######## design 1 ########
### Sequential cells colored by netlist name, design 1

(2 px per um)
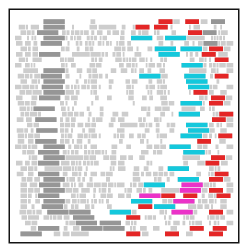

### config.mk
export PLATFORM = sky130hd
export DESIGN_NAME = itof_pipe_flat
export DESIGN_NICKNAME = d
export VERILOG_FILES = /design/src/rtl/itof_pipe_if.sv /design/src/rtl/itof_pipe.sv /design/src/flat_wrapper.sv
export SDC_FILE = /design/constraint.sdc
export NUM_CORES = 1
export LEC_CHECK = 0
export CORE_AREA = 2 2 112 114
export CTS_CLUSTER_DIAMETER = 120
export DETAILED_ROUTE_END_ITERATION = 10
export DIE_AREA = 0 0 114 116
export PLACE_DENSITY_LB_ADDON = 0.3
export REMOVE_ABC_BUFFERS = 1
export SYNTH_ARGS = -nofsm -noshare
export SYNTH_HDL_FRONTEND = slang
export SYNTH_SLANG_ARGS = --single-unit
### constraint.sdc
create_clock -name clk -period 4.6 [get_ports clk]
set_clock_uncertainty 0.15 [all_clocks]
set_input_delay 1.15 -clock clk [delete_from_list [all_inputs] [get_ports clk]]
set_output_delay 1.15 -clock clk [all_outputs]
set_load 0.05 [all_outputs]
### src/rtl/itof_pipe_if.sv
// Handshake/data bundle for the int->float converter.
// slave: the converter side; master: the producer/consumer side.
interface itof_pipe_if;
  logic        in_valid;
  logic        in_ready;
  logic [31:0] x;
  logic        out_valid;
  logic        out_ready;
  logic [31:0] y;

  modport slave (
    input  in_valid, x, out_ready,
    output in_ready, out_valid, y
  );

  modport master (
    output in_valid, x, out_ready,
    input  in_ready, out_valid, y
  );
endinterface

### src/rtl/itof_pipe.sv
// itof_pipe: signed 32-bit integer -> IEEE-754 single, 3-stage pipeline.
//   stage 1: sign / magnitude / zero flag
//   stage 2: leading-zero count and normalising shift
//   stage 3: exponent, rounding, packing into the registered output y
// Build option: define ITOF_ROUND_EN for round-to-nearest-even;
// otherwise the mantissa is truncated toward zero.
module itof_pipe (
  input  logic        clk,
  input  logic        rst,
  itof_pipe_if.slave  bus
);

  // Truncating builds never look below n[8], so those bits are not kept.
`ifdef ITOF_ROUND_EN
  localparam int unsigned NLSB = 0;
`else
  localparam int unsigned NLSB = 8;
`endif

  logic        advance;

  // stage 1 registers
  logic        v1, s1, z1;
  logic [31:0] a1;
  logic [31:0] a_d;

  // stage 2 registers
  logic        v2, s2, z2;
  logic [4:0]  l2;
  logic [30:NLSB] n2;
  logic [4:0]  l_d;
  logic [31:0] n_d;
  logic        found;

  // stage 3 (output) registers
  logic        ov_q;
  logic [31:0] y_q;
  logic [31:0] y_d;
  logic [7:0]  e_base, e_r;
  logic [22:0] mant_r;

  // Whole pipe moves together; it only stalls when a result is waiting.
  assign advance      = !ov_q | bus.out_ready;
  assign bus.in_ready = advance;
  assign bus.out_valid = ov_q;
  assign bus.y         = y_q;

  // Magnitude of the operand; 0x80000000 maps onto itself as unsigned.
  always_comb begin
    a_d = bus.x[31] ? (~bus.x + 32'd1) : bus.x;
  end

  // Stage 1 register: sign, magnitude, zero flag.
  always_ff @(posedge clk) begin
    if (rst) begin
      v1 <= 1'b0;
    end else if (advance) begin
      v1 <= bus.in_valid;
      s1 <= bus.x[31];
      z1 <= (bus.x == '0);
      a1 <= a_d;
    end
  end

  // Leading-zero count of the magnitude and normalising left shift.
  always_comb begin
    l_d   = '0;
    found = 1'b0;
    for (int unsigned i = 0; i < 32; i++) begin
      if (!found && a1[31 - i]) begin
        l_d   = i[4:0];
        found = 1'b1;
      end
    end
    n_d = a1 << l_d;
  end

  // Stage 2 register: normalised significand and shift amount.
  always_ff @(posedge clk) begin
    if (rst) begin
      v2 <= 1'b0;
    end else if (advance) begin
      v2 <= v1;
      s2 <= s1;
      z2 <= z1;
      l2 <= l_d;
      n2 <= n_d[30:NLSB];
    end
  end

  // Exponent, optional rounding with carry into the exponent, packing.
`ifdef ITOF_ROUND_EN
  logic        inc;
  logic [23:0] msum;
`endif
  always_comb begin
    e_base = 8'd158 - {3'b000, l2};
`ifdef ITOF_ROUND_EN
    inc    = n2[7] & ((|n2[6:0]) | n2[8]);
    msum   = {1'b0, n2[30:8]} + {23'd0, inc};
    mant_r = msum[22:0];
    e_r    = e_base + {7'd0, msum[23]};
`else
    mant_r = n2[30:8];
    e_r    = e_base;
`endif
    y_d = z2 ? '0 : {s2, e_r, mant_r};
  end

  // Stage 3 register: the visible result, held while the consumer stalls.
  always_ff @(posedge clk) begin
    if (rst) begin
      ov_q <= 1'b0;
      y_q  <= '0;
    end else if (advance) begin
      ov_q <= v2;
      y_q  <= y_d;
    end
  end

endmodule
### src/flat_wrapper.sv
// flat-port wrapper written by rule: the top's interface ports become plain ports
module itof_pipe_flat 
  (clk, rst, bus_in_valid, bus_x, bus_out_ready, bus_in_ready, bus_out_valid, bus_y);
  itof_pipe_if bus_i ();
  input  logic clk;
  input  logic rst;
  input wire logic [$bits(bus_i.in_valid)-1:0] bus_in_valid;
  input wire logic [$bits(bus_i.x)-1:0] bus_x;
  input wire logic [$bits(bus_i.out_ready)-1:0] bus_out_ready;
  output wire logic [$bits(bus_i.in_ready)-1:0] bus_in_ready;
  output wire logic [$bits(bus_i.out_valid)-1:0] bus_out_valid;
  output wire logic [$bits(bus_i.y)-1:0] bus_y;
  assign bus_i.in_valid = bus_in_valid;
  assign bus_i.x = bus_x;
  assign bus_i.out_ready = bus_out_ready;
  assign bus_in_ready = bus_i.in_ready;
  assign bus_out_valid = bus_i.out_valid;
  assign bus_y = bus_i.y;
  itof_pipe u_core (.clk(clk), .rst(rst), .bus(bus_i));
endmodule
######## design 2 ########
===== config.mk =====
export PLATFORM = sky130hd
export DESIGN_NAME = arith_result_stage
export DESIGN_NICKNAME = d
export VERILOG_FILES = /design/src/rtl/arith_result_stage.sv
export SDC_FILE = /design/constraint.sdc
export NUM_CORES = 1
export LEC_CHECK = 0
export CAP_MARGIN = 0
export CORE_MARGIN = 5
export CORE_UTILIZATION = 40
export CTS_BUF_LIST = sky130_fd_sc_hd__clkbuf_4 sky130_fd_sc_hd__clkbuf_8
export DETAILED_ROUTE_END_ITERATION = 7
export HOLD_SLACK_MARGIN = 0.03
export MAX_ROUTING_LAYER = met4
export PLACE_DENSITY = 0.66
export SLEW_MARGIN = 20
export SYNTH_ARGS = -nofsm -noshare
export SYNTH_HDL_FRONTEND = slang
export SYNTH_SLANG_ARGS = --single-unit

===== constraint.sdc =====
create_clock -name clk -period 2.92 [get_ports clk]
set_input_delay 0.438 -clock clk [delete_from_list [all_inputs] [get_ports clk]]
set_output_delay 0.438 -clock clk [all_outputs]
set_load 0.05 [all_outputs]

===== src/rtl/arith_result_stage.sv =====
// arith_result_stage
// Formats raw adder/subtractor output into the final arithmetic result:
// pass-through, signed/unsigned set-less-than, and byte/halfword sign/zero
// extension. Formatted results sit in a 2-entry skid buffer behind a
// valid/ready handshake, so the ALU can be pipelined and stalled without
// losing data.
//
// Optional feature macro: ARITH_RESULT_SLT_OVF_EN
//   defined   : signed SLT corrects the sign bit for two's-complement overflow
//   undefined : legacy signed SLT, result taken from the raw sum sign bit only

module arith_result_stage #(
  parameter int WIDTH = 32
) (
  input  logic             clk,
  input  logic             reset,
  input  logic             in_valid,
  output logic             in_ready,
  input  logic [WIDTH-1:0] sum,
  input  logic             carry_out,
  input  logic             a_msb,
  input  logic             b_msb,
  input  logic [2:0]       mode,
  output logic             out_valid,
  input  logic             out_ready,
  output logic [WIDTH-1:0] result,
  output logic             zero
);

  logic [WIDTH-1:0] formatted;
  logic             formattedZero;
  logic             sltLess;
  logic             push;
  logic             pop;

  logic [1:0]       count_q, count_d;
  logic [WIDTH-1:0] head_q, head_d;
  logic [WIDTH-1:0] tail_q, tail_d;
  logic             headZero_q, headZero_d;
  logic             tailZero_q, tailZero_d;

`ifdef ARITH_RESULT_SLT_OVF_EN
  logic sltOverflow;

  // Operands of differing sign can overflow the subtraction; when they do the
  // sum sign bit is inverted relative to the true comparison.
  assign sltOverflow = (a_msb != b_msb) & (sum[WIDTH-1] != a_msb);
  assign sltLess     = sum[WIDTH-1] ^ sltOverflow;
`else
  logic unusedOperandMsbs;

  // Legacy compare trusts the raw sign bit; operand MSBs play no part.
  assign sltLess           = sum[WIDTH-1];
  assign unusedOperandMsbs = a_msb ^ b_msb;
`endif

  // Format the incoming adder output according to the requested mode.
  always_comb begin
    formatted = sum;
    case (mode)
      3'b001:  formatted = {{(WIDTH-1){1'b0}}, sltLess};
      3'b010:  formatted = {{(WIDTH-1){1'b0}}, ~carry_out};
      3'b011:  formatted = {{(WIDTH-8){sum[7]}}, sum[7:0]};
      3'b100:  formatted = {{(WIDTH-8){1'b0}}, sum[7:0]};
      3'b101:  formatted = {{(WIDTH-16){sum[15]}}, sum[15:0]};
      3'b110:  formatted = {{(WIDTH-16){1'b0}}, sum[15:0]};
      default: formatted = sum;
    endcase
  end

  assign formattedZero = (formatted == '0);

  assign in_ready  = (count_q != 2'd2);
  assign out_valid = (count_q != 2'd0);
  assign push      = in_valid & in_ready;
  assign pop       = out_valid & out_ready;
  assign result    = head_q;
  assign zero      = headZero_q;

  // Buffer next state: the head always feeds the output, the tail only fills
  // when a push arrives while the head is still waiting to be taken.
  always_comb begin
    count_d    = count_q;
    head_d     = head_q;
    tail_d     = tail_q;
    headZero_d = headZero_q;
    tailZero_d = tailZero_q;
    case (count_q)
      2'd0: begin
        if (push) begin
          head_d     = formatted;
          headZero_d = formattedZero;
          count_d    = 2'd1;
        end
      end
      2'd1: begin
        if (push && pop) begin
          head_d     = formatted;
          headZero_d = formattedZero;
        end else if (push) begin
          tail_d     = formatted;
          tailZero_d = formattedZero;
          count_d    = 2'd2;
        end else if (pop) begin
          count_d    = 2'd0;
        end
      end
      2'd2: begin
        if (pop) begin
          head_d     = tail_q;
          headZero_d = tailZero_q;
          count_d    = 2'd1;
        end
      end
      default: begin
        count_d = 2'd0;
      end
    endcase
  end

  // Buffer storage; reset discards every entry immediately.
  always_ff @(posedge clk or posedge reset) begin
    if (reset) begin
      count_q    <= 2'd0;
      head_q     <= '0;
      tail_q     <= '0;
      headZero_q <= 1'b0;
      tailZero_q <= 1'b0;
    end else begin
      count_q    <= count_d;
      head_q     <= head_d;
      tail_q     <= tail_d;
      headZero_q <= headZero_d;
      tailZero_q <= tailZero_d;
    end
  end

endmodule


######## design 3 ########
`src/rtl/mips_pkg.sv`:
```
// Shared types and constants for the MIPS core front end.
package mips_pkg;

   localparam int unsigned INST_W = 32;
   localparam int unsigned ADDR_W = 32;

   localparam logic [ADDR_W-1:0] PC_STEP  = ADDR_W'(4);
   localparam logic [INST_W-1:0] NOP_INST = INST_W'(0);

   typedef enum logic [1:0] {
      RUN   = 2'd0,
      HALT  = 2'd1,
      FAULT = 2'd2
   } fetch_state_t;

   // Force a byte address onto a word boundary.
   function automatic logic [ADDR_W-1:0] word_align(input logic [ADDR_W-1:0] a);
      return {a[ADDR_W-1:2], 2'b00};
   endfunction

endpackage

```
`src/rtl/ifetch_ctrl.sv`:
```
// Instruction-fetch sequencer: owns the PC, drives the ROM address and hands
// fetched words to decode through a one-entry valid/ready buffer.
module ifetch_ctrl
   import mips_pkg::*;
#(
   parameter logic [31:0] RESET_PC    = 32'h0000_0000,
   parameter int unsigned ROM_WORDS   = 32,
   parameter int unsigned WAIT_CYCLES = 0
) (
   input  logic        clk,
   input  logic        rst,
   output logic [31:0] rom_addr,
   input  logic [31:0] rom_data,
   output logic [31:0] inst,
   output logic [31:0] inst_pc,
   output logic        inst_valid,
   input  logic        inst_ready,
   input  logic        redirect,
   input  logic [31:0] redirect_pc,
   input  logic        halt,
   output logic        fetch_fault,
   output logic [31:0] fetch_count
);

   localparam int unsigned CNT_W = 32;
   localparam int unsigned WC_W  = (WAIT_CYCLES > 0) ? $clog2(WAIT_CYCLES + 1) : 1;
   localparam int unsigned LIM_W = ADDR_W + 1;

   // One extra bit so a full 4 GiB ROM limit cannot wrap to zero.
   localparam logic [LIM_W-1:0] ROM_LIMIT = LIM_W'(ROM_WORDS) << 2;
   localparam logic [WC_W-1:0]  WAIT_MAX  = WC_W'(WAIT_CYCLES);

   fetch_state_t      r_state;
   fetch_state_t      w_state_nxt;
   logic [ADDR_W-1:0] r_pc;
   logic [WC_W-1:0]   r_wait_cnt;
   logic [INST_W-1:0] r_inst;
   logic [ADDR_W-1:0] r_inst_pc;
   logic              r_inst_valid;
   logic              r_fault;
   logic [CNT_W-1:0]  r_count;

   logic              w_in_range;
   logic              w_rdy;
   logic              w_free;
   logic              w_xfer;
   logic              w_capture;
   logic [ADDR_W-1:0] w_pc_nxt;
   logic [WC_W-1:0]   w_wait_nxt;
   logic              w_valid_nxt;
   logic              w_fault_nxt;
   logic [CNT_W-1:0]  w_count_nxt;

   assign w_in_range = ({1'b0, r_pc} < ROM_LIMIT);
   assign w_rdy      = (r_state == RUN) && (r_wait_cnt == WAIT_MAX);
   assign w_free     = !r_inst_valid || inst_ready;
   assign w_xfer     = r_inst_valid && inst_ready;
   assign w_capture  = w_rdy && w_free && !redirect && !halt && w_in_range;

   // State register.
   always_ff @(posedge clk or posedge rst) begin
      if (rst) r_state <= RUN;
      else     r_state <= w_state_nxt;
   end

   // Next state: redirect wins, then the range fault, then halt; FAULT is sticky.
   always_comb begin
      w_state_nxt = r_state;
      if (redirect) begin
         w_state_nxt = halt ? HALT : RUN;
      end else if (!w_in_range) begin
         w_state_nxt = FAULT;
      end else if (r_state != FAULT) begin
         w_state_nxt = halt ? HALT : RUN;
      end
   end

   // Next values for the PC, wait counter, buffer and status registers.
   always_comb begin
      w_pc_nxt    = r_pc;
      w_wait_nxt  = r_wait_cnt;
      w_valid_nxt = r_inst_valid;
      w_fault_nxt = r_fault;
      w_count_nxt = r_count + CNT_W'(w_xfer);
      if (w_xfer) w_valid_nxt = 1'b0;
      if (redirect) begin
         w_pc_nxt    = word_align(redirect_pc);
         w_wait_nxt  = '0;
         w_valid_nxt = 1'b0;
         w_fault_nxt = 1'b0;
      end else begin
         if (!w_in_range) w_fault_nxt = 1'b1;
         if (w_capture) begin
            w_pc_nxt    = r_pc + PC_STEP;
            w_wait_nxt  = '0;
            w_valid_nxt = 1'b1;
         end else if ((r_state == RUN) && !halt) begin
            if (r_wait_cnt != WAIT_MAX) w_wait_nxt = r_wait_cnt + WC_W'(1);
         end else if (r_state != RUN) begin
            w_wait_nxt = '0;
         end
      end
   end

   always_ff @(posedge clk or posedge rst) begin
      if (rst) begin
         r_pc         <= RESET_PC;
         r_wait_cnt   <= '0;
         r_inst       <= NOP_INST;
         r_inst_pc    <= '0;
         r_inst_valid <= 1'b0;
         r_fault      <= 1'b0;
         r_count      <= '0;
      end else begin
         r_pc         <= w_pc_nxt;
         r_wait_cnt   <= w_wait_nxt;
         r_inst_valid <= w_valid_nxt;
         r_fault      <= w_fault_nxt;
         r_count      <= w_count_nxt;
         if (w_capture) begin
            r_inst    <= rom_data;
            r_inst_pc <= r_pc;
         end
      end
   end

   assign rom_addr    = r_pc;
   assign inst        = r_inst;
   assign inst_pc     = r_inst_pc;
   assign inst_valid  = r_inst_valid;
   assign fetch_fault = r_fault;
   assign fetch_count = r_count;

endmodule

```
`config.mk`:
```
export PLATFORM = sky130hd
export DESIGN_NAME = ifetch_ctrl
export DESIGN_NICKNAME = d
export VERILOG_FILES = /design/src/rtl/mips_pkg.sv /design/src/rtl/ifetch_ctrl.sv
export SDC_FILE = /design/constraint.sdc
export NUM_CORES = 1
export LEC_CHECK = 0
export CORE_MARGIN = 4
export CORE_UTILIZATION = 44
export CTS_CLUSTER_DIAMETER = 80
export DETAILED_ROUTE_END_ITERATION = 10
export PLACE_DENSITY = 0.9
export RECOVER_POWER = 50
export SLEW_MARGIN = 10
export SYNTH_ARGS = -nofsm -noshare
export SYNTH_HDL_FRONTEND = slang
export SYNTH_SLANG_ARGS = --single-unit
```
`constraint.sdc`:
```
create_clock -name clk -period 5.3 [get_ports clk]
set_clock_uncertainty 0.2 [all_clocks]
set_input_delay 0.53 -clock clk [delete_from_list [all_inputs] [get_ports clk]]
set_output_delay 0.53 -clock clk [all_outputs]
set_load 0.01 [all_outputs]
```
######## design 4 ########
==> config.mk <==
export PLATFORM = sky130hd
export DESIGN_NAME = req_encoder_32to5
export DESIGN_NICKNAME = d
export VERILOG_FILES = /design/src/rtl/req_encoder_32to5.sv
export SDC_FILE = /design/constraint.sdc
export NUM_CORES = 1
export LEC_CHECK = 0
export CAP_MARGIN = 20
export CORE_ASPECT_RATIO = 0.75
export CORE_MARGIN = 2
export CORE_UTILIZATION = 44
export DETAILED_ROUTE_END_ITERATION = 8
export HOLD_SLACK_MARGIN = 0.03
export PLACE_DENSITY_LB_ADDON = 0.08
export SETUP_SLACK_MARGIN = 0.15
export SLEW_MARGIN = 0
export SYNTH_ARGS = -nofsm -noshare
export SYNTH_HDL_FRONTEND = slang
export SYNTH_SLANG_ARGS = --single-unit
==> constraint.sdc <==
create_clock -name clk -period 1.7 [get_ports clk]
set_input_delay 0.34 -clock clk [delete_from_list [all_inputs] [get_ports clk]]
set_output_delay 0.34 -clock clk [all_outputs]
set_load 0.02 [all_outputs]
==> src/rtl/req_encoder_32to5.sv <==
// Latches request lines into a pending vector and hands out one 5-bit index at a time; fixed-priority or round-robin pick.
// Req->Valid takes 2 edges; Out/Valid hold until Ack; one idle cycle between grants; pending keeps accumulating while E=0.
module req_encoder_32to5 #(
  parameter bit RR = 1'b0
) (
  input  logic        clk,
  input  logic        rst_n,
  input  logic [31:0] req,
  input  logic        e,
  input  logic        ack,
  output logic [4:0]  out,
  output logic        valid,
  output logic [31:0] pending,
  output logic        any
);

  typedef enum logic {IDLE, PRESENT} state_t;

  state_t      state;
  logic [4:0]  ptr;
  logic [4:0]  sel;
  logic [4:0]  idx;
  logic        found;
  logic [31:0] clr;

  assign any = |pending;

  // Only a completed handshake clears; a fresh request on the same bit re-sets it.
  assign clr = (valid && ack) ? (32'd1 << out) : 32'd0;

  // Scan starts at ptr in round-robin mode (5-bit wrap), at 0 otherwise.
  always_comb begin
    sel   = '0;
    idx   = '0;
    found = 1'b0;
    for (int i = 0; i < 32; i++) begin
      idx = RR ? (ptr + 5'(i)) : 5'(i);
      if (!found && pending[idx]) begin
        sel   = idx;
        found = 1'b1;
      end
    end
  end

  always_ff @(posedge clk or negedge rst_n) begin
    if (!rst_n) begin
      state   <= IDLE;
      pending <= '0;
      out     <= '0;
      valid   <= 1'b0;
      ptr     <= '0;
    end else begin
      pending <= (pending & ~clr) | req;
      case (state)
        IDLE: begin
          if (e && any) begin
            out   <= sel;
            valid <= 1'b1;
            state <= PRESENT;
          end
        end
        PRESENT: begin
          if (ack) begin
            valid <= 1'b0;
            state <= IDLE;
            if (RR) ptr <= out + 5'd1;
          end
        end
        default: state <= IDLE;
      endcase
    end
  end

endmodule

######## design 5 ########
File: config.mk
export PLATFORM = sky130hd
export DESIGN_NAME = write_test_sequencer_flat
export DESIGN_NICKNAME = d
export VERILOG_FILES = /design/src/rtl/write_test_sequencer_if.sv /design/src/rtl/write_test_sequencer.sv /design/src/flat_wrapper.sv
export SDC_FILE = /design/constraint.sdc
export NUM_CORES = 1
export LEC_CHECK = 0
export CAP_MARGIN = 20
export CORE_ASPECT_RATIO = 0.8
export CORE_MARGIN = 3
export CORE_UTILIZATION = 53
export DETAILED_ROUTE_END_ITERATION = 8
export GPL_TIMING_DRIVEN = 1
export PLACE_DENSITY = 0.81
export SYNTH_ARGS = -nofsm -noshare
export SYNTH_HDL_FRONTEND = slang
export SYNTH_SLANG_ARGS = --single-unit
File: constraint.sdc
create_clock -name okClk -period 4.2 [get_ports okClk]
set_input_delay 1.26 -clock okClk [delete_from_list [all_inputs] [get_ports okClk]]
set_output_delay 1.26 -clock okClk [all_outputs]
set_load 0.02 [all_outputs]
File: src/rtl/write_test_sequencer_if.sv
// Datapath side of the write-throughput sequencer:
// pipe strobe, FIFO/checker status and the datapath resets.
interface write_test_sequencer_if;
  logic        pipe_in_write;
  logic        fifo_empty;
  logic        fifo_valid;
  logic [31:0] error_count_in;
  logic        fifo_rst;
  logic        checker_rst;
  logic        pattern_rst;

  modport master (
    input  pipe_in_write,
    input  fifo_empty,
    input  fifo_valid,
    input  error_count_in,
    output fifo_rst,
    output checker_rst,
    output pattern_rst
  );

  modport slave (
    output pipe_in_write,
    output fifo_empty,
    output fifo_valid,
    output error_count_in,
    input  fifo_rst,
    input  checker_rst,
    input  pattern_rst
  );
endinterface

File: src/rtl/write_test_sequencer.sv
// Sequences one host-to-FPGA write-throughput run:
// flush, arm, count, drain, then freeze results.
module write_test_sequencer #(
  parameter int unsigned RESET_HOLD_CYCLES = 8,
  parameter int unsigned RECOVER_CYCLES    = 4,
  parameter int unsigned TIMEOUT_CYCLES    = 16777216
) (
  input  logic        okClk,
  input  logic        reset,
  input  logic        start,
  input  logic [31:0] transfer_words,
  write_test_sequencer_if.master dp,
  output logic [63:0] clk_counts,
  output logic [31:0] words_received,
  output logic [31:0] words_checked,
  output logic [31:0] error_count,
  output logic        busy,
  output logic        done,
  output logic        timeout,
  output logic        bad_length,
  output logic        overrun,
  output logic [2:0]  state
);

  typedef enum logic [2:0] {
    IDLE    = 3'd0,
    FLUSH   = 3'd1,
    RECOVER = 3'd2,
    ARMED   = 3'd3,
    RUN     = 3'd4,
    DRAIN   = 3'd5,
    DONE    = 3'd6,
    ERROR   = 3'd7
  } state_t;

  localparam logic [31:0] HOLD_LAST = 32'(RESET_HOLD_CYCLES - 1);
  localparam logic [31:0] REC_LAST  = 32'(RECOVER_CYCLES - 1);
  localparam logic [31:0] TO_LAST   = 32'(TIMEOUT_CYCLES - 1);

  state_t      st;
  logic [31:0] xfer;
  logic [31:0] cnt;
  logic [31:0] inact;
  logic        flush_rst;

  logic        activity;
  logic        stalled;
  logic        drained;
  logic        len_bad;

  assign activity = dp.pipe_in_write | dp.fifo_valid;
  assign stalled  = !activity && (inact == TO_LAST);
  assign drained  = dp.fifo_empty
                 && (words_checked == {1'b0, xfer[31:1]});
  assign len_bad  = (transfer_words == 32'd0)
                 || transfer_words[0];

  assign state          = st;
  assign dp.fifo_rst    = flush_rst;
  assign dp.checker_rst = flush_rst;
  assign dp.pattern_rst = flush_rst;

  always_ff @(posedge okClk) begin
    if (reset) begin
      st             <= IDLE;
      xfer           <= '0;
      cnt            <= '0;
      inact          <= '0;
      flush_rst      <= 1'b0;
      clk_counts     <= '0;
      words_received <= '0;
      words_checked  <= '0;
      error_count    <= '0;
      busy           <= 1'b0;
      done           <= 1'b0;
      timeout        <= 1'b0;
      bad_length     <= 1'b0;
      overrun        <= 1'b0;
    end else begin
      unique case (st)
        IDLE, DONE, ERROR: begin
          if (start) begin
            xfer           <= transfer_words;
            cnt            <= '0;
            inact          <= '0;
            clk_counts     <= '0;
            words_received <= '0;
            words_checked  <= '0;
            error_count    <= '0;
            timeout        <= 1'b0;
            overrun        <= 1'b0;
            if (len_bad) begin
              st         <= ERROR;
              bad_length <= 1'b1;
              done       <= 1'b1;
              busy       <= 1'b0;
            end else begin
              st         <= FLUSH;
              bad_length <= 1'b0;
              done       <= 1'b0;
              busy       <= 1'b1;
              flush_rst  <= 1'b1;
            end
          end
        end
        FLUSH: begin
          if (cnt == HOLD_LAST) begin
            st        <= RECOVER;
            cnt       <= '0;
            flush_rst <= 1'b0;
          end else begin
            cnt <= cnt + 32'd1;
          end
        end
        RECOVER: begin
          if (cnt == REC_LAST) begin
            st    <= ARMED;
            inact <= '0;
          end else begin
            cnt <= cnt + 32'd1;
          end
        end
        ARMED: begin
          if (dp.pipe_in_write) begin
            st             <= RUN;
            words_received <= 32'd1;
            clk_counts     <= 64'd1;
            inact          <= '0;
          end else if (stalled) begin
            st          <= ERROR;
            timeout     <= 1'b1;
            done        <= 1'b1;
            busy        <= 1'b0;
            error_count <= dp.error_count_in;
          end else begin
            inact <= activity ? '0 : inact + 32'd1;
          end
        end
        RUN: begin
          if (stalled) begin
            st          <= ERROR;
            timeout     <= 1'b1;
            done        <= 1'b1;
            busy        <= 1'b0;
            error_count <= dp.error_count_in;
          end else begin
            clk_counts <= clk_counts + 64'd1;
            inact      <= activity ? '0 : inact + 32'd1;
            if (dp.fifo_valid)
              words_checked <= words_checked + 32'd1;
            if (dp.pipe_in_write && words_received != xfer) begin
              words_received <= words_received + 32'd1;
              if (words_received + 32'd1 == xfer)
                st <= DRAIN;
            end
          end
        end
        DRAIN: begin
          // surplus writes are flagged but never counted
          if (dp.pipe_in_write)
            overrun <= 1'b1;
          if (drained) begin
            st          <= DONE;
            done        <= 1'b1;
            busy        <= 1'b0;
            error_count <= dp.error_count_in;
          end else if (stalled) begin
            st          <= ERROR;
            timeout     <= 1'b1;
            done        <= 1'b1;
            busy        <= 1'b0;
            error_count <= dp.error_count_in;
          end else begin
            clk_counts <= clk_counts + 64'd1;
            inact      <= activity ? '0 : inact + 32'd1;
            if (dp.fifo_valid)
              words_checked <= words_checked + 32'd1;
          end
        end
        default: st <= IDLE;
      endcase
    end
  end

endmodule
File: src/flat_wrapper.sv
// flat-port wrapper written by rule: the top's interface ports become plain ports
module write_test_sequencer_flat 
#(
  parameter int unsigned RESET_HOLD_CYCLES = 8,
  parameter int unsigned RECOVER_CYCLES    = 4,
  parameter int unsigned TIMEOUT_CYCLES    = 16777216
)
  (okClk, reset, start, transfer_words, clk_counts, words_received, words_checked, error_count, busy, done, timeout, bad_length, overrun, state, dp_pipe_in_write, dp_fifo_empty, dp_fifo_valid, dp_error_count_in, dp_fifo_rst, dp_checker_rst, dp_pattern_rst);
  write_test_sequencer_if dp_i ();
  input  logic okClk;
  input  logic reset;
  input  logic start;
  input  logic [31:0] transfer_words;
  output logic [63:0] clk_counts;
  output logic [31:0] words_received;
  output logic [31:0] words_checked;
  output logic [31:0] error_count;
  output logic busy;
  output logic done;
  output logic timeout;
  output logic bad_length;
  output logic overrun;
  output logic [2:0] state;
  input wire logic [$bits(dp_i.pipe_in_write)-1:0] dp_pipe_in_write;
  input wire logic [$bits(dp_i.fifo_empty)-1:0] dp_fifo_empty;
  input wire logic [$bits(dp_i.fifo_valid)-1:0] dp_fifo_valid;
  input wire logic [$bits(dp_i.error_count_in)-1:0] dp_error_count_in;
  output wire logic [$bits(dp_i.fifo_rst)-1:0] dp_fifo_rst;
  output wire logic [$bits(dp_i.checker_rst)-1:0] dp_checker_rst;
  output wire logic [$bits(dp_i.pattern_rst)-1:0] dp_pattern_rst;
  assign dp_i.pipe_in_write = dp_pipe_in_write;
  assign dp_i.fifo_empty = dp_fifo_empty;
  assign dp_i.fifo_valid = dp_fifo_valid;
  assign dp_i.error_count_in = dp_error_count_in;
  assign dp_fifo_rst = dp_i.fifo_rst;
  assign dp_checker_rst = dp_i.checker_rst;
  assign dp_pattern_rst = dp_i.pattern_rst;
  write_test_sequencer #(.RESET_HOLD_CYCLES(RESET_HOLD_CYCLES), .RECOVER_CYCLES(RECOVER_CYCLES), .TIMEOUT_CYCLES(TIMEOUT_CYCLES)) u_core (.okClk(okClk), .reset(reset), .start(start), .transfer_words(transfer_words), .dp(dp_i), .clk_counts(clk_counts), .words_received(words_received), .words_checked(words_checked), .error_count(error_count), .busy(busy), .done(done), .timeout(timeout), .bad_length(bad_length), .overrun(overrun), .state(state));
endmodule
### Cell classes on the final placement, design 4

(3 px per um)
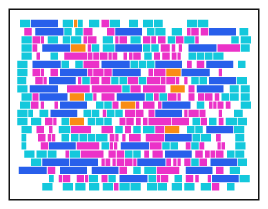
color	class	cells	share of their area
orange	clock drivers and dummy loads	8	2.8%
magenta	combinational and other logic	166	34%
cyan	remaining buffers and delay cells	145	35%
blue	sequential cells	39	28%
Finished Cell Area: 3610 um2
# rows: 21
final core occ: 0.808
sequential cell area share: 0.276

==> flow_metrics.env, design 4 <==
# source this file to load flow results
export IMPL_yosys_area_share_xor_xnor=0
export IMPL_failed_checks="setup timing"
export IMPL_clock_root_buffer="clkbuf_8"
export IMPL_area_leaders="dfrtp_1 48%, a21o_1 12%, nand2_1 5.7%"
export IMPL_clock_net_power_w=0.000701
export IMPL_sequential_cell_area_fraction_in_the_yosys_report=0.478
export IMPL_floorplan_die_width_um=82.7
export IMPL_numSynthFlops=39
export IMPL_fp_util=0.457
export IMPL_finalSetupViolCount=5
export IMPL_period_used=1.13
export IMPL_holdBufCountCts=0
export IMPL_final_antenna_net_count=0
export IMPL_inverter_tally_of_the_final_layout_excluding_the_clock_network=8
export IMPL_cts_clk_slew_worst_paths_ps=80
export IMPL_holdCritPathClass="primary input to asynchronous set/reset pin"
export IMPL_clockPowerShare=0.294
export IMPL_io_buffers=74
export IMPL_avgViaCountPerCell=5.68
export IMPL_report_power_total_w=0.00239
export IMPL_synth_lib_cells_used_distinct=44
export IMPL_nonClockBufferCount=145
export IMPL_wire_per_inst_um=18.1
export IMPL_fin_ws_ps=-227
export IMPL_detail_route_iter0_violations=124
export IMPL_placed_standard_cell_area_um2=3320
export IMPL_drive_above_1_share=0.360
export IMPL_outcome="finished with violations"
export IMPL_cpMaxStageDelayCell="dfrtp_1"
[design 4: metal layers]
layer / vias to the layer above / track usage / part of all wire
met4: 0 / 0.100 / 0.028
met2: 139 / 0.444 / 0.45
met3: 29 / 0.0650 / 0.079
li1: 1058 / - / -
met5: - / 0 / 0
met1: 1133 / 0.423 / 0.45
[design 4: final timing paths]
check / start / cells past startpoint / slack, ps / end
setup / recovery: pending[2] / 4 / -230 / any
hold / removal: rst_n / 1 / 60 / pending[24]
setup reg to reg: pending[17] / 6 / -110 / out[1]
hold reg to reg: state / 1 / 500 / valid
max in group asynchronous: rst_n / 2 / 1030 / pending[5]
min in group clk: state / 1 / 500 / valid
[design 4: per-stage QoR]
stage               hold slack (ps)  utilization
finish                         56.6        0.808
detailed placement              383        0.743
CTS                            70.4        0.781
floorplan                      44.4            -
global route                   96.8        0.808
global placement                373        0.743
[design 4: cells by family after synthesis]
kind of cell / after synthesis
compound gates: 63
buf+inv: 13
flops: 39
simple gates: 95
[design 4: registers in the layout, indices dropped and copies added, names as in the netlist]
| register | count |
|---|---|
| valid | 1 |
| state | 1 |
| pending | 32 |
| out | 5 |
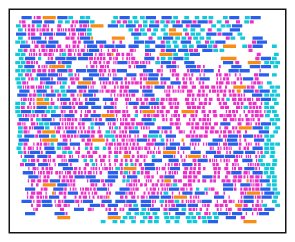
*Cell classes on the final placement, design 5*
(1.5 px per um)
color	class	cells	share of their area
magenta	combinational and other logic	1277	47%
blue	sequential cells	265	32%
orange	clock drivers and dummy loads	43	5.1%
cyan	remaining buffers and delay cells	270	16%
final core occ: 0.688
sequential cell area share: 0.314

### Cell outlines without signal wires, design 5

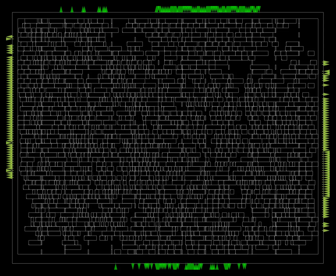
core box area: 24600 um2
total number of tap cells: 318
# rows: 51
fin cells: 2173
number of fill cells in the layout: 1968

==> flow_metrics.env, design 5 <==
# source this file to load flow results
export IMPL_cp_slowest_stage_delay_ps=560
export IMPL_insertion_delay_ps=530
export IMPL_cp_data_required_time_ps=4610
export IMPL_yosys_area_um2=13300
export IMPL_first_global_vias=12000
export IMPL_finalWorstPathRequiredPeriod_ps=3610
export IMPL_power_top_group="sequential cells"
export IMPL_ir_worst_vdd_v=0.000373
export IMPL_wire_per_inst_um=17.8
export IMPL_clock_root_buffer="clkbuf_16"
export IMPL_postSynthCellCount=1628
export IMPL_outcome="completed"
export IMPL_tightestPinTransition_ps=742
export IMPL_power_combinational_w=0.00220
export IMPL_cp_cell_sequence="clkdlybuf4s50_1, nor2b_1, o21ai_0, and3_1, or4_1, o22a_1, or4b_1, xor2_1, nor2_1"
export IMPL_worstRegToRegCells=8
export IMPL_top_usage_layer="met2"
export IMPL_switching_power_w=0.00262
export IMPL_largest_net_degree_at_the_start_of_global_routing=64
==> design 5: worst max-delay path, delay by kind of cell <==
| family | cells | cell delay (ps) |
|---|---|---|
| compound gates | 2 | 470 |
| simple gates | 5 | 1620 |
| xor+xnor | 1 | 160 |
| buf+inv | 1 | 520 |
==> design 5: cells by family after synthesis <==
family          share of synthesized area
xor+xnor                            0.153
buf+inv                            0.0344
compound gates                      0.108
simple gates                        0.296
flops                               0.398
mux                               0.00684
fa+ha+maj                         0.00469
==> design 5: cell type report <==
type                       count  area, um2  share of cell area
clock buffer                  39        771              0.0456
clock inverter                 4       73.8             0.00437
inverter                      27        101             0.00600
multi-input combinational   1250       7600               0.450
sequential                   265       5310               0.314
tap                          318        398              0.0236
timing repair buffer         270       2650               0.157
==> design 5: stage by stage <==
stage               area [um2]  instances  utilization
floorplan                13300       1628            -
global placement         16000       2130        0.653
detailed placement       16000       2130        0.653
CTS                      16900       2173        0.688
global route             16900       2173        0.688
finish                   16900       2173        0.688
==> design 5: state kept, by name (all words and copies together) (netlist names), 3 cells and up <==
register and count:
u_core.cnt 32, u_core.words_checked 32, u_core.state 3, u_core.words_received 32, u_core.clk_counts 64, u_core.error_count 32, u_core.inact 32, u_core.xfer 32
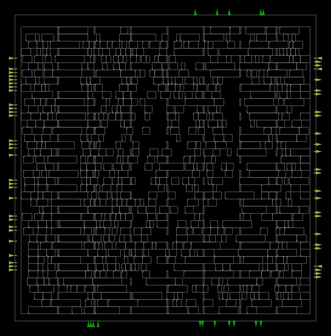
*Cell outlines without signal wires, design 1*
total number of tap cells: 147
fin cells: 889
core box area: 11900 um2
# rows: 40
final core occ: 0.623

### Clock wires, drivers and flops, design 1

(2 px per um)
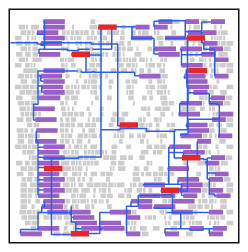
[purple] flip-flops | count: 99
[red] clock drivers | count: 9
[blue] clock wires | length: 1220 um
flops lie	widely spread
routed clock nets	10
worst-skew pair later-pin latency: 360 ps
clk pwr: 0.000717 W

About 'Sequential cells colored by netlist name' of design 1:
color	signal	flops
magenta	u_core.l2	5
red	u_core.bus.y	32
cyan	u_core.mant_r	23
not colored	39
sequential cell area share: 0.353
power of the sequential group: 0.00110 W

==> flow_metrics.env, design 1 <==
# source this file to load flow results
export IMPL_i_o_pin_count=70
export IMPL_tightestPinTransition_ps=1100
export IMPL_final_antenna_net_count=0
export IMPL_synth_adder_area_share=0.00407
export IMPL_layout_area_overhead_pct=20.9
export IMPL_synth_cells_yosys=662
export IMPL_top_cell_area_share=0.313
export IMPL_whs_ps=269
export IMPL_comb_area_um2=3330
export IMPL_drc_errors=0
export IMPL_area_leaders="edfxtp_1 31%, dfxtp_1 11%, a21oi_1 4.8%"
export IMPL_final_net_count=775
export IMPL_cts_max_level=3
export IMPL_critical_path_peak_fanout=5
export IMPL_post_route_cell_area_um2=7420
export IMPL_buffer_area_frac=0.128
export IMPL_antenna_cells=0
export IMPL_worst_setup_path_start_kind="primary input"
export IMPL_num_vias=5704
export IMPL_cp_top_family="simple AND/OR/NAND/NOR gates"
export IMPL_place_congestion=0.982
export IMPL_postSynthCellCount=662
export IMPL_layout_area_seq_um2=2620
export IMPL_placement_setup_worst_slack_ps=50.7
export IMPL_globalRoute_totalOverflow=0
export IMPL_cts_clk_slew_worst_paths_ps=60
export IMPL_synth_warnings=0
export IMPL_period_used=0.906
export IMPL_clock_root_buffer="clkbuf_16"
export IMPL_holdCritPathClass="register to register"
export IMPL_die_height_um=116
export IMPL_cpMaxStageDelayCell="or4b_4"
export IMPL_max_cap_viol_count=0
export IMPL_synthMuxAreaShare=0.0471
export IMPL_flops=99
export IMPL_log_warning_count=25
export IMPL_holdBufCountCts=0
export IMPL_cp_buffers_inverters=1
export IMPL_outcome="completed"
==> design 1: registers in the layout (all words and copies together) (netlist names) <==
| name | count |
|---|---|
| u_core.a1 | 32 |
| u_core.bus.out_valid | 1 |
| u_core.bus.y | 32 |
| u_core.l2 | 5 |
| u_core.mant_r | 23 |
| u_core.s1 | 1 |
| u_core.s2 | 1 |
| u_core.v1 | 1 |
| u_core.v2 | 1 |
| u_core.z1 | 1 |
| u_core.z2 | 1 |
==> design 1: report_power, final <==
part	leakage (nW)	switching (W)	internal [W]	total, W
registers	0.915	0.0000572	0.00104	0.00110
logic	1.56	0.000358	0.000247	0.000605
clock network	0.139	0.000317	0.000400	0.000717
==> design 1: worst register-to-register path: stages (launching register included) <==
cell and delay (ps):
edfxtp_1 480, nor4_2 550, nand4_1 330, a211oi_1 480, a221o_1 390, nor2_1 110, inv_2 410, a31oi_1 200
a221oi_1 480, o2111ai_1 190
==> design 1: worst paths after layout <==
kind                       from                 to  slack [ps]  depth (start not counted)
setup / recovery       bus_x[0]      u_core.a1[29]         430                          9
hold / removal        u_core.z1          u_core.z2         270                          0
setup reg to reg  u_core.a1[29]  u_core.mant_r[16]         560                          9
hold reg to reg       u_core.z1          u_core.z2         270                          0
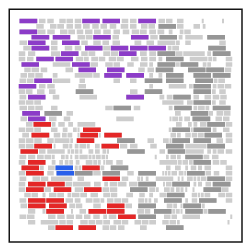
*Sequential cells colored by netlist name, design 3*
(2 px per um)
color	signal	flops
red	rom_addr	30
purple	inst	32
blue	r_state	2
final core occ: 0.683
sequential cell area share: 0.412
power of the sequential group: 0.00104 W
register area: 3200 um2

==> flow_metrics.env, design 3 <==
# source this file to load flow results
export IMPL_outcome="finished with violations"
export IMPL_failed_checks="capacitance limit, slew limit"
export IMPL_top_usage_layer="met2"
export IMPL_timing_max_transition_violations_final=115
export IMPL_critPathKind="primary input to asynchronous set/reset pin"
export IMPL_max_cap_viol_count=3
export IMPL_synth_top_flop_cell="dfrtp_1"
export IMPL_post_cts_resize_count=0
export IMPL_i_o_pin_count=199
export IMPL_layout_area_overhead_pct=52.4
export IMPL_dp_hpwl_mm=9.12
export IMPL_power_sequential_fraction=0.422
export IMPL_clockBufferCount=18
export IMPL_rr_endpoint="inst_pc[17]"
export IMPL_top_area_cell_class="sequential cells"
export IMPL_clockPowerShare=0.494
design 3: cells in the final DEF (no fill, tap or decap), types with 2 or more instances in the layout:
cell | synthesis | layout
mux2_1 | 4 | 4
mux2_2 | 58 | 58
nor2_1 | 10 | 10
nand3_1 | 18 | 18
nand4_1 | 12 | 12
and4_1 | 3 | 3
xor2_1 | 8 | 8
inv_1 | 5 | 4
dlygate4sd3_1 | 0 | 30
and3_1 | 6 | 6
bufinv_16 | 0 | 4
xnor2_1 | 22 | 22
nand4b_1 | 2 | 2
clkinv_2 | 0 | 4
dfrtp_1 | 128 | 128
clkinvlp_4 | 0 | 2
clkbuf_16 | 0 | 17
a21oi_1 | 2 | 2
and2_1 | 3 | 2
nand2b_1 | 2 | 2
a31oi_1 | 5 | 5
nor3_1 | 7 | 7
clkdlybuf4s50_1 | 0 | 162
nand2_1 | 9 | 9
nor2b_1 | 27 | 27
clkinv_4 | 0 | 4
buf_4 | 4 | 3
nor4_1 | 8 | 8
or4_1 | 4 | 4
ha_1 | 3 | 3
o31ai_1 | 4 | 4
conb_1 | 1 | 4
clkbuf_1 | 7 | 2
### Sequential cells colored by netlist name, design 2

(3 px per um)
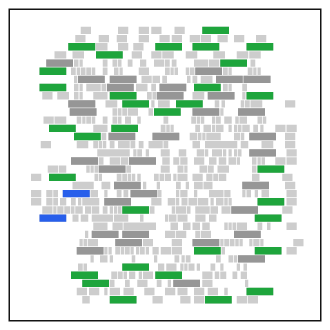
color	signal	flops
green	result	32
blue	count_q	2
not colored	34

==> flow_metrics.env, design 2 <==
# source this file to load flow results
export IMPL_detail_route_iter0_violations=197
export IMPL_timing_max_transition_violations_final=0
export IMPL_outcome="completed"
export IMPL_design_die_area_um2=10700
export IMPL_p_sw_frac=0.388
export IMPL_p_comb_frac=0.400
export IMPL_finalWorstPathRequiredPeriod_ps=2560
export IMPL_die_height_um=103
export IMPL_yosys_area_top_type="dfrtp_1"
export IMPL_comb_area_um2=1660
export IMPL_synth_cellmix_simpleShare=0.210
export IMPL_clock_root_buffer="clkbuf_8"
export IMPL_powerDensity_nw_per_um2=855
export IMPL_antenna_cells=0
export IMPL_fp_util=0.406
export IMPL_largest_net_degree_at_the_start_of_global_routing=48
export IMPL_use_met2=0.281
[design 2: final cells by class]
type | instances | area share
Multi-Input combinational cell | 296 | 0.358
Inverter | 4 | 0.00325
Clock buffer | 10 | 0.0298
Timing Repair Buffer | 88 | 0.188
Sequential cell | 68 | 0.368
Tap cell | 108 | 0.0292
Clock inverter | 6 | 0.0241
[design 2: sequential cells by signal, indices dropped and copies added, names as in the netlist]
name / cells
count_q: 2
tail_q: 32
result: 32
zero: 1
tailZero_q: 1
[design 2: metrics by stage]
stage | hold slack (ps) | power, W | std cells | setup WS (ps) | area [um2]
finish | 434 | 0.00395 | 580 | 359 | 4620
global route | 468 | 0.00420 | 580 | 221 | 4620
CTS | 452 | 0.00399 | 580 | 390 | 4620
detailed placement | 463 | 0.00302 | 564 | 45.1 | 4380
global placement | 459 | 0.00299 | 564 | 115 | 4380
floorplan | 445 | 0.00246 | 397 | 770 | 3490
[design 2: cell usage in the layout, fill, tap and decap left out, drive strengths merged, types with 4 or more instances in the layout]
master	n
clkbuf	10
a22oi	7
a21oi	39
a31oi	8
mux2i	8
o21ai	28
nor2b	4
clkdlybuf4s50	73
nand2	79
o211ai	7
nor2	42
nand3	16
mux2	19
buf	15
dfrtp	68

######## design 6 ########
### Cell classes on the final placement, design 6

(3 px per um)
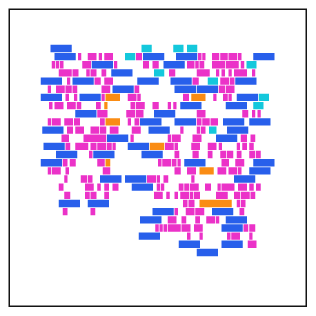

`src/rtl/operation_selector_encoder.sv`:
```
// Pushbutton front end for the ALU operation selector: synchronizes and debounces
// KEY0/KEY1, steps a wrapping 3-bit op code on key presses, and honours the SW9 lock.
module operation_selector_encoder #(
  parameter int unsigned DEBOUNCE_CYCLES = 1000000,
  parameter int unsigned NUM_OPS         = 8,
  parameter int unsigned RESET_OP        = 0
) (
  input  logic       CLOCK_50,
  input  logic       RESET,
  input  logic       KEY0,
  input  logic       KEY1,
  input  logic       SW9,
  output logic [2:0] op,
  output logic       op_changed,
  output logic       locked
);

  localparam int unsigned   CW       = $clog2(DEBOUNCE_CYCLES + 1);
  localparam logic [CW-1:0] CNT_LAST = CW'(DEBOUNCE_CYCLES - 1);
  localparam logic [2:0]    OP_MAX   = 3'(NUM_OPS - 1);
  localparam logic [2:0]    OP_RST   = 3'(RESET_OP);

  // Key vectors: bit 0 = KEY0 (step up), bit 1 = KEY1 (step down); all active-low.
  logic [1:0]         key_s1_q, key_s2_q;
  logic               sw_s1_q, sw_s2_q;
  logic [1:0]         deb_q, deb_d, deb_prev_q;
  logic [1:0]         press_q, press_d;
  logic [1:0][CW-1:0] cnt_q, cnt_d;
  logic [2:0]         op_q, op_d;
  logic               chg_q, chg_d;

  always_ff @(posedge CLOCK_50) begin
    if (RESET) begin
      key_s1_q <= '1;
      key_s2_q <= '1;
      sw_s1_q  <= 1'b0;
      sw_s2_q  <= 1'b0;
    end else begin
      key_s1_q <= {KEY1, KEY0};
      key_s2_q <= key_s1_q;
      sw_s1_q  <= SW9;
      sw_s2_q  <= sw_s1_q;
    end
  end

  // The counter never stores DEBOUNCE_CYCLES: the level flips on the cycle it would.
  always_comb begin
    deb_d = deb_q;
    cnt_d = '0;
    for (int unsigned k = 0; k < 2; k++) begin
      if (key_s2_q[k] != deb_q[k]) begin
        if (cnt_q[k] == CNT_LAST) deb_d[k] = key_s2_q[k];
        else                      cnt_d[k] = cnt_q[k] + 1'b1;
      end
    end
    press_d = deb_prev_q & ~deb_q;
  end

  always_comb begin
    op_d  = op_q;
    chg_d = 1'b0;
    if (!sw_s2_q && (press_q[0] ^ press_q[1])) begin
      chg_d = 1'b1;
      if (press_q[0]) op_d = (op_q == OP_MAX) ? '0 : op_q + 3'd1;
      else            op_d = (op_q == '0) ? OP_MAX : op_q - 3'd1;
    end
  end

  always_ff @(posedge CLOCK_50) begin
    if (RESET) begin
      deb_q      <= '1;
      deb_prev_q <= '1;
      cnt_q      <= '0;
      press_q    <= '0;
      op_q       <= OP_RST;
      chg_q      <= 1'b0;
    end else begin
      deb_q      <= deb_d;
      deb_prev_q <= deb_q;
      cnt_q      <= cnt_d;
      press_q    <= press_d;
      op_q       <= op_d;
      chg_q      <= chg_d;
    end
  end

  assign op         = op_q;
  assign op_changed = chg_q;
  assign locked     = sw_s2_q;

endmodule
```
`config.mk`:
```
export PLATFORM = sky130hd
export DESIGN_NAME = operation_selector_encoder
export DESIGN_NICKNAME = d
export VERILOG_FILES = /design/src/rtl/operation_selector_encoder.sv
export SDC_FILE = /design/constraint.sdc
export NUM_CORES = 1
export LEC_CHECK = 0
export CORE_MARGIN = 10
export CORE_UTILIZATION = 40
export CTS_CLUSTER_DIAMETER = 150
export DETAILED_ROUTE_END_ITERATION = 16
export HOLD_SLACK_MARGIN = 0.15
export PLACE_DENSITY_LB_ADDON = 0.2
export SYNTH_ARGS = -nofsm -noshare
export SYNTH_HDL_FRONTEND = slang
export SYNTH_SLANG_ARGS = --single-unit
```
`constraint.sdc`:
```
create_clock -name CLOCK_50 -period 4.15 [get_ports CLOCK_50]
set_input_delay 0.83 -clock CLOCK_50 [delete_from_list [all_inputs] [get_ports CLOCK_50]]
set_output_delay 0.83 -clock CLOCK_50 [all_outputs]
set_load 0.1 [all_outputs]
```
######## design 7 ########
### src/rtl/alu_issue_stage.sv
// -----------------------------------------------------------------------------
// alu_issue_stage
//   ID/EX pipeline register that sits directly in front of the ALU. It captures
//   one decoded instruction and its register-file operands, resolves RAW
//   hazards against the EX, MEM and WB writers at capture time, and drives the
//   ALU operand inputs from registers. There is a valid/ready handshake on both
//   sides, with stall (out_ready low) and flush (branch redirect).
//
//   Build option: define ALU_ISSUE_BYPASS_EN to enable the bypass network.
//   Without it, operands come straight from the register file (r0 still reads
//   zero) and the decoder is responsible for interlocking.
//
// Ports
//   clk, rst_n                    clock (rising edge), async active-low reset
//   flush                         kill the held instruction, block capture
//   in_valid / in_ready           decoder handshake
//   in_opcode, in_rs*_idx/val,
//   in_is_imm, in_imm,
//   in_rd_idx, in_rd_we           decoded instruction and regfile read data
//   alu_result                    EX bypass source (result of held instruction)
//   mem_we/idx/data, wb_we/idx/data  MEM and WB writers
//   out_valid / out_ready         downstream handshake
//   opcode, in1, in2_is_imm,
//   in2_imm, in2_readbus          registered ALU inputs
//   rd_idx, rd_we                 destination carried downstream
// -----------------------------------------------------------------------------
module alu_issue_stage #(
    parameter int WORD = 32,
    parameter int OPW  = 6,
    parameter int IMMW = 16,
    parameter int RIDX = 5
) (
    input  logic            clk,
    input  logic            rst_n,
    input  logic            flush,
    input  logic            in_valid,
    output logic            in_ready,
    input  logic [OPW-1:0]  in_opcode,
    input  logic [RIDX-1:0] in_rs1_idx,
    input  logic [RIDX-1:0] in_rs2_idx,
    input  logic [WORD-1:0] in_rs1_val,
    input  logic [WORD-1:0] in_rs2_val,
    input  logic            in_is_imm,
    input  logic [IMMW-1:0] in_imm,
    input  logic [RIDX-1:0] in_rd_idx,
    input  logic            in_rd_we,
    input  logic [WORD-1:0] alu_result,
    input  logic            mem_we,
    input  logic [RIDX-1:0] mem_idx,
    input  logic [WORD-1:0] mem_data,
    input  logic            wb_we,
    input  logic [RIDX-1:0] wb_idx,
    input  logic [WORD-1:0] wb_data,
    output logic            out_valid,
    input  logic            out_ready,
    output logic [OPW-1:0]  opcode,
    output logic [WORD-1:0] in1,
    output logic            in2_is_imm,
    output logic [IMMW-1:0] in2_imm,
    output logic [WORD-1:0] in2_readbus,
    output logic [RIDX-1:0] rd_idx,
    output logic            rd_we
);

    logic            vld_p0;
    logic [OPW-1:0]  opcode_p0;
    logic [WORD-1:0] in1_p0;
    logic            is_imm_p0;
    logic [IMMW-1:0] imm_p0;
    logic [WORD-1:0] rs2_p0;
    logic [RIDX-1:0] rd_idx_p0;
    logic            rd_we_p0;

    logic            advance;
    logic            capture;
    logic [WORD-1:0] rs1_resolved;
    logic [WORD-1:0] rs2_resolved;

    assign advance  = vld_p0 && out_ready;
    assign in_ready = !flush && (!vld_p0 || out_ready);
    assign capture  = in_valid && in_ready;

`ifdef ALU_ISSUE_BYPASS_EN
    // The held instruction forwards its ALU result only in the cycle it leaves
    // this stage; that is exactly when a dependent younger one can be captured.
    logic ex_fwd;
    assign ex_fwd = advance && rd_we_p0;

    // Youngest producer wins: EX, then MEM, then WB, then the register file.
    function automatic logic [WORD-1:0] resolve_operand(
        input logic [RIDX-1:0] idx,
        input logic [WORD-1:0] rf_val,
        input logic            ex_hit_en,
        input logic [RIDX-1:0] ex_idx,
        input logic [WORD-1:0] ex_val,
        input logic            m_we,
        input logic [RIDX-1:0] m_idx,
        input logic [WORD-1:0] m_val,
        input logic            w_we,
        input logic [RIDX-1:0] w_idx,
        input logic [WORD-1:0] w_val
    );
        logic [WORD-1:0] r;
        if (idx == '0)                        r = '0;
        else if (ex_hit_en && ex_idx == idx)  r = ex_val;
        else if (m_we && m_idx == idx)        r = m_val;
        else if (w_we && w_idx == idx)        r = w_val;
        else                                  r = rf_val;
        return r;
    endfunction

    assign rs1_resolved = resolve_operand(in_rs1_idx, in_rs1_val, ex_fwd, rd_idx_p0,
                                          alu_result, mem_we, mem_idx, mem_data,
                                          wb_we, wb_idx, wb_data);
    // rs2 is resolved even for immediate forms; the ALU simply ignores it.
    assign rs2_resolved = resolve_operand(in_rs2_idx, in_rs2_val, ex_fwd, rd_idx_p0,
                                          alu_result, mem_we, mem_idx, mem_data,
                                          wb_we, wb_idx, wb_data);
`else
    function automatic logic [WORD-1:0] resolve_operand(
        input logic [RIDX-1:0] idx,
        input logic [WORD-1:0] rf_val
    );
        return (idx == '0) ? '0 : rf_val;
    endfunction

    assign rs1_resolved = resolve_operand(in_rs1_idx, in_rs1_val);
    assign rs2_resolved = resolve_operand(in_rs2_idx, in_rs2_val);

    // Bypass sources stay on the port list for a uniform interface.
    logic unused_bypass;
    assign unused_bypass = ^{alu_result, mem_we, mem_idx, mem_data,
                             wb_we, wb_idx, wb_data};
`endif

    // ---- stage p0: ID/EX register ----
    always_ff @(posedge clk or negedge rst_n) begin
        if (!rst_n) begin
            vld_p0    <= 1'b0;
            opcode_p0 <= '0;
            in1_p0    <= '0;
            is_imm_p0 <= 1'b0;
            imm_p0    <= '0;
            rs2_p0    <= '0;
            rd_idx_p0 <= '0;
            rd_we_p0  <= 1'b0;
        end else if (flush) begin
            vld_p0 <= 1'b0;
        end else if (capture) begin
            vld_p0    <= 1'b1;
            opcode_p0 <= in_opcode;
            in1_p0    <= rs1_resolved;
            is_imm_p0 <= in_is_imm;
            imm_p0    <= in_imm;
            rs2_p0    <= rs2_resolved;
            rd_idx_p0 <= in_rd_idx;
            rd_we_p0  <= in_rd_we && (in_rd_idx != '0);
        end else if (advance) begin
            vld_p0 <= 1'b0;
        end
    end

    assign out_valid   = vld_p0;
    assign opcode      = opcode_p0;
    assign in1         = in1_p0;
    assign in2_is_imm  = is_imm_p0;
    assign in2_imm     = imm_p0;
    assign in2_readbus = rs2_p0;
    assign rd_idx      = rd_idx_p0;
    assign rd_we       = rd_we_p0;

endmodule

### config.mk
export PLATFORM = sky130hd
export DESIGN_NAME = alu_issue_stage
export DESIGN_NICKNAME = d
export VERILOG_FILES = /design/src/rtl/alu_issue_stage.sv
export SDC_FILE = /design/constraint.sdc
export NUM_CORES = 1
export LEC_CHECK = 0
export CAP_MARGIN = 20
export CORE_AREA = 3 3 119 121
export DETAILED_ROUTE_END_ITERATION = 8
export DIE_AREA = 0 0 122 124
export PLACE_DENSITY = 0.73
export SETUP_SLACK_MARGIN = 0.3
export SKIP_LAST_GASP = 1
export SYNTH_ARGS = -nofsm -noshare
export SYNTH_HDL_FRONTEND = slang
export SYNTH_SLANG_ARGS = --single-unit
### constraint.sdc
create_clock -name clk -period 3.5 [get_ports clk]
set_input_delay 0.7 -clock clk [delete_from_list [all_inputs] [get_ports clk]]
set_output_delay 0.7 -clock clk [all_outputs]
set_load 0.1 [all_outputs]
######## design 8 ########
$ cat src/rtl/bus_dest_decoder_pkg.sv
// Shared numbering for the datapath bus: source/destination codes, FSM states
// and the writable-destination predicate used by both encoder and decoder sides.
package bus_dest_decoder_pkg;

  localparam int unsigned CODE_W   = 5;
  localparam int unsigned NUM_DEST = 24;

  typedef logic [CODE_W-1:0] code_t;

  localparam code_t CODE_R0     = 5'd0;
  localparam code_t CODE_R1     = 5'd1;
  localparam code_t CODE_R2     = 5'd2;
  localparam code_t CODE_R3     = 5'd3;
  localparam code_t CODE_R4     = 5'd4;
  localparam code_t CODE_R5     = 5'd5;
  localparam code_t CODE_R6     = 5'd6;
  localparam code_t CODE_R7     = 5'd7;
  localparam code_t CODE_R8     = 5'd8;
  localparam code_t CODE_R9     = 5'd9;
  localparam code_t CODE_R10    = 5'd10;
  localparam code_t CODE_R11    = 5'd11;
  localparam code_t CODE_R12    = 5'd12;
  localparam code_t CODE_R13    = 5'd13;
  localparam code_t CODE_R14    = 5'd14;
  localparam code_t CODE_R15    = 5'd15;
  localparam code_t CODE_HI     = 5'd16;
  localparam code_t CODE_LO     = 5'd17;
  localparam code_t CODE_ZHIGH  = 5'd18;
  localparam code_t CODE_ZLOW   = 5'd19;
  localparam code_t CODE_PC     = 5'd20;
  localparam code_t CODE_MDR    = 5'd21;
  localparam code_t CODE_INPORT = 5'd22;
  localparam code_t CODE_C      = 5'd23;

  typedef enum logic [1:0] {
    IDLE,
    LATCH,
    COMMIT
  } state_t;

  // Z, InPort and C are driven by other units and are never bus destinations.
  function automatic logic code_is_writable(input code_t code, input int unsigned num_gpr);
    return (32'(code) < num_gpr) || (code == CODE_HI) || (code == CODE_LO) ||
           (code == CODE_PC) || (code == CODE_MDR);
  endfunction

endpackage

$ cat src/rtl/dest_decoder_5to32.sv
// Combinational 5-to-32 one-hot decoder for destination codes.
module dest_decoder_5to32 (
  input  logic [4:0]  i_code,
  output logic [31:0] o_onehot
);

  always_comb begin
    o_onehot         = '0;
    o_onehot[i_code] = 1'b1;
  end

endmodule

$ cat src/rtl/bus_dest_decoder.sv
// Receive end of the datapath bus: captures BusMuxOut on request, decodes the
// destination code, and loads the selected register after a LATCH/COMMIT walk.
module bus_dest_decoder
  import bus_dest_decoder_pkg::*;
#(
  parameter int unsigned DATA_W  = 32,
  parameter int unsigned NUM_GPR = 16,
  parameter int unsigned CODE_W  = 5
) (
  input  logic              clock,
  input  logic              clear,
  input  logic [DATA_W-1:0] BusMuxOut,
  input  logic              wr_valid,
  input  logic [CODE_W-1:0] wr_code,
  output logic              wr_ready,
  output logic [23:0]       Rin,
  input  logic [CODE_W-1:0] rd_code,
  output logic [DATA_W-1:0] rd_data,
  output logic              err_sticky,
  output logic [CODE_W-1:0] err_code
);

  state_t              r_state;
  state_t              w_state_next;
  logic [DATA_W-1:0]   r_hold_data;
  logic [CODE_W-1:0]   r_hold_code;
  logic [23:0]         r_rin;
  logic                r_bad;
  logic                r_err_sticky;
  logic [CODE_W-1:0]   r_err_code;
  logic [DATA_W-1:0]   r_dest [NUM_DEST];
  logic [31:0]         w_dec;
  logic [31:0]         w_mask;
  logic                w_accept;
  logic [DATA_W-1:0]   w_rd_data;

  dest_decoder_5to32 u_dec (
    .i_code   (r_hold_code),
    .o_onehot (w_dec)
  );

  always_comb begin
    w_mask = '0;
    for (int unsigned i = 0; i < 32; i++) begin
      w_mask[i] = code_is_writable(code_t'(i), NUM_GPR);
    end
  end

  always_comb begin
    w_state_next = r_state;
    wr_ready     = 1'b0;
    unique case (r_state)
      IDLE: begin
        wr_ready = 1'b1;
        if (wr_valid) w_state_next = LATCH;
      end
      LATCH:   w_state_next = COMMIT;
      COMMIT:  w_state_next = IDLE;
      default: w_state_next = IDLE;
    endcase
  end

  assign w_accept = (r_state == IDLE) && wr_valid;

  // Load strobe is registered in LATCH so it is live for exactly the COMMIT cycle;
  // decode bits outside the writable set become the invalid-destination flag.
  always_ff @(posedge clock or posedge clear) begin
    if (clear) begin
      r_state      <= IDLE;
      r_hold_data  <= '0;
      r_hold_code  <= '0;
      r_rin        <= '0;
      r_bad        <= 1'b0;
      r_err_sticky <= 1'b0;
      r_err_code   <= '0;
    end else begin
      r_state <= w_state_next;
      if (w_accept) begin
        r_hold_data <= BusMuxOut;
        r_hold_code <= wr_code;
      end
      if (r_state == LATCH) begin
        r_rin <= w_dec[23:0] & w_mask[23:0];
        r_bad <= |(w_dec & ~w_mask);
      end else begin
        r_rin <= '0;
        r_bad <= 1'b0;
      end
      if ((r_state == COMMIT) && r_bad) begin
        r_err_sticky <= 1'b1;
        if (!r_err_sticky) r_err_code <= r_hold_code;
      end
    end
  end

  always_ff @(posedge clock or posedge clear) begin
    if (clear) begin
      for (int unsigned i = 0; i < NUM_DEST; i++) r_dest[i] <= '0;
    end else if (r_state == COMMIT) begin
      for (int unsigned i = 0; i < NUM_DEST; i++) begin
        if (r_rin[i]) r_dest[i] <= r_hold_data;
      end
    end
  end

  always_comb begin
    w_rd_data = '0;
    if (code_is_writable(code_t'(rd_code), NUM_GPR)) begin
      if ((r_state == COMMIT) && (rd_code == r_hold_code)) w_rd_data = r_hold_data;
      else                                                 w_rd_data = r_dest[rd_code];
    end
  end

  assign Rin        = r_rin;
  assign rd_data    = w_rd_data;
  assign err_sticky = r_err_sticky;
  assign err_code   = r_err_code;

endmodule

$ cat config.mk
export PLATFORM = sky130hd
export DESIGN_NAME = bus_dest_decoder
export DESIGN_NICKNAME = d
export VERILOG_FILES = /design/src/rtl/bus_dest_decoder_pkg.sv /design/src/rtl/dest_decoder_5to32.sv /design/src/rtl/bus_dest_decoder.sv
export SDC_FILE = /design/constraint.sdc
export NUM_CORES = 1
export LEC_CHECK = 0
export ABC_AREA = 1
export CAP_MARGIN = 20
export CORE_UTILIZATION = 60
export CTS_CLUSTER_DIAMETER = 30
export DETAILED_ROUTE_END_ITERATION = 12
export GPL_ROUTABILITY_DRIVEN = 0
export PLACE_DENSITY_LB_ADDON = 0.3
export SETUP_SLACK_MARGIN = 0.2
export SKIP_LAST_GASP = 1
export SLEW_MARGIN = 15
export SYNTH_ARGS = -nofsm -noshare
export SYNTH_HDL_FRONTEND = slang
export SYNTH_HIERARCHICAL = 1
export SYNTH_SLANG_ARGS = --single-unit
$ cat constraint.sdc
create_clock -name clock -period 71.1 [get_ports clock]
set_clock_uncertainty 0.15 [all_clocks]
set_input_delay 14.22 -clock clock [delete_from_list [all_inputs] [get_ports clock]]
set_output_delay 14.22 -clock clock [all_outputs]
set_load 0.005 [all_outputs]
######## design 9 ########
<file path="src/rtl/multimode_register.sv">
// WIDTH-bit clocked register with hold, load, increment, decrement, shifts and clear.
// A registered carry/borrow/shift-out flag sits alongside q; zero is decoded combinationally from q.
module multimode_register #(
  parameter int               WIDTH       = 4,
  parameter logic [WIDTH-1:0] RESET_VALUE = '0,
  parameter bit               SATURATE    = 1'b0
) (
  input  logic             clk,
  input  logic             reset,
  input  logic             enable,
  input  logic [2:0]       mode,
  input  logic [WIDTH-1:0] d,
  input  logic             serial_in,
  output logic [WIDTH-1:0] q,
  output logic             carry,
  output logic             zero
);

  typedef enum logic [2:0] {
    MODE_HOLD  = 3'b000,
    MODE_LOAD  = 3'b001,
    MODE_INC   = 3'b010,
    MODE_DEC   = 3'b011,
    MODE_SHL   = 3'b100,
    MODE_SHR   = 3'b101,
    MODE_CLEAR = 3'b110,
    MODE_RSVD  = 3'b111
  } mode_t;

  localparam logic [WIDTH-1:0] ONE      = {{(WIDTH-1){1'b0}}, 1'b1};
  localparam logic [WIDTH-1:0] ALL_ONES = '1;

  logic [WIDTH-1:0] next_q;
  logic             next_carry;

  // Mode decode only runs when enabled, so an undriven mode during hold cannot leak into state.
  always_comb begin
    next_q     = q;
    next_carry = carry;
    if (enable) begin
      case (mode_t'(mode))
        MODE_LOAD: begin
          next_q     = d;
          next_carry = 1'b0;
        end
        MODE_INC: begin
          if (q == ALL_ONES) begin
            next_q     = SATURATE ? ALL_ONES : '0;
            next_carry = 1'b1;
          end else begin
            next_q     = q + ONE;
            next_carry = 1'b0;
          end
        end
        MODE_DEC: begin
          if (q == '0) begin
            next_q     = SATURATE ? '0 : ALL_ONES;
            next_carry = 1'b1;
          end else begin
            next_q     = q - ONE;
            next_carry = 1'b0;
          end
        end
        MODE_SHL: begin
          next_q     = {q[WIDTH-2:0], serial_in};
          next_carry = q[WIDTH-1];
        end
        MODE_SHR: begin
          next_q     = {serial_in, q[WIDTH-1:1]};
          next_carry = q[0];
        end
        MODE_CLEAR: begin
          next_q     = '0;
          next_carry = 1'b0;
        end
        default: begin
          next_q     = q;
          next_carry = carry;
        end
      endcase
    end
  end

  always_ff @(posedge clk) begin
    if (reset) begin
      q     <= RESET_VALUE;
      carry <= 1'b0;
    end else begin
      q     <= next_q;
      carry <= next_carry;
    end
  end

  assign zero = (q == '0);

endmodule
</file>
<file path="config.mk">
export PLATFORM = sky130hd
export DESIGN_NAME = multimode_register
export DESIGN_NICKNAME = d
export VERILOG_FILES = /design/src/rtl/multimode_register.sv
export SDC_FILE = /design/constraint.sdc
export NUM_CORES = 1
export LEC_CHECK = 0
export CAP_MARGIN = 20
export CORE_MARGIN = 1
export CORE_UTILIZATION = 46
export CTS_CLUSTER_DIAMETER = 50
export CTS_CLUSTER_SIZE = 25
export DETAILED_ROUTE_END_ITERATION = 10
export PLACE_DENSITY = 0.77
export SYNTH_ARGS = -nofsm -noshare
export SYNTH_HDL_FRONTEND = slang
export SYNTH_SLANG_ARGS = --single-unit
</file>
<file path="constraint.sdc">
create_clock -name clk -period 1.8 [get_ports clk]
set_input_delay 0.18 -clock clk [delete_from_list [all_inputs] [get_ports clk]]
set_output_delay 0.18 -clock clk [all_outputs]
set_load 0.02 [all_outputs]
</file>

==> layout pictures side by side <==
Clock wires, drivers and flops.
picture 1
(2 px per um)
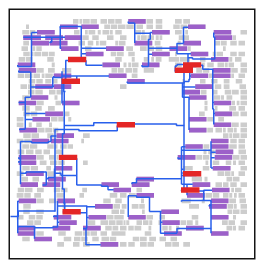
picture 2
(3 px per um)
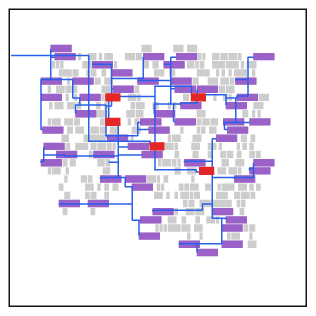
picture 3
(8 px per um)
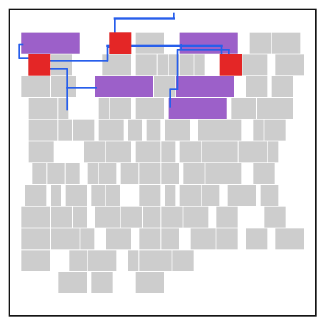
picture 4
(1 px per um)
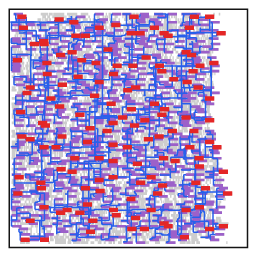
Picture 4 is design 8.
Picture 1 is design 7.
Picture 2 is design 6.
Picture 3 is design 9.
Of these, fewest sequential cells: picture 3
Of these, most sequential cells: picture 4

Key to picture 4:
[red] clock drivers | count: 136
[blue] clock wires | length: 9550 um
[purple] flip-flops | count: 706
routed clock nets	137

### Nets reached from selected ports, design 9

(12 px per um)
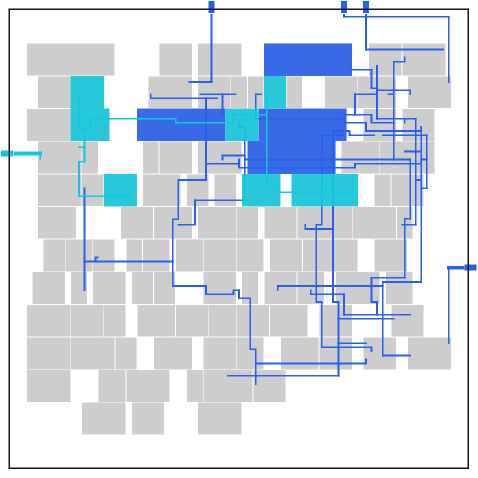
color	port	bits	direction	edge	end cells	buffers	wire
cyan	reset	1	input	left	7	1	49.5 um
blue	q	4	output	3 top, 1 right	4	7	360 um

==> flow_metrics.env, design 9 <==
# source this file to load flow results
export IMPL_design_die_area_um2=1450
export IMPL_clock_root_buffer="clkbuf_4"
export IMPL_finalWorstPathRequiredPeriod_ps=1650
export IMPL_die_height_um=38.1
export IMPL_cts_tree="yes"
export IMPL_hold_path_startpoint="carry"
export IMPL_common_cells="6 x a21oi_1, 6 x buf_2, 5 x dfxtp_1, 5 x nand2_1, 4 x nand3b_1"
export IMPL_cp_slowest_stage_delay_ps=610
export IMPL_ys_async_sr_fraction=0
export IMPL_crit_path_arrival_time_ps=1470
export IMPL_layout_top_cell="clkdlybuf4s50_1"
export IMPL_register_to_register_setup_slack_ps=200
export IMPL_finalWirelength_mm=1.64
export IMPL_final_instance_count_excl_fill=116
export IMPL_cts_post_setup_buffers_inserted=0
export IMPL_worstSetupEndpointType="primary output"
export IMPL_drive_above_1_share=0.167
export IMPL_log_warning_count=27
export IMPL_antenna_cells=0
export IMPL_avgViaCountPerCell=6.06
export IMPL_finalSetupViolCount=0
export IMPL_critPathCapture="q[2]"
export IMPL_fin_ws_ps=147
export IMPL_outcome="completed"
## design 9: layer usage
| metal | part of all wire | wire length [um] | vias to the layer above | GRT usage |
|---|---|---|---|---|
| met5 | 0 | 0 | - | 0 |
| li1 | - | - | 351 | - |
| met2 | 0.47 | 768 | 25 | 0.419 |
| met4 | 0 | 0 | 0 | 0.00893 |
| met3 | 0.046 | 76 | 0 | 0.0814 |
| met1 | 0.48 | 793 | 327 | 0.321 |
## design 9: cell type report
class	count	area, um2
inverter	2	7.51
sequential	5	100
fill	91	304
tap	14	17.5
clock buffer	4	26.3
timing repair buffer	28	249
multi-input combinational	63	452
## design 9: state kept, by name, summed over array words and instances, names as in the netlist
signal and count:
q 4, carry 1
## design 9: power breakdown
| group | internal [W] | leakage, nW | switching, W |
|---|---|---|---|
| logic | 0.000106 | 0.281 | 0.000105 |
| registers | 0.000119 | 0.0411 | 0.00000801 |
| clock network | 0.0000838 | 0.0150 | 0.0000458 |
| total | 0.000309 | 0.337 | 0.000159 |
## design 9: critical path: cells and delay by family, from the launching register on
family   cells  cell delay, ps
buf+inv      2             810
flops        1             420
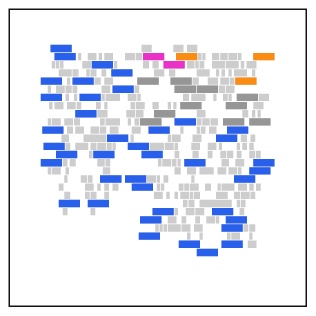
*Sequential cells colored by netlist name, design 6*
(3 px per um)
color	signal	flops
orange	op	3
blue	cnt_q	40
magenta	key_s1_q	2
not colored	11

### Nets reached from selected ports, design 6

(4 px per um)
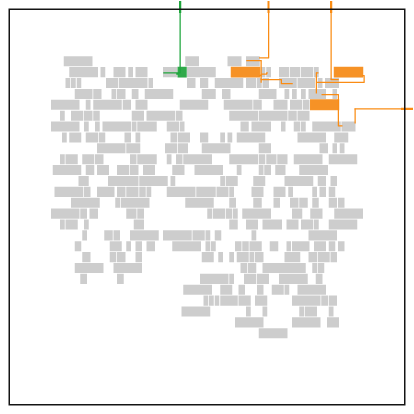
color	port	bits	direction	edge	end cells	buffers	wire
orange	op	3	output	2 top, 1 right	3	3	102 um
green	KEY0	1	input	top	1	1	20.1 um
count of port buffers added during placement: 9
I/O pin count: 10

## Picture notes: 'Cell classes on the final placement' of design 6
color	class	cells	share of their area
orange	clock drivers and dummy loads	8	4.1%
blue	sequential cells	56	43%
magenta	combinational and other logic	210	50%
cyan	remaining buffers and delay cells	10	3.7%
# rows: 28
final core occ: 0.457
sequential cell area share: 0.412

==> flow_metrics.env, design 6 <==
# source this file to load flow results
export IMPL_sequential_cell_area_fraction_in_the_yosys_report=0.455
export IMPL_critical_path_peak_fanout=4
export IMPL_comb_share=0.462
export IMPL_synth_warnings=0
export IMPL_cts_max_path_buffers=2
export IMPL_finalWorstPathRequiredPeriod_ps=2680
export IMPL_netlist_top_cell_by_instances="dfxtp_1"
export IMPL_top_area_cell_class="combinational gates"
export IMPL_cpMaxStageDelayCell="clkdlybuf4s50_1"
export IMPL_p_sw_frac=0.197
export IMPL_area_leaders="dfxtp_1 45%, nor2_1 5.8%, xnor2_1 5.7%"
export IMPL_final_net_count=294
export IMPL_achievable_frequency_mhz=373
export IMPL_inverter_tally_of_the_final_layout_excluding_the_clock_network=12
export IMPL_cts_tree="yes"
export IMPL_holdBufCountCts=0
export IMPL_cp_top_family="buffers and inverters"
export IMPL_timing_hold_violations_final=0
export IMPL_power_combinational_w=0.0000168
export IMPL_worst_setup_path_start_kind="register"
export IMPL_worstRegToRegCells=4
export IMPL_outcome="completed"
export IMPL_holdCritPathClass="register to register"
export IMPL_grt_antenna_before_repair=0
export IMPL_die_height_um=98.5
export IMPL_top_usage_layer="met2"
export IMPL_synth_adder_area_share=0.0305
export IMPL_common_cells="56 x dfxtp_1, 38 x nor2_1, 16 x xnor2_1"
export IMPL_fill_cells=607
export IMPL_wl_met2_mm=1.92
export IMPL_nonClockBufferCount=10
export IMPL_yosys_area_um2=2460
export IMPL_fin_tns_setup_ps=0
export IMPL_synth_cells_yosys=273
export IMPL_detail_route_iter0_violations=38
[design 6: stage by stage]
step	cells	worst slack (ps)	power [W]
2_1_floorplan	273	2080	0.000565
3_3_place_gp	351	1780	0.000572
3_5_place_dp	351	1760	0.000572
4_1_cts	359	1450	0.000922
5_1_grt	359	1410	0.000948
6_report	359	1470	0.000905
[design 6: path summary, 6_finish.rpt]
| check | from | endpoint | slack, ps |
|---|---|---|---|
| setup / recovery | locked | locked | 1470 |
| hold / removal | deb_prev_q[0] | press_q[0] | 420 |
| setup reg to reg | cnt_q[2] | cnt_q[7] | 2170 |
| hold reg to reg | deb_prev_q[0] | press_q[0] | 420 |
[design 6: cells in the final DEF (no fill, tap or decap), types with 5 or more instances in the layout]
cell             instances
clkdlybuf4s50_1          9
or2_2                    6
nor4b_1                  5
inv_1                   12
xor2_1                  12
nand3_1                 14
nand2_1                 15
a21oi_1                 12
nor2_1                  38
or3_1                    6
and4_1                   8
xnor2_1                 16
dfxtp_1                 56
nor3_1                   7
nand4_1                 11
ha_1                     6
clkbuf_8                 5
o21ai_0                 10
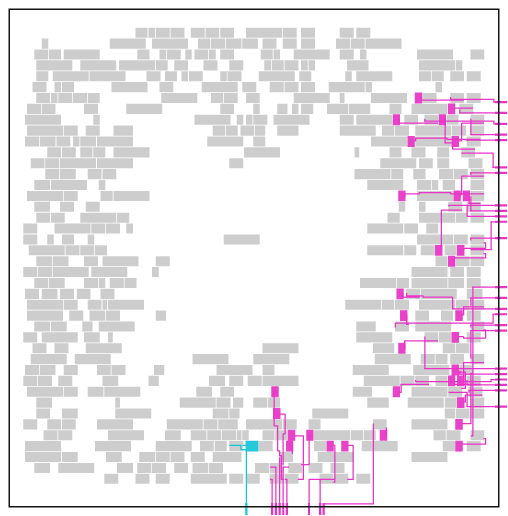
*Nets reached from selected ports, design 7*
(4 px per um)
color	port	bits	direction	edge	end cells	buffers	wire
cyan	out_ready	1	input	bottom	1	1	20.3 um
magenta	in_rs2_val	32	input	24 right, 8 bottom	32	32	772 um
count of port buffers added during placement: 202
I/O pin count: 311

### Cell outlines without signal wires, design 7

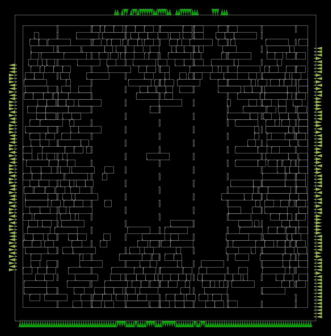
total number of tap cells: 176
core box area: 13200 um2
final core occ: 0.476
flop count: 94
# rows: 42

==> flow_metrics.env, design 7 <==
# source this file to load flow results
export IMPL_timing_max_slew_rel_slack=0.327
export IMPL_yosys_area_um2=3920
export IMPL_use_met3=0.0631
export IMPL_comb_area_um2=1350
export IMPL_area_leaders="dfrtp_1 60%, o2bb2ai_1 13%, nand3_1 8.3%"
export IMPL_clock_root_buffer="clkbuf_16"
export IMPL_switching_power_w=0.00197
export IMPL_drive_above_1_share=0.129
export IMPL_outcome="completed"
export IMPL_cp_buffers_inverters=1
export IMPL_fill_cells=1181
export IMPL_placed_standard_cell_area_um2=6000
export IMPL_finalWirelength_mm=11.6
export IMPL_first_global_vias=3399
export IMPL_synth_lib_cells_used_distinct=19
-- design 7: metal layers --
| metal | vias to the layer above | part of all wire |
|---|---|---|
| met5 | - | 0.0011 |
| met4 | 2 | 0.014 |
| met3 | 12 | 0.11 |
| met2 | 142 | 0.47 |
| met1 | 1596 | 0.40 |
| li1 | 1486 | - |
-- design 7: synth_stat cells --
cell type and instances:
or4_1 1, nor2_4 2, buf_4 1, nand2_1 1
nand2b_1 1, buf_6 13, clkbuf_1 4, o2bb2ai_1 59
o2bb2ai_2 6, a21oi_1 1, dfrtp_1 94, nor2_1 1
nor2b_1 2, inv_1 1, nand3_1 65, or4_4 2
buf_2 12, clkbuf_2 1, mux2_2 28
-- design 7: worst paths after layout --
path                                 start         endpoint
setup / recovery                   in1[18]          in1[18]
hold / removal                       rst_n  in2_readbus[14]
setup reg to reg                 out_valid          in1[25]
hold reg to reg            in2_readbus[19]  in2_readbus[19]
max in group asynchronous            rst_n          in1[20]
min in group clk           in2_readbus[19]  in2_readbus[19]
-- design 7: flip-flops by register name, summed over array words and instances (netlist names) --
register and flops:
in1 32, in2_imm 16, in2_readbus 32, out_valid 1, in2_is_imm 1, rd_idx 5, opcode 6, rd_we 1
### Cell classes on the final placement, design 8

(1 px per um)
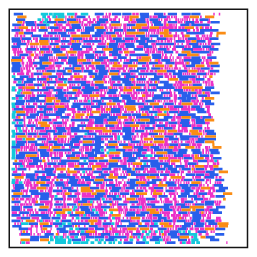
color	class	cells	share of their area
magenta	combinational and other logic	3293	37%
cyan	remaining buffers and delay cells	147	3.7%
blue	sequential cells	706	47%
orange	clock drivers and dummy loads	251	13%

==> flow_metrics.env, design 8 <==
# source this file to load flow results
export IMPL_outcome="completed"
export IMPL_clockPowerShare=0.523
export IMPL_critPathMostFrequentCell="nand2_1"
export IMPL_p_sw_frac=0.267
export IMPL_detail_route_iter0_violations=3712
export IMPL_buffer_area_frac=0.0358
export IMPL_layout_area_overhead_pct=17.0
export IMPL_timing_max_slew_rel_slack=0.206
export IMPL_power_combinational_w=0.000140
export IMPL_whs_ps=320
export IMPL_yosys_area_top_type="dfrtp_1"
export IMPL_log_warning_count=36
export IMPL_cp_cell_sequence="buf_4, buf_4, inv_4, buf_4, nand2_1, nand2_1, nand2_1, nand2_1, nor2_1, nand2_1, nand2_1, a21oi_1, clkdlybuf4s50_1"
export IMPL_grt_antenna_before_repair=1
export IMPL_edff_count_synth=0
export IMPL_inverter_tally_of_the_final_layout_excluding_the_clock_network=338
export IMPL_report_power_total_w=0.00127
export IMPL_clock_net_power_w=0.000663
export IMPL_yosys_area_share_xor_xnor=0.000265
export IMPL_clk_share=0.124
export IMPL_powerDensity_nw_per_um2=32.8
export IMPL_finalCoreUtilization=0.714
export IMPL_netlist_top_cell_by_instances="nand2_1"
export IMPL_sequential_cell_area_fraction_in_the_yosys_report=0.535
export IMPL_wire_per_inst_um=19.3
export IMPL_final_antenna_net_count=0
export IMPL_timing_max_transition_violations_final=0
export IMPL_antenna_cells=0
export IMPL_design_die_area_um2=56000
export IMPL_register_to_register_setup_slack_ps=68840
export IMPL_post_synth_main_logic_family="simple AND/OR/NAND/NOR gates"
export IMPL_global_route_usage_total=0.360
export IMPL_avgViaCountPerCell=5.84
export IMPL_holdCritPathClass="register to register"
-- design 8: worst max-delay path, delay by kind of cell --
family,cells,cell delay (ps)
AOI/OAI and AO/OA,1,400
buffers and inverters,5,2750
and+or+nand+nor,7,590
-- design 8: layout by cell type (no fill, tap or decap), types with 2 or more instances in the layout --
| cell | instances |
|---|---|
| clkinv_2 | 28 |
| conb_1 | 4 |
| clkdlybuf4s50_1 | 98 |
| clkbuf_8 | 23 |
| buf_4 | 42 |
| clkinvlp_4 | 9 |
| clkinv_1 | 4 |
| buf_2 | 3 |
| nand3_1 | 267 |
| clkinv_4 | 6 |
| nand2_2 | 20 |
| clkbuf_16 | 142 |
| nor2_4 | 5 |
| bufinv_16 | 17 |
| a22o_1 | 14 |
| nand4_1 | 20 |
| inv_8 | 2 |
| buf_12 | 3 |
| nor4_1 | 3 |
| inv_4 | 2 |
| nor2_1 | 116 |
| nand2_1 | 1710 |
| inv_2 | 3 |
| clkbuf_1 | 17 |
| inv_1 | 326 |
| inv_6 | 10 |
| dfrtp_1 | 706 |
| o21ai_0 | 698 |
| a21oi_1 | 92 |

######## design 10 ########
### Nets reached from selected ports, design 10

(4 px per um)
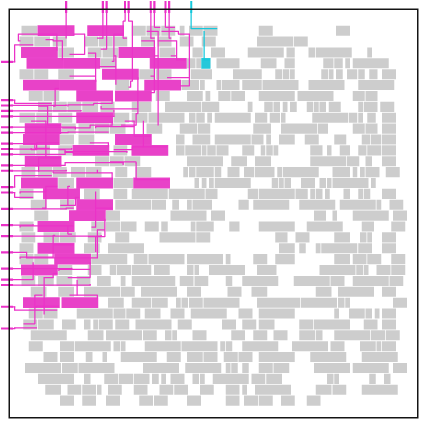

<file path="src/rtl/sram_mem_responder.sv">
`default_nettype none
`timescale 1ns/1ps
// sram_mem_responder: serves 32-bit MEM-stage loads/stores as two 16-bit
// accesses to an asynchronous SRAM; ready low freezes the pipeline.
module sram_mem_responder #(
   parameter int unsigned WAIT_CYCLES = 2,
   parameter int unsigned MEM_BASE    = 1024
) (
   input  logic        clk,
   input  logic        rst,
   input  logic        wr_en,
   input  logic        rd_en,
   input  logic [31:0] address,
   input  logic [31:0] write_data,
   output logic [31:0] read_data,
   output logic        ready,
   output logic [17:0] sram_addr,
   output logic [15:0] sram_dq_out,
   input  logic [15:0] sram_dq_in,
   output logic        sram_dq_oe,
   output logic        sram_we_n,
   output logic        sram_oe_n
);

   typedef enum logic [1:0] {
      S_IDLE = 2'd0,
      S_LOW  = 2'd1,
      S_HIGH = 2'd2,
      S_DONE = 2'd3
   } state_t;

   localparam logic [3:0] C_LAST = 4'(WAIT_CYCLES - 1);

   state_t      r_state;
   state_t      w_next;
   logic [3:0]  r_cnt;
   logic        r_is_wr;
   logic [16:0] r_idx;
   logic [15:0] r_wdata_hi;
   logic [31:0] r_rdata;
   logic [17:0] r_addr;
   logic [15:0] r_dq;

   logic        w_req;
   logic        w_last;
   logic [16:0] w_idx;

   assign w_req  = rd_en | wr_en;
   assign w_last = (r_cnt == C_LAST);
   // Addresses below MEM_BASE wrap modulo 2^32 before truncation.
   assign w_idx  = 17'((address - MEM_BASE) >> 2);

   assign read_data   = r_rdata;
   assign sram_addr   = r_addr;
   assign sram_dq_out = r_dq;

   always_ff @(posedge clk or negedge rst) begin
      if (!rst) begin
         r_state <= S_IDLE;
      end else begin
         r_state <= w_next;
      end
   end

   always_comb begin
      w_next     = r_state;
      ready      = 1'b0;
      sram_we_n  = 1'b1;
      sram_oe_n  = 1'b1;
      sram_dq_oe = 1'b0;
      case (r_state)
         S_IDLE: begin
            ready = ~w_req;
            if (w_req) begin
               w_next = S_LOW;
            end
         end
         S_LOW: begin
            sram_we_n  = ~r_is_wr;
            sram_oe_n  = r_is_wr;
            sram_dq_oe = r_is_wr;
            if (w_last) begin
               w_next = S_HIGH;
            end
         end
         S_HIGH: begin
            sram_we_n  = ~r_is_wr;
            sram_oe_n  = r_is_wr;
            sram_dq_oe = r_is_wr;
            if (w_last) begin
               w_next = S_DONE;
            end
         end
         S_DONE: begin
            ready  = 1'b1;
            w_next = S_IDLE;
         end
         default: w_next = S_IDLE;
      endcase
   end

   // Address and store data are loaded at phase entry so they stay stable
   // for the whole phase; read halves are sampled on the phase's last cycle.
   always_ff @(posedge clk or negedge rst) begin
      if (!rst) begin
         r_cnt      <= 4'd0;
         r_is_wr    <= 1'b0;
         r_idx      <= 17'd0;
         r_wdata_hi <= 16'd0;
         r_rdata    <= 32'd0;
         r_addr     <= 18'd0;
         r_dq       <= 16'd0;
      end else begin
         case (r_state)
            S_IDLE: begin
               r_cnt <= 4'd0;
               if (w_req) begin
                  r_is_wr    <= wr_en;
                  r_idx      <= w_idx;
                  r_wdata_hi <= write_data[31:16];
                  r_addr     <= {w_idx, 1'b0};
                  if (wr_en) begin
                     r_dq <= write_data[15:0];
                  end
               end
            end
            S_LOW: begin
               if (w_last) begin
                  r_cnt  <= 4'd0;
                  r_addr <= {r_idx, 1'b1};
                  if (r_is_wr) begin
                     r_dq <= r_wdata_hi;
                  end else begin
                     r_rdata[15:0] <= sram_dq_in;
                  end
               end else begin
                  r_cnt <= r_cnt + 4'd1;
               end
            end
            S_HIGH: begin
               if (w_last) begin
                  r_cnt <= 4'd0;
                  if (!r_is_wr) begin
                     r_rdata[31:16] <= sram_dq_in;
                  end
               end else begin
                  r_cnt <= r_cnt + 4'd1;
               end
            end
            default: r_cnt <= 4'd0;
         endcase
      end
   end

endmodule
`default_nettype wire
</file>
<file path="config.mk">
export PLATFORM = sky130hd
export DESIGN_NAME = sram_mem_responder
export DESIGN_NICKNAME = d
export VERILOG_FILES = /design/src/rtl/sram_mem_responder.sv
export SDC_FILE = /design/constraint.sdc
export NUM_CORES = 1
export LEC_CHECK = 0
export CAP_MARGIN = 20
export CORE_MARGIN = 2
export CORE_UTILIZATION = 48
export CTS_CLUSTER_DIAMETER = 50
export DETAILED_ROUTE_END_ITERATION = 10
export HOLD_SLACK_MARGIN = 0.12
export PLACE_DENSITY_LB_ADDON = 0.15
export RECOVER_POWER = 25
export SETUP_SLACK_MARGIN = 0.02
export SLEW_MARGIN = 20
export SYNTH_ARGS = -nofsm -noshare
export SYNTH_HDL_FRONTEND = slang
export SYNTH_SLANG_ARGS = --single-unit
</file>
<file path="constraint.sdc">
create_clock -name clk -period 2.7 [get_ports clk]
set_input_delay 0.27 -clock clk [delete_from_list [all_inputs] [get_ports clk]]
set_output_delay 0.27 -clock clk [all_outputs]
set_load 0.05 [all_outputs]
</file>
######## design 11 ########
### src/rtl/tx_nco_ctrl_pkg.sv
// Shared types and defaults for the TX NCO frequency controller.
package tx_nco_ctrl_pkg;

    localparam int unsigned APR_DEF       = 32;
    localparam int unsigned NCO_LAT_DEF   = 10;
    localparam int unsigned RAMP_HOLD_DEF = 64;
    localparam int unsigned KW_DEF        = 4;

    // Signed difference of two unsigned APR-bit words needs one extra bit.
    function automatic int unsigned delta_w(input int unsigned apr);
        return apr + 1;
    endfunction

    localparam int unsigned DELTA_W = delta_w(APR_DEF);

    typedef enum logic [2:0] {
        OFF,
        WARMUP,
        RUN,
        RAMP,
        SETTLE
    } state_e;

endpackage

### src/rtl/tx_nco_ramp_gen.sv
// Phase-continuous linear ramp of the NCO phase increment in 2^k held steps.
module tx_nco_ramp_gen
    import tx_nco_ctrl_pkg::*;
#(
    parameter int unsigned APR       = APR_DEF,
    parameter int unsigned RAMP_HOLD = RAMP_HOLD_DEF,
    parameter int unsigned KW        = KW_DEF
) (
    input  logic           clk,
    input  logic           reset,
    input  logic           start,
    input  logic [KW-1:0]  k,
    input  logic [APR-1:0] current,
    input  logic [APR-1:0] target,
    input  logic           enable,
    input  logic           abort,
    output logic [APR-1:0] phi_out_c,
    output logic           done_c
);

    localparam int unsigned DW     = delta_w(APR);
    localparam int unsigned HOLD_W = (RAMP_HOLD > 1) ? $clog2(RAMP_HOLD) : 1;
    localparam int unsigned STEP_W = 2 ** KW;
    localparam logic [HOLD_W-1:0] HOLD_LAST = HOLD_W'(RAMP_HOLD - 1);
    // The accept cycle counts as hold cycle 0; with a one-cycle hold it is also the first update.
    localparam logic [HOLD_W-1:0] HOLD_INIT = (RAMP_HOLD > 1) ? HOLD_W'(1) : '0;
    localparam logic [STEP_W-1:0] STEP_INIT = (RAMP_HOLD > 1) ? '0 : STEP_W'(1);

    logic [HOLD_W-1:0]    hold_cnt;
    logic [STEP_W-1:0]    step_cnt;
    logic [STEP_W-1:0]    last_idx;
    logic [KW-1:0]        k_q;
    logic signed [DW-1:0] delta_c;
    logic signed [DW-1:0] step_c;
    logic signed [DW-1:0] step_q;
    logic signed [DW-1:0] step_use_c;
    logic                 wrap_c;
    logic                 last_c;

    // Step size, update strobe and next phase increment.
    always_comb begin
        delta_c    = $signed({1'b0, target}) - $signed({1'b0, current});
        step_c     = delta_c >>> k;
        step_use_c = start ? step_c : step_q;
        last_idx   = (STEP_W'(1) << k_q) - STEP_W'(1);
        wrap_c     = (enable && (hold_cnt == HOLD_LAST)) || (start && (RAMP_HOLD == 1));
        last_c     = !start && (step_cnt == last_idx);
        done_c     = wrap_c && last_c;
        phi_out_c  = current;
        if (done_c) begin
            phi_out_c = target;
        end else if (wrap_c) begin
            phi_out_c = APR'($signed({1'b0, current}) + step_use_c);
        end
    end

    always_ff @(posedge clk) begin
        if (reset || abort) begin
            hold_cnt <= '0;
            step_cnt <= '0;
            step_q   <= '0;
            k_q      <= '0;
        end else if (start) begin
            hold_cnt <= HOLD_INIT;
            step_cnt <= STEP_INIT;
            step_q   <= step_c;
            k_q      <= k;
        end else if (enable) begin
            if (hold_cnt == HOLD_LAST) begin
                hold_cnt <= '0;
                step_cnt <= step_cnt + STEP_W'(1);
            end else begin
                hold_cnt <= hold_cnt + HOLD_W'(1);
            end
        end
    end

endmodule

### src/rtl/tx_nco_freq_ctrl.sv
// TX NCO sequencer: clock enable, phase increment, warm-up/settle tracking and cfg handshake.
module tx_nco_freq_ctrl
    import tx_nco_ctrl_pkg::*;
#(
    parameter int unsigned APR       = APR_DEF,
    parameter int unsigned NCO_LAT   = NCO_LAT_DEF,
    parameter int unsigned RAMP_HOLD = RAMP_HOLD_DEF,
    parameter int unsigned KW        = KW_DEF
) (
    input  logic           clk,
    input  logic           reset,
    input  logic           en,
    input  logic           cfg_valid,
    output logic           cfg_ready,
    input  logic [APR-1:0] cfg_phi_inc,
    input  logic [KW-1:0]  cfg_ramp_k,
    output logic           nco_clken,
    output logic [APR-1:0] nco_phi_inc,
    input  logic           nco_out_valid,
    output logic           tx_gate,
    output logic           settled,
    output logic           busy
);

    localparam int unsigned CNT_W = $clog2(NCO_LAT + 1);
    localparam logic [CNT_W-1:0] CNT_LAST = CNT_W'(NCO_LAT - 1);

    state_e         state;
    state_e         next_state;
    logic [CNT_W-1:0] cnt;
    logic [CNT_W-1:0] cnt_d;
    logic [APR-1:0] target;
    logic [APR-1:0] target_d;
    logic [APR-1:0] phi_d;
    logic [APR-1:0] ramp_phi_c;
    logic           clken_d;
    logic           gate_d;
    logic           settled_d;
    logic           busy_d;
    logic           accept_c;
    logic           cnt_end_c;
    logic           ramp_start_c;
    logic           ramp_en_c;
    logic           ramp_done_c;

    // Handshake and ramp control strobes.
    always_comb begin
        cfg_ready    = (state == OFF) || (state == RUN);
        accept_c     = cfg_valid && cfg_ready;
        cnt_end_c    = (cnt == CNT_LAST);
        ramp_start_c = accept_c && en && (state == RUN) && (cfg_ramp_k != '0);
        ramp_en_c    = en && (state == RAMP);
        target_d     = accept_c ? cfg_phi_inc : target;
    end

    tx_nco_ramp_gen #(
        .APR       (APR),
        .RAMP_HOLD (RAMP_HOLD),
        .KW        (KW)
    ) u_ramp (
        .clk       (clk),
        .reset     (reset),
        .start     (ramp_start_c),
        .k         (cfg_ramp_k),
        .current   (nco_phi_inc),
        .target    (target_d),
        .enable    (ramp_en_c),
        .abort     (~en),
        .phi_out_c (ramp_phi_c),
        .done_c    (ramp_done_c)
    );

    always_ff @(posedge clk) begin
        if (reset) begin
            state <= OFF;
        end else begin
            state <= next_state;
        end
    end

    // Disable from any active state wins over every other transition.
    always_comb begin
        next_state = state;
        if (!en && (state != OFF)) begin
            next_state = OFF;
        end else begin
            case (state)
                OFF:     if (en) next_state = WARMUP;
                WARMUP:  if (cnt_end_c && nco_out_valid) next_state = RUN;
                RUN:     if (accept_c) next_state = (cfg_ramp_k == '0) ? SETTLE : RAMP;
                RAMP:    if (ramp_done_c) next_state = SETTLE;
                SETTLE:  if (cnt_end_c) next_state = RUN;
                default: next_state = OFF;
            endcase
        end
    end

    always_comb begin
        clken_d   = (next_state != OFF);
        gate_d    = (next_state == RUN) || (next_state == RAMP) || (next_state == SETTLE);
        settled_d = (next_state == RUN);
        busy_d    = (next_state == RAMP) || (next_state == SETTLE);
        cnt_d     = '0;
        if ((next_state == state) && ((state == WARMUP) || (state == SETTLE))) begin
            cnt_d = cnt_end_c ? cnt : cnt + CNT_W'(1);
        end
        phi_d = nco_phi_inc;
        if (state == OFF) begin
            if (accept_c) phi_d = cfg_phi_inc;
        end else if (!en) begin
            phi_d = target_d;
        end else if ((state == RUN) && accept_c) begin
            phi_d = (cfg_ramp_k == '0) ? cfg_phi_inc : ramp_phi_c;
        end else if (state == RAMP) begin
            phi_d = ramp_phi_c;
        end
    end

    always_ff @(posedge clk) begin
        if (reset) begin
            cnt         <= '0;
            target      <= '0;
            nco_phi_inc <= '0;
            nco_clken   <= 1'b0;
            tx_gate     <= 1'b0;
            settled     <= 1'b0;
            busy        <= 1'b0;
        end else begin
            cnt         <= cnt_d;
            target      <= target_d;
            nco_phi_inc <= phi_d;
            nco_clken   <= clken_d;
            tx_gate     <= gate_d;
            settled     <= settled_d;
            busy        <= busy_d;
        end
    end

endmodule
### config.mk
export PLATFORM = sky130hd
export DESIGN_NAME = tx_nco_freq_ctrl
export DESIGN_NICKNAME = d
export VERILOG_FILES = /design/src/rtl/tx_nco_ctrl_pkg.sv /design/src/rtl/tx_nco_ramp_gen.sv /design/src/rtl/tx_nco_freq_ctrl.sv
export SDC_FILE = /design/constraint.sdc
export NUM_CORES = 1
export LEC_CHECK = 0
export ABC_CLOCK_PERIOD_IN_PS = 21100
export CAP_MARGIN = 20
export CORE_UTILIZATION = 40
export CTS_BUF_LIST = sky130_fd_sc_hd__clkbuf_4 sky130_fd_sc_hd__clkbuf_8 sky130_fd_sc_hd__clkbuf_16
export DETAILED_ROUTE_END_ITERATION = 12
export SLEW_MARGIN = 30
export SYNTH_ARGS = -nofsm -noshare
export SYNTH_HDL_FRONTEND = slang
export SYNTH_SLANG_ARGS = --single-unit
### constraint.sdc
create_clock -name clk -period 21.1 [get_ports clk]
set_input_delay 4.22 -clock clk [delete_from_list [all_inputs] [get_ports clk]]
set_output_delay 4.22 -clock clk [all_outputs]
set_load 0.02 [all_outputs]
######## design 12 ########
**src/rtl/hex8_capture.sv**
```systemverilog
// hex8_capture
//   Watches the scanned seg/sel lines of an 8-digit multiplexed seven-segment
//   driver, decodes each lit glyph back to a hex nibble and reassembles the
//   32-bit word being shown. A digit is only taken once its seg/sel pattern has
//   been steady for SETTLE synchronized samples, so scan transitions and short
//   glitches are rejected.
//
// Ports
//   clk         system clock
//   rst_n       asynchronous active-low reset
//   en          capture enable; low clears any partial frame
//   seg[6:0]    segment lines, seg[0]=a .. seg[6]=g
//   sel[7:0]    digit selects, sel[k] carries nibble k (bits [4k+3:4k])
//   disp_data   last complete captured word
//   data_valid  one-cycle pulse when disp_data updates
//   glyph_err   qualifies data_valid: some digit of that frame was undecodable
//   sel_err     one-cycle pulse on a stable multi-hot sel sample
//   timeout     one-cycle pulse when a partial frame is dropped for inactivity

module hex8_capture #(
  parameter int unsigned SETTLE         = 4,
  parameter int unsigned TIMEOUT        = 65535,
  parameter bit          SEG_ACTIVE_LOW = 1'b1,
  parameter bit          SEL_ACTIVE_LOW = 1'b1
) (
  input  logic        clk,
  input  logic        rst_n,
  input  logic        en,
  input  logic [6:0]  seg,
  input  logic [7:0]  sel,
  output logic [31:0] disp_data,
  output logic        data_valid,
  output logic        glyph_err,
  output logic        sel_err,
  output logic        timeout
);

  localparam int unsigned CNT_W  = (SETTLE < 1) ? 1 : $clog2(SETTLE + 1);
  localparam int unsigned IDLE_W = (TIMEOUT < 2) ? 1 : $clog2(TIMEOUT + 1);

  // Raw line levels that mean "nothing lit / nothing selected". Synchronizers
  // reset to these so that reset looks like blanking rather than a fake
  // all-segments, all-digits sample.
  localparam logic [6:0] SEG_IDLE = SEG_ACTIVE_LOW ? 7'h7F : 7'h00;
  localparam logic [7:0] SEL_IDLE = SEL_ACTIVE_LOW ? 8'hFF : 8'h00;

  // Returns {undecodable, nibble}; undecodable patterns store nibble 0.
  function automatic logic [4:0] decode_glyph(input logic [6:0] g);
    logic [4:0] r;
    case (g)
      7'h3F:   r = 5'h00;
      7'h06:   r = 5'h01;
      7'h5B:   r = 5'h02;
      7'h4F:   r = 5'h03;
      7'h66:   r = 5'h04;
      7'h6D:   r = 5'h05;
      7'h7D:   r = 5'h06;
      7'h07:   r = 5'h07;
      7'h7F:   r = 5'h08;
      7'h6F:   r = 5'h09;
      7'h77:   r = 5'h0A;
      7'h7C:   r = 5'h0B;
      7'h39:   r = 5'h0C;
      7'h5E:   r = 5'h0D;
      7'h79:   r = 5'h0E;
      7'h71:   r = 5'h0F;
      default: r = 5'h10;
    endcase
    return r;
  endfunction

  logic [6:0]        seg_s1_q, seg_s2_q;
  logic [7:0]        sel_s1_q, sel_s2_q;
  logic [14:0]       samp_q, samp_d;
  logic [CNT_W-1:0]  cnt_q, cnt_d;
  logic [7:0]        mask_q, mask_d;
  logic [31:0]       shadow_q, shadow_d;
  logic              ferr_q, ferr_d;
  logic [IDLE_W-1:0] idle_q, idle_d;
  logic [31:0]       disp_q, disp_d;
  logic              gerr_q, gerr_d;
  logic              dv_q, dv_d;
  logic              se_q, se_d;
  logic              to_q, to_d;

  logic [6:0] seg_st;
  logic [7:0] sel_st;
  logic       stable_evt;
  logic       multi_hot;
  logic       one_hot;
  logic       accept;
  logic       multi_evt;
  logic [4:0] dec;
  logic [2:0] idx;

  always_ff @(posedge clk or negedge rst_n) begin
    if (!rst_n) begin
      seg_s1_q <= SEG_IDLE;
      seg_s2_q <= SEG_IDLE;
      sel_s1_q <= SEL_IDLE;
      sel_s2_q <= SEL_IDLE;
    end else begin
      seg_s1_q <= seg;
      seg_s2_q <= seg_s1_q;
      sel_s1_q <= sel;
      sel_s2_q <= sel_s1_q;
    end
  end

  // samp_q holds the normalized sample; cnt_q counts how many further cycles
  // it has been repeated, so cnt_q == SETTLE-1 means SETTLE identical samples.
  always_comb begin
    samp_d = {seg_s2_q ^ SEG_IDLE, sel_s2_q ^ SEL_IDLE};
    if (samp_d != samp_q)
      cnt_d = '0;
    else if (cnt_q == CNT_W'(SETTLE))
      cnt_d = cnt_q;
    else
      cnt_d = cnt_q + 1'b1;
  end

  assign seg_st     = samp_q[14:8];
  assign sel_st     = samp_q[7:0];
  assign stable_evt = (cnt_q == CNT_W'(SETTLE - 1));
  assign multi_hot  = |(sel_st & (sel_st - 8'd1));
  assign one_hot    = (sel_st != 8'h00) && !multi_hot;
  assign accept     = en && stable_evt && one_hot;
  assign multi_evt  = en && stable_evt && multi_hot;
  assign dec        = decode_glyph(seg_st);

  always_comb begin
    idx = 3'd0;
    for (int i = 0; i < 8; i++) begin
      if (sel_st[i]) idx = 3'(i);
    end
  end

  always_comb begin
    mask_d   = mask_q;
    shadow_d = shadow_q;
    ferr_d   = ferr_q;
    idle_d   = idle_q;
    disp_d   = disp_q;
    gerr_d   = gerr_q;
    dv_d     = 1'b0;
    se_d     = 1'b0;
    to_d     = 1'b0;
    if (!en) begin
      mask_d = 8'h00;
      ferr_d = 1'b0;
      idle_d = '0;
    end else if (multi_evt) begin
      se_d   = 1'b1;
      mask_d = 8'h00;
      ferr_d = 1'b0;
    end else if (accept) begin
      shadow_d[{idx, 2'b00} +: 4] = dec[3:0];
      mask_d = mask_q | sel_st;
      ferr_d = ferr_q | dec[4];
      idle_d = '0;
      // Publishing at this edge makes data_valid appear one cycle after the
      // completing accept, with the mask already free for the next frame.
      if (mask_d == 8'hFF) begin
        disp_d = shadow_d;
        gerr_d = ferr_d;
        dv_d   = 1'b1;
        mask_d = 8'h00;
        ferr_d = 1'b0;
      end
    end else if (mask_q != 8'h00) begin
      if (idle_q == IDLE_W'(TIMEOUT - 1)) begin
        to_d   = 1'b1;
        mask_d = 8'h00;
        ferr_d = 1'b0;
        idle_d = '0;
      end else begin
        idle_d = idle_q + 1'b1;
      end
    end
  end

  always_ff @(posedge clk or negedge rst_n) begin
    if (!rst_n) begin
      samp_q   <= '0;
      cnt_q    <= '0;
      mask_q   <= 8'h00;
      shadow_q <= 32'h0;
      ferr_q   <= 1'b0;
      idle_q   <= '0;
      disp_q   <= 32'h0;
      gerr_q   <= 1'b0;
      dv_q     <= 1'b0;
      se_q     <= 1'b0;
      to_q     <= 1'b0;
    end else begin
      samp_q   <= samp_d;
      cnt_q    <= cnt_d;
      mask_q   <= mask_d;
      shadow_q <= shadow_d;
      ferr_q   <= ferr_d;
      idle_q   <= idle_d;
      disp_q   <= disp_d;
      gerr_q   <= gerr_d;
      dv_q     <= dv_d;
      se_q     <= se_d;
      to_q     <= to_d;
    end
  end

  assign disp_data  = disp_q;
  assign data_valid = dv_q;
  assign glyph_err  = gerr_q;
  assign sel_err    = se_q;
  assign timeout    = to_q;

endmodule

```
**config.mk**
```make
export PLATFORM = sky130hd
export DESIGN_NAME = hex8_capture
export DESIGN_NICKNAME = d
export VERILOG_FILES = /design/src/rtl/hex8_capture.sv
export SDC_FILE = /design/constraint.sdc
export NUM_CORES = 1
export LEC_CHECK = 0
export CAP_MARGIN = 40
export CORE_UTILIZATION = 40
export CTS_CLUSTER_SIZE = 8
export DETAILED_ROUTE_END_ITERATION = 8
export SYNTH_ARGS = -nofsm -noshare
export SYNTH_HDL_FRONTEND = slang
export SYNTH_SLANG_ARGS = --single-unit
```
**constraint.sdc**
```tcl
create_clock -name clk -period 4.99 [get_ports clk]
set_input_delay 1.2475 -clock clk [delete_from_list [all_inputs] [get_ports clk]]
set_output_delay 1.2475 -clock clk [all_outputs]
set_load 0.05 [all_outputs]
```
### Sequential cells colored by netlist name, design 10

(3 px per um)
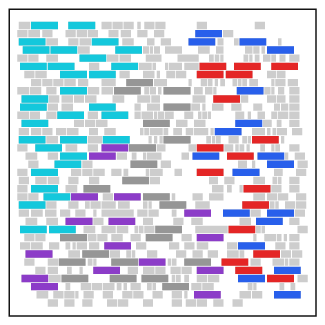
color	signal	flops
cyan	read_data	32
red	r_idx	17
blue	sram_addr	18
purple	r_wdata_hi	16

### Clock wires, drivers and flops, design 10

(3 px per um)
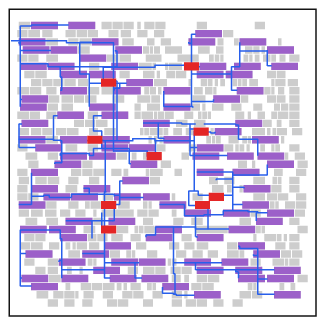
[blue] clock wires | length: 1170 um
[red] clock drivers | count: 9
[purple] flip-flops | count: 106
routed clock nets	10
flops lie	widely spread

Notes on 'Nets reached from selected ports' of design 10 above:
color	port	bits	direction	edge	end cells	buffers	wire
cyan	sram_oe_n	1	output	top	1	1	19.4 um
magenta	read_data	32	output	23 left, 9 top	32	32	963 um

==> flow_metrics.env, design 10 <==
# source this file to load flow results
export IMPL_grt_first_pass_wirelength_mm=15.6
export IMPL_timing_hold_violations_final=0
export IMPL_yosys_area_top_type="dfrtp_1"
export IMPL_register_to_register_setup_slack_ps=590
export IMPL_top_cell_area_share=0.579
export IMPL_insertion_delay_ps=360
export IMPL_internal_power_w=0.00493
export IMPL_synth_cellmix_simpleShare=0.0827
export IMPL_post_synth_main_logic_family="multiplexers"
export IMPL_timing_clock_skew_ps=12.8
export IMPL_cts_max_path_buffers=2
export IMPL_holdCritPathClass="register to register"
export IMPL_coreArea_um2=9240
export IMPL_outcome="completed"
export IMPL_ys_async_sr_fraction=1.00
export IMPL_clock_root_buffer="clkbuf_8"
export IMPL_sequential_cell_area_fraction_in_the_yosys_report=0.579
export IMPL_cp_top_family="buffers and inverters"
export IMPL_number_of_nets_at_floorplan=457
export IMPL_io_buffers=138
export IMPL_met1_resource_use_gr=0.244
export IMPL_rsz0062_at_grt="no"
export IMPL_detail_route_iter0_violations=138
export IMPL_cts_max_level=3
export IMPL_total_leakage_power_nw=2.64
export IMPL_finalCoreUtilization=0.684
export IMPL_finalWorstPathRequiredPeriod_ps=2520
export IMPL_globalRoute_totalOverflow=0
export IMPL_powerDensity_nw_per_um2=1460
export IMPL_tightestPinTransition_ps=1210
export IMPL_i_o_pin_count=154
## design 10: metrics by stage
step / hold WS [ps] / cell area, um2 / setup slack [ps]
2_1_floorplan: -25.6 / 4580 / 644
3_3_place_gp: 333 / 6090 / 608
3_5_place_dp: 336 / 6090 / 580
4_1_cts: 476 / 6330 / 155
5_1_grt: 493 / 6320 / 50.9
6_report: 489 / 6320 / 179
## design 10: power groups by stage
stage | combinational, W | sequential (W) | clock, W
after detailed placement | 0.00535 | 0.00285 | 0
after floorplan | 0.00202 | 0.00453 | 0
after CTS | 0.00536 | 0.00282 | 0.00113
final | 0.00531 | 0.00282 | 0.00109
after global placement | 0.00528 | 0.00281 | 0
after global routing | 0.00566 | 0.00291 | 0.00120
## design 10: layout make-up
type | instances | area, um2
fill | 706 | 2920
tap | 129 | 161
timing repair buffer | 145 | 1440
multi-input combinational | 235 | 1810
clock inverter | 7 | 106
inverter | 6 | 22.5
sequential | 106 | 2650
clock buffer | 9 | 124
## design 10: logic make-up after synthesis
| family | after synthesis |
|---|---|
| xor+xnor | 9 |
| fa+ha+maj | 8 |
| flops | 106 |
| buf+inv | 24 |
| mux | 85 |
| compound gates | 53 |
| simple gates | 80 |
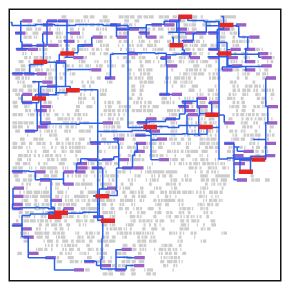
*Clock wires, drivers and flops, design 11*
(1.5 px per um)
[blue] clock wires | length: 2450 um
[red] clock drivers | count: 17
[purple] flip-flops | count: 133
routed clock nets	18
flops lie	widely spread
largest clock skew in the final design: 13.5 ps
share of total power in the clock network: 0.296
worst-skew pair later-pin latency: 460 ps
clk pwr: 0.000315 W

==> flow_metrics.env, design 11 <==
# source this file to load flow results
export IMPL_outcome="completed"
export IMPL_rr_endpoint="nco_phi_inc[28]"
export IMPL_cts_tree="yes"
export IMPL_fill_cells=3119
export IMPL_cts_clk_slew_worst_paths_ps=70
export IMPL_power_combinational_w=0.000471
export IMPL_grt_antenna_before_repair=0
export IMPL_fp_util=0.410
export IMPL_layout_area_overhead_pct=12.7
export IMPL_lay_top_cells="189 x nor2_1, 157 x nand2_1, 134 x a21oi_1, 133 x dfxtp_1, 93 x o21ai_0"
export IMPL_synth_warnings=0
export IMPL_critical_path_peak_fanout=36
export IMPL_tightestPinTransition_ps=873
export IMPL_final_antenna_net_count=0
export IMPL_detail_route_iter0_violations=1238
export IMPL_final_net_count=1840
export IMPL_yosys_area_um2=12700
export IMPL_numSynthFlops=133
export IMPL_p_comb_frac=0.443
export IMPL_dp_cells=2105
export IMPL_i_o_pin_count=78
export IMPL_min_delay_worst_endpoint="u_ramp.step_q[22]"
export IMPL_synth_cellmix_simpleShare=0.239
export IMPL_period_used=0.571
export IMPL_comb_share=0.652
export IMPL_cts_post_setup_buffers_inserted=0
export IMPL_fin_ws_ps=9060
export IMPL_switching_power_w=0.000444
export IMPL_comb_area_um2=9310
export IMPL_sequential_cell_area_fraction_in_the_yosys_report=0.210
export IMPL_worst_setup_path_start_kind="primary input"
export IMPL_finalSetupViolCount=0
export IMPL_post_synth_instance_area_um2=12700
export IMPL_tap_cells=396
export IMPL_global_route_usage_total=0.303
export IMPL_pg_seq_w=0.000279
export IMPL_max_cap_viol_count=0
export IMPL_clock_sink_count=133
export IMPL_startpoint_of_the_lowest_slack_register_to_register_path="state[0]"
export IMPL_powerDensity_nw_per_um2=74.5
export IMPL_seq_area_frac=0.186
design 11: flip-flops by register name, summed over array words and instances, names as in the netlist:
signal	cells
busy	1
u_ramp.hold_cnt	6
cnt	4
u_ramp.k_q	4
u_ramp.step_q	32
nco_phi_inc	32
u_ramp.step_cnt	16
target	32
tx_gate	1
state	3
nco_clken	1
settled	1
design 11: worst max-delay path, stage by stage:
cell and delay (ps):
clkdlybuf4s50_1 510, nor3b_2 170, buf_4 530, mux2i_1 530, inv_1 90, ha_1 390
a211oi_2 110, o21ai_1 510, nand2_1 220, o21a_1 270, and4_1 230, nor3_1 410
mux4_2 340, nor2_1 50, nor3_1 310, nor2_1 100, ha_1 230, fa_1 430
a211oi_1 360, o21ai_1 180, a311oi_1 640, o21ai_1 270, a41oi_1 400, nor2_1 120
a2111oi_0 390, nor2_1 80, a21oi_1 140, a2111oi_1 70
design 11: metal layers:
layer,global-route usage,vias up,part of all wire
li1,-,6453,-
met1,0.384,6610,0.43
met2,0.488,581,0.45
met3,0.0432,121,0.059
met4,0.183,0,0.056
met5,0,-,0
### Cell classes on the final placement, design 12

(2 px per um)
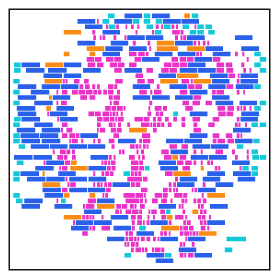
color	class	cells	share of their area
orange	clock drivers and dummy loads	32	7.8%
magenta	combinational and other logic	417	37%
blue	sequential cells	141	47%
cyan	remaining buffers and delay cells	59	8.0%

==> flow_metrics.env, design 12 <==
# source this file to load flow results
export IMPL_critPathKind="register to register"
export IMPL_holdCritPathClass="register to register"
export IMPL_place_congestion=0.819
export IMPL_number_of_nets_at_floorplan=615
export IMPL_p_sw_frac=0.237
export IMPL_clock_root_buffer="clkbuf_16"
export IMPL_rsz0062_at_grt="no"
export IMPL_floorplan_die_width_um=129
export IMPL_post_cts_resize_count=0
export IMPL_synth_warnings=0
export IMPL_edff_count_synth=0
export IMPL_first_pass_iters=5
export IMPL_crit_path_arrival_time_ps=3500
export IMPL_avgViaCountPerCell=5.19
export IMPL_grt_first_pass_wirelength_mm=22.1
export IMPL_netlist_top_cell_by_instances="dfrtp_1"
export IMPL_coreArea_um2=15900
export IMPL_met1_resource_use_gr=0.219
export IMPL_timing_hold_violations_final=0
export IMPL_std_cell_rows=46
export IMPL_cts_clk_slew_worst_paths_ps=60
export IMPL_pg_seq_w=0.00120
export IMPL_numSynthFlops=141
export IMPL_clock_net_power_w=0.00125
export IMPL_timing_max_slew_rel_slack=0.520
export IMPL_switching_power_w=0.000610
export IMPL_postSynthCellCount=589
export IMPL_use_met2=0.278
export IMPL_whs_ps=352
export IMPL_cp_cell_sequence="nor2b_1, o21ai_0, and2_1, ha_1, ha_1, nor2_1, nand4_1, nor2_4, mux2_1"
export IMPL_achievable_frequency_mhz=313
export IMPL_drc_errors=0
export IMPL_power_combinational_w=0.000127
export IMPL_io_buffers=53
export IMPL_cpMaxStageDelayCell="dfrtp_1"
export IMPL_common_cells="111 x dfrtp_1, 60 x nand2_1, 31 x mux2i_1"
export IMPL_design_die_area_um2=16800
export IMPL_synth_top_flop_cell="dfrtp_1"
export IMPL_placement_setup_worst_slack_ps=1570
export IMPL_finalWirelength_mm=12.7
export IMPL_synth_cells_yosys=589
export IMPL_largest_net_degree_at_the_start_of_global_routing=74
export IMPL_outcome="completed"
## design 12: path summary, 6_finish.rpt
check	startpoint	endpoint	slack, ps	cells after the start
setup reg to reg	samp_q[1]	shadow_q[1]	1790	9
hold / removal	seg_s1_q[6]	seg_s2_q[6]	350	0
setup / recovery	samp_q[1]	shadow_q[1]	1790	9
min in group asynchronous	rst_n	idle_q[7]	720	1
max in group asynchronous	rst_n	seg_s1_q[5]	3520	2
hold reg to reg	seg_s1_q[6]	seg_s2_q[6]	350	0
## design 12: cell type report
type	count	area, um2
Fill cell	1437	8080
Clock inverter	15	160
Multi-Input combinational cell	389	2680
Inverter	28	105
Timing Repair Buffer	59	599
Clock buffer	17	425
Sequential cell	141	3570
Tap cell	216	270
## design 12: cell families (layout without fill, tap and decap cells)
kind of cell,after synthesis,after routing,synth area share
simple gates,187,187,0.157
flops,141,141,0.549
compound gates,113,113,0.112
mux,63,63,0.103
buf+inv,59,119,0.0393
xor+xnor,18,18,0.0243
fa+ha+maj,8,8,0.0154

==> notes/layouts.md <==
Pictures saved along the way, in no particular order.

Cell outlines without signal wires.
panel A
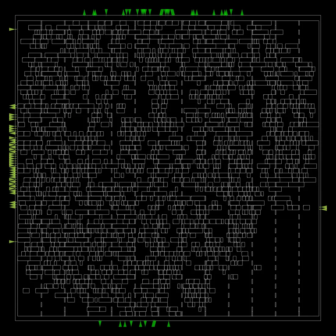
panel B
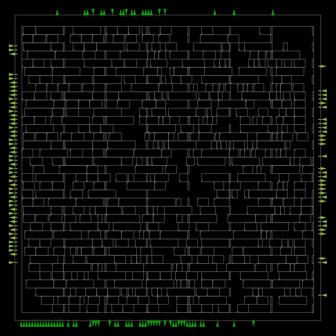
panel C
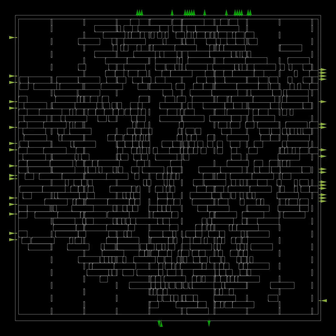
- design 10 = panel B
- design 11 = panel A
- design 12 = panel C
The one with the highest utilization is panel B.


######## design 13 ########
### Sequential cells colored by netlist name, design 13

(3 px per um)
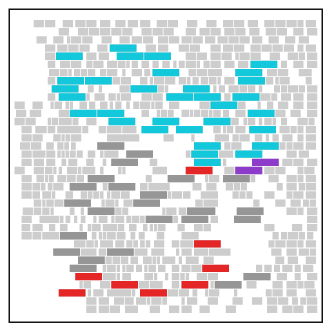
### Cell classes on the final placement, design 13

(3 px per um)
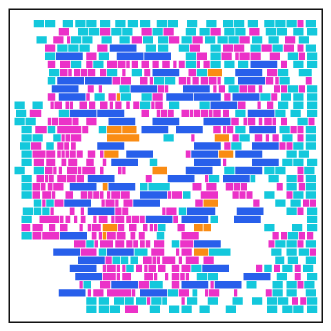
<file path="src/rtl/bram_arb_pkg.sv">
// Shared types and defaults for the two-requester block-RAM burst arbiter.
// Holds the FSM state encoding, width defaults and a requester-index to one-hot helper.
package bram_arb_pkg;

  typedef enum logic {
    IDLE = 1'b0,
    BUSY = 1'b1
  } state_t;

  localparam int ADDR_W_DFLT = 8;
  localparam int DATA_W_DFLT = 32;
  localparam int LEN_W_DFLT  = 8;
  localparam int NUM_REQ     = 2;

  function automatic logic [NUM_REQ-1:0] req_onehot(input logic idx);
    return idx ? 2'b10 : 2'b01;
  endfunction

endpackage

</file>
<file path="src/rtl/rr_arbiter2.sv">
// Two-way round-robin pick, purely combinational: on a tie the requester that
// did not own the RAM last time wins.
module rr_arbiter2 (
  input  logic [1:0] i_req,
  input  logic       i_last_owner,
  output logic       o_winner,
  output logic       o_valid
);

  always_comb begin
    o_valid  = |i_req;
    o_winner = 1'b0;
    if (i_req == 2'b11) begin
      o_winner = ~i_last_owner;
    end else if (i_req[1]) begin
      o_winner = 1'b1;
    end
  end

endmodule

</file>
<file path="src/rtl/bram_burst_arbiter.sv">
// Round-robin sharing of one 1-cycle-latency block RAM between two requesters: single writes, 1..255-word reads.
// Grant one cycle after an IDLE sample, one beat per cycle, read data one cycle after its beat; requests wait while busy.
module bram_burst_arbiter
  import bram_arb_pkg::*;
#(
  parameter int ADDR_W = ADDR_W_DFLT,
  parameter int DATA_W = DATA_W_DFLT,
  parameter int LEN_W  = LEN_W_DFLT
) (
  input  logic                       clk,
  input  logic                       reset,
  input  logic [NUM_REQ-1:0]         req_i,
  input  logic [NUM_REQ-1:0]         rw_i,
  input  logic [NUM_REQ*ADDR_W-1:0]  addr_i,
  input  logic [NUM_REQ*LEN_W-1:0]   len_i,
  input  logic [NUM_REQ*DATA_W-1:0]  wdata_i,
  output logic [NUM_REQ-1:0]         gnt_o,
  output logic [NUM_REQ-1:0]         rvalid_o,
  output logic [DATA_W-1:0]          rdata_o,
  output logic [NUM_REQ-1:0]         done_o,
  output logic                       busy_o,
  output logic [ADDR_W-1:0]          mem_addr,
  output logic [DATA_W-1:0]          mem_wdata,
  output logic                       mem_rden,
  output logic                       mem_wren,
  input  logic [DATA_W-1:0]          mem_rdata
);

  state_t              r_state;
  logic                r_owner;
  logic                r_last_owner;
  logic                r_rw;
  logic [ADDR_W-1:0]   r_base;
  logic [LEN_W-1:0]    r_beat;
  logic [LEN_W-1:0]    r_last_beat;
  logic [DATA_W-1:0]   r_wdata;
  logic [NUM_REQ-1:0]  r_gnt;
  logic [NUM_REQ-1:0]  r_rvalid;
  logic [NUM_REQ-1:0]  r_done;

  state_t              w_state_nxt;
  logic                w_take;
  logic                w_last;
  logic                w_win;
  logic                w_win_vld;
  logic                w_sel_rw;
  logic [ADDR_W-1:0]   w_sel_addr;
  logic [LEN_W-1:0]    w_sel_len;
  logic [DATA_W-1:0]   w_sel_wdata;
  logic [LEN_W-1:0]    w_sel_last_beat;

  rr_arbiter2 u_rr (
    .i_req        (req_i),
    .i_last_owner (r_last_owner),
    .o_winner     (w_win),
    .o_valid      (w_win_vld)
  );

  assign w_sel_rw    = w_win ? rw_i[1] : rw_i[0];
  assign w_sel_addr  = w_win ? addr_i[2*ADDR_W-1:ADDR_W] : addr_i[ADDR_W-1:0];
  assign w_sel_len   = w_win ? len_i[2*LEN_W-1:LEN_W]    : len_i[LEN_W-1:0];
  assign w_sel_wdata = w_win ? wdata_i[2*DATA_W-1:DATA_W] : wdata_i[DATA_W-1:0];

  // Length 0 is served as a single beat; writes are always one beat.
  always_comb begin
    w_sel_last_beat = '0;
    if (w_sel_rw && (w_sel_len != '0)) begin
      w_sel_last_beat = w_sel_len - LEN_W'(1);
    end
  end

  always_comb begin
    w_state_nxt = r_state;
    w_take      = 1'b0;
    w_last      = 1'b0;
    case (r_state)
      IDLE: begin
        if (w_win_vld) begin
          w_take      = 1'b1;
          w_state_nxt = BUSY;
        end
      end
      BUSY: begin
        if (r_beat == r_last_beat) begin
          w_last      = 1'b1;
          w_state_nxt = IDLE;
        end
      end
      default: w_state_nxt = IDLE;
    endcase
  end

  always_ff @(posedge clk or posedge reset) begin
    if (reset) begin
      r_state      <= IDLE;
      r_owner      <= 1'b0;
      r_last_owner <= 1'b1;
      r_rw         <= 1'b0;
      r_base       <= '0;
      r_beat       <= '0;
      r_last_beat  <= '0;
      r_wdata      <= '0;
      r_gnt        <= '0;
      r_rvalid     <= '0;
      r_done       <= '0;
    end else begin
      r_state  <= w_state_nxt;
      r_gnt    <= w_take ? req_onehot(w_win) : '0;
      r_done   <= w_last ? req_onehot(r_owner) : '0;
      r_rvalid <= mem_rden ? req_onehot(r_owner) : '0;
      if (w_take) begin
        r_owner      <= w_win;
        r_last_owner <= w_win;
        r_rw         <= w_sel_rw;
        r_base       <= w_sel_addr;
        r_beat       <= '0;
        r_last_beat  <= w_sel_last_beat;
        r_wdata      <= w_sel_rw ? '0 : w_sel_wdata;
      end else if (r_state == BUSY) begin
        r_beat <= r_beat + LEN_W'(1);
      end
    end
  end

  // RAM strobes come only from registered state, never from the request inputs.
  assign mem_rden  = (r_state == BUSY) &&  r_rw;
  assign mem_wren  = (r_state == BUSY) && !r_rw;
  assign mem_addr  = r_base + ADDR_W'(r_beat);
  assign mem_wdata = mem_wren ? r_wdata : '0;

  assign gnt_o    = r_gnt;
  assign done_o   = r_done;
  assign rvalid_o = r_rvalid;
  assign rdata_o  = (|r_rvalid) ? mem_rdata : '0;
  assign busy_o   = (r_state == BUSY) || (|r_rvalid);

endmodule
</file>
<file path="config.mk">
export PLATFORM = sky130hd
export DESIGN_NAME = bram_burst_arbiter
export DESIGN_NICKNAME = d
export VERILOG_FILES = /design/src/rtl/bram_arb_pkg.sv /design/src/rtl/rr_arbiter2.sv /design/src/rtl/bram_burst_arbiter.sv
export SDC_FILE = /design/constraint.sdc
export NUM_CORES = 1
export LEC_CHECK = 0
export CAP_MARGIN = 20
export CORE_MARGIN = 1
export CORE_UTILIZATION = 40
export CTS_CLUSTER_DIAMETER = 50
export DETAILED_ROUTE_END_ITERATION = 7
export HOLD_SLACK_MARGIN = 0.1
export PLACE_DENSITY = 0.9
export SLEW_MARGIN = 25
export SYNTH_ARGS = -nofsm -noshare
export SYNTH_HDL_FRONTEND = slang
export SYNTH_SLANG_ARGS = --single-unit
</file>
<file path="constraint.sdc">
create_clock -name clk -period 3 [get_ports clk]
set_input_delay 0.9 -clock clk [delete_from_list [all_inputs] [get_ports clk]]
set_output_delay 0.9 -clock clk [all_outputs]
set_load 0.01 [all_outputs]
</file>
==> flow_metrics.env <==
# source this file to load flow results
export IMPL_drc_errors=0
export IMPL_worstSetupEndpointType="primary output"
export IMPL_nonClockBufferCount=241
export IMPL_met3_length_um=686
export IMPL_antenna_cells=1
export IMPL_failed_checks="setup timing"
export IMPL_outcome="finished with violations"
export IMPL_insertion_delay_ps=340
export IMPL_coreArea_um2=9910
export IMPL_inverter_tally_of_the_final_layout_excluding_the_clock_network=15
export IMPL_yosys_area_um2=4150
export IMPL_final_instance_count_excl_fill=798
export IMPL_design_die_area_um2=10800
export IMPL_io_buffers=214
export IMPL_holdBufCountCts=0
export IMPL_period_used=1.02
export IMPL_path_depth=9
export IMPL_cts_max_path_buffers=2
export IMPL_rsz0062_at_grt="yes"
export IMPL_finalSetupViolCount=2
export IMPL_wire_per_inst_um=16.0
export IMPL_fin_tns_setup_ps=-129
export IMPL_numSynthFlops=66
export IMPL_edff_count_synth=0
export IMPL_largest_net_degree_at_the_start_of_global_routing=56
export IMPL_fin_ws_ps=-69.2
export IMPL_internal_power_w=0.00354
export IMPL_final_net_count=804
export IMPL_whs_path_depth=2
export IMPL_layout_area_seq_um2=1650
export IMPL_avgViaCountPerCell=5.11
export IMPL_synth_area_in_compound_gates=0.132
export IMPL_comb_area_um2=2300
export IMPL_startpoint_of_the_lowest_slack_register_to_register_path="r_last_owner"
export IMPL_tap_cells=133
export IMPL_fill_cells=777
export IMPL_cts_clk_slew_worst_paths_ps=80
export IMPL_synth_lib_cells_used_distinct=47
export IMPL_crit_path_arrival_time_ps=2170
export IMPL_cp_cell_sequence="ha_2, inv_2, fa_2, nor2b_1, o21ai_1, a21boi_1, or4_1, nand3_1, buf_2"
export IMPL_tightestPinTransition_ps=633
export IMPL_num_vias=4076
About 'Sequential cells colored by netlist name' of design 13:
color	signal	flops
cyan	r_wdata	32
purple	done_o	2
red	r_base	8
power of the sequential group: 0.00150 W
sequential cell area share: 0.246

About 'Cell classes on the final placement' of design 13:
color	class	cells	share of their area
magenta	combinational and other logic	341	36%
cyan	remaining buffers and delay cells	241	36%
orange	clock drivers and dummy loads	16	3.0%
blue	sequential cells	66	25%

placed cells by master (no fill, tap or decap), drive strengths merged, types with 3 or more instances in the layout:
cell type and instances:
or3 4, nor4 3, nand2 58, nor3 5, ha 10, clkbuf 13, nor2 21, and2 34
nor2b 37, xnor2 13, nand3 7, o21ai 10, xor2 10, or4 3, o211ai 5, a222oi 8
o31ai 35, dfrtp 65, buf 29, inv 15, nand4 4, dlymetal6s2s 3, mux2i 39, clkdlybuf4s50 205
registers in the layout (all words and copies together), names as in the netlist:
register      flops
r_owner           1
r_rw              1
r_wdata          32
done_o            2
gnt_o             2
rvalid_o          2
r_state           1
r_beat            8
r_last_beat       8
r_base            8
r_last_owner      1
metrics by stage:
step | area, um2 | hold WS (ps)
after global routing | 6730 | 496
final | 6730 | 470
after global placement | 6500 | 451
after floorplan | 4150 | 440
after CTS | 6710 | 473
after detailed placement | 6500 | 458
power by group through the flow:
stage	Sequential, W	Clock [W]	Combinational (W)
after floorplan	0.00148	0	0.00176
after global placement	0.00149	0	0.00339
after detailed placement	0.00151	0	0.00350
after CTS	0.00150	0.000755	0.00346
after global routing	0.00155	0.000798	0.00373
final	0.00150	0.000742	0.00344


==> layout pictures side by side <==
Cell classes on the final placement.
image #1
(2 px per um)
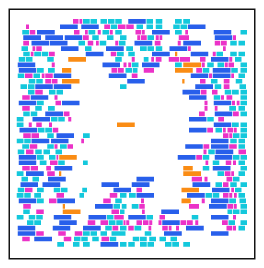
image #2
(2 px per um)
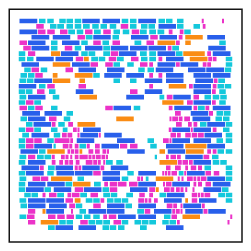
image #3
(8 px per um)
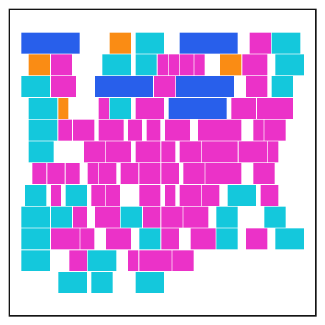
image #4
(3 px per um)
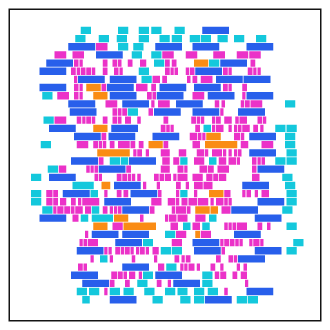
image #5
(3 px per um)
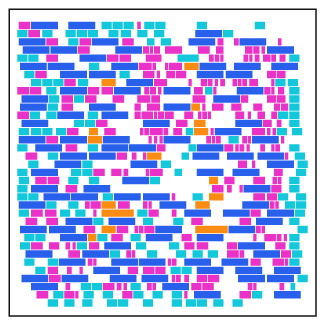
image #6
(1.5 px per um)
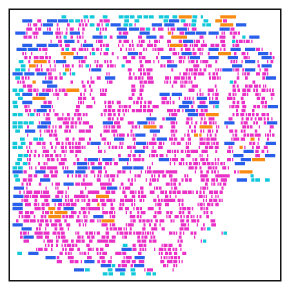
Image #4 is design 2.
Image #1 is design 7.
Image #6 is design 11.
Image #3 is design 9.
Image #2 is design 3.
Image #5 is design 10.
Of these, largest die: image #6
Of these, most cells: image #6


==> gallery <==
Cell outlines without signal wires.
Plate I
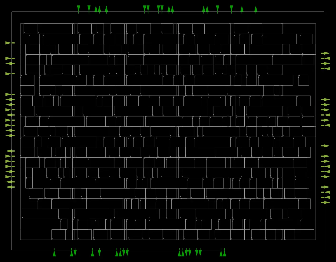
Plate II
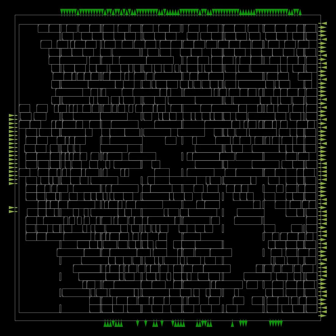
Plate III
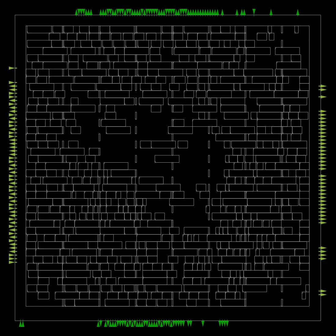
Plate IV
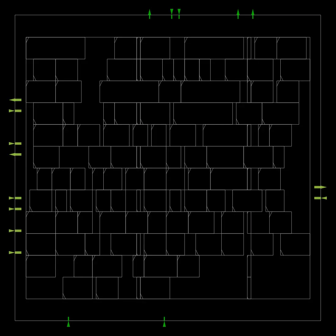
Plate V
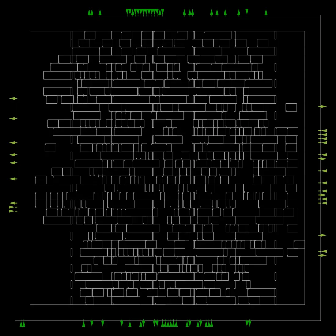
Plate VI
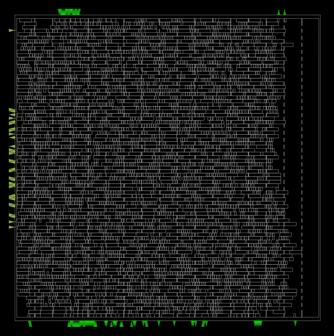
Plate VI: design 8
Plate III: design 3
Plate II: design 13
Plate IV: design 9
Plate V: design 2
Plate I: design 4

Power is estimated from default activity; no workload was simulated.
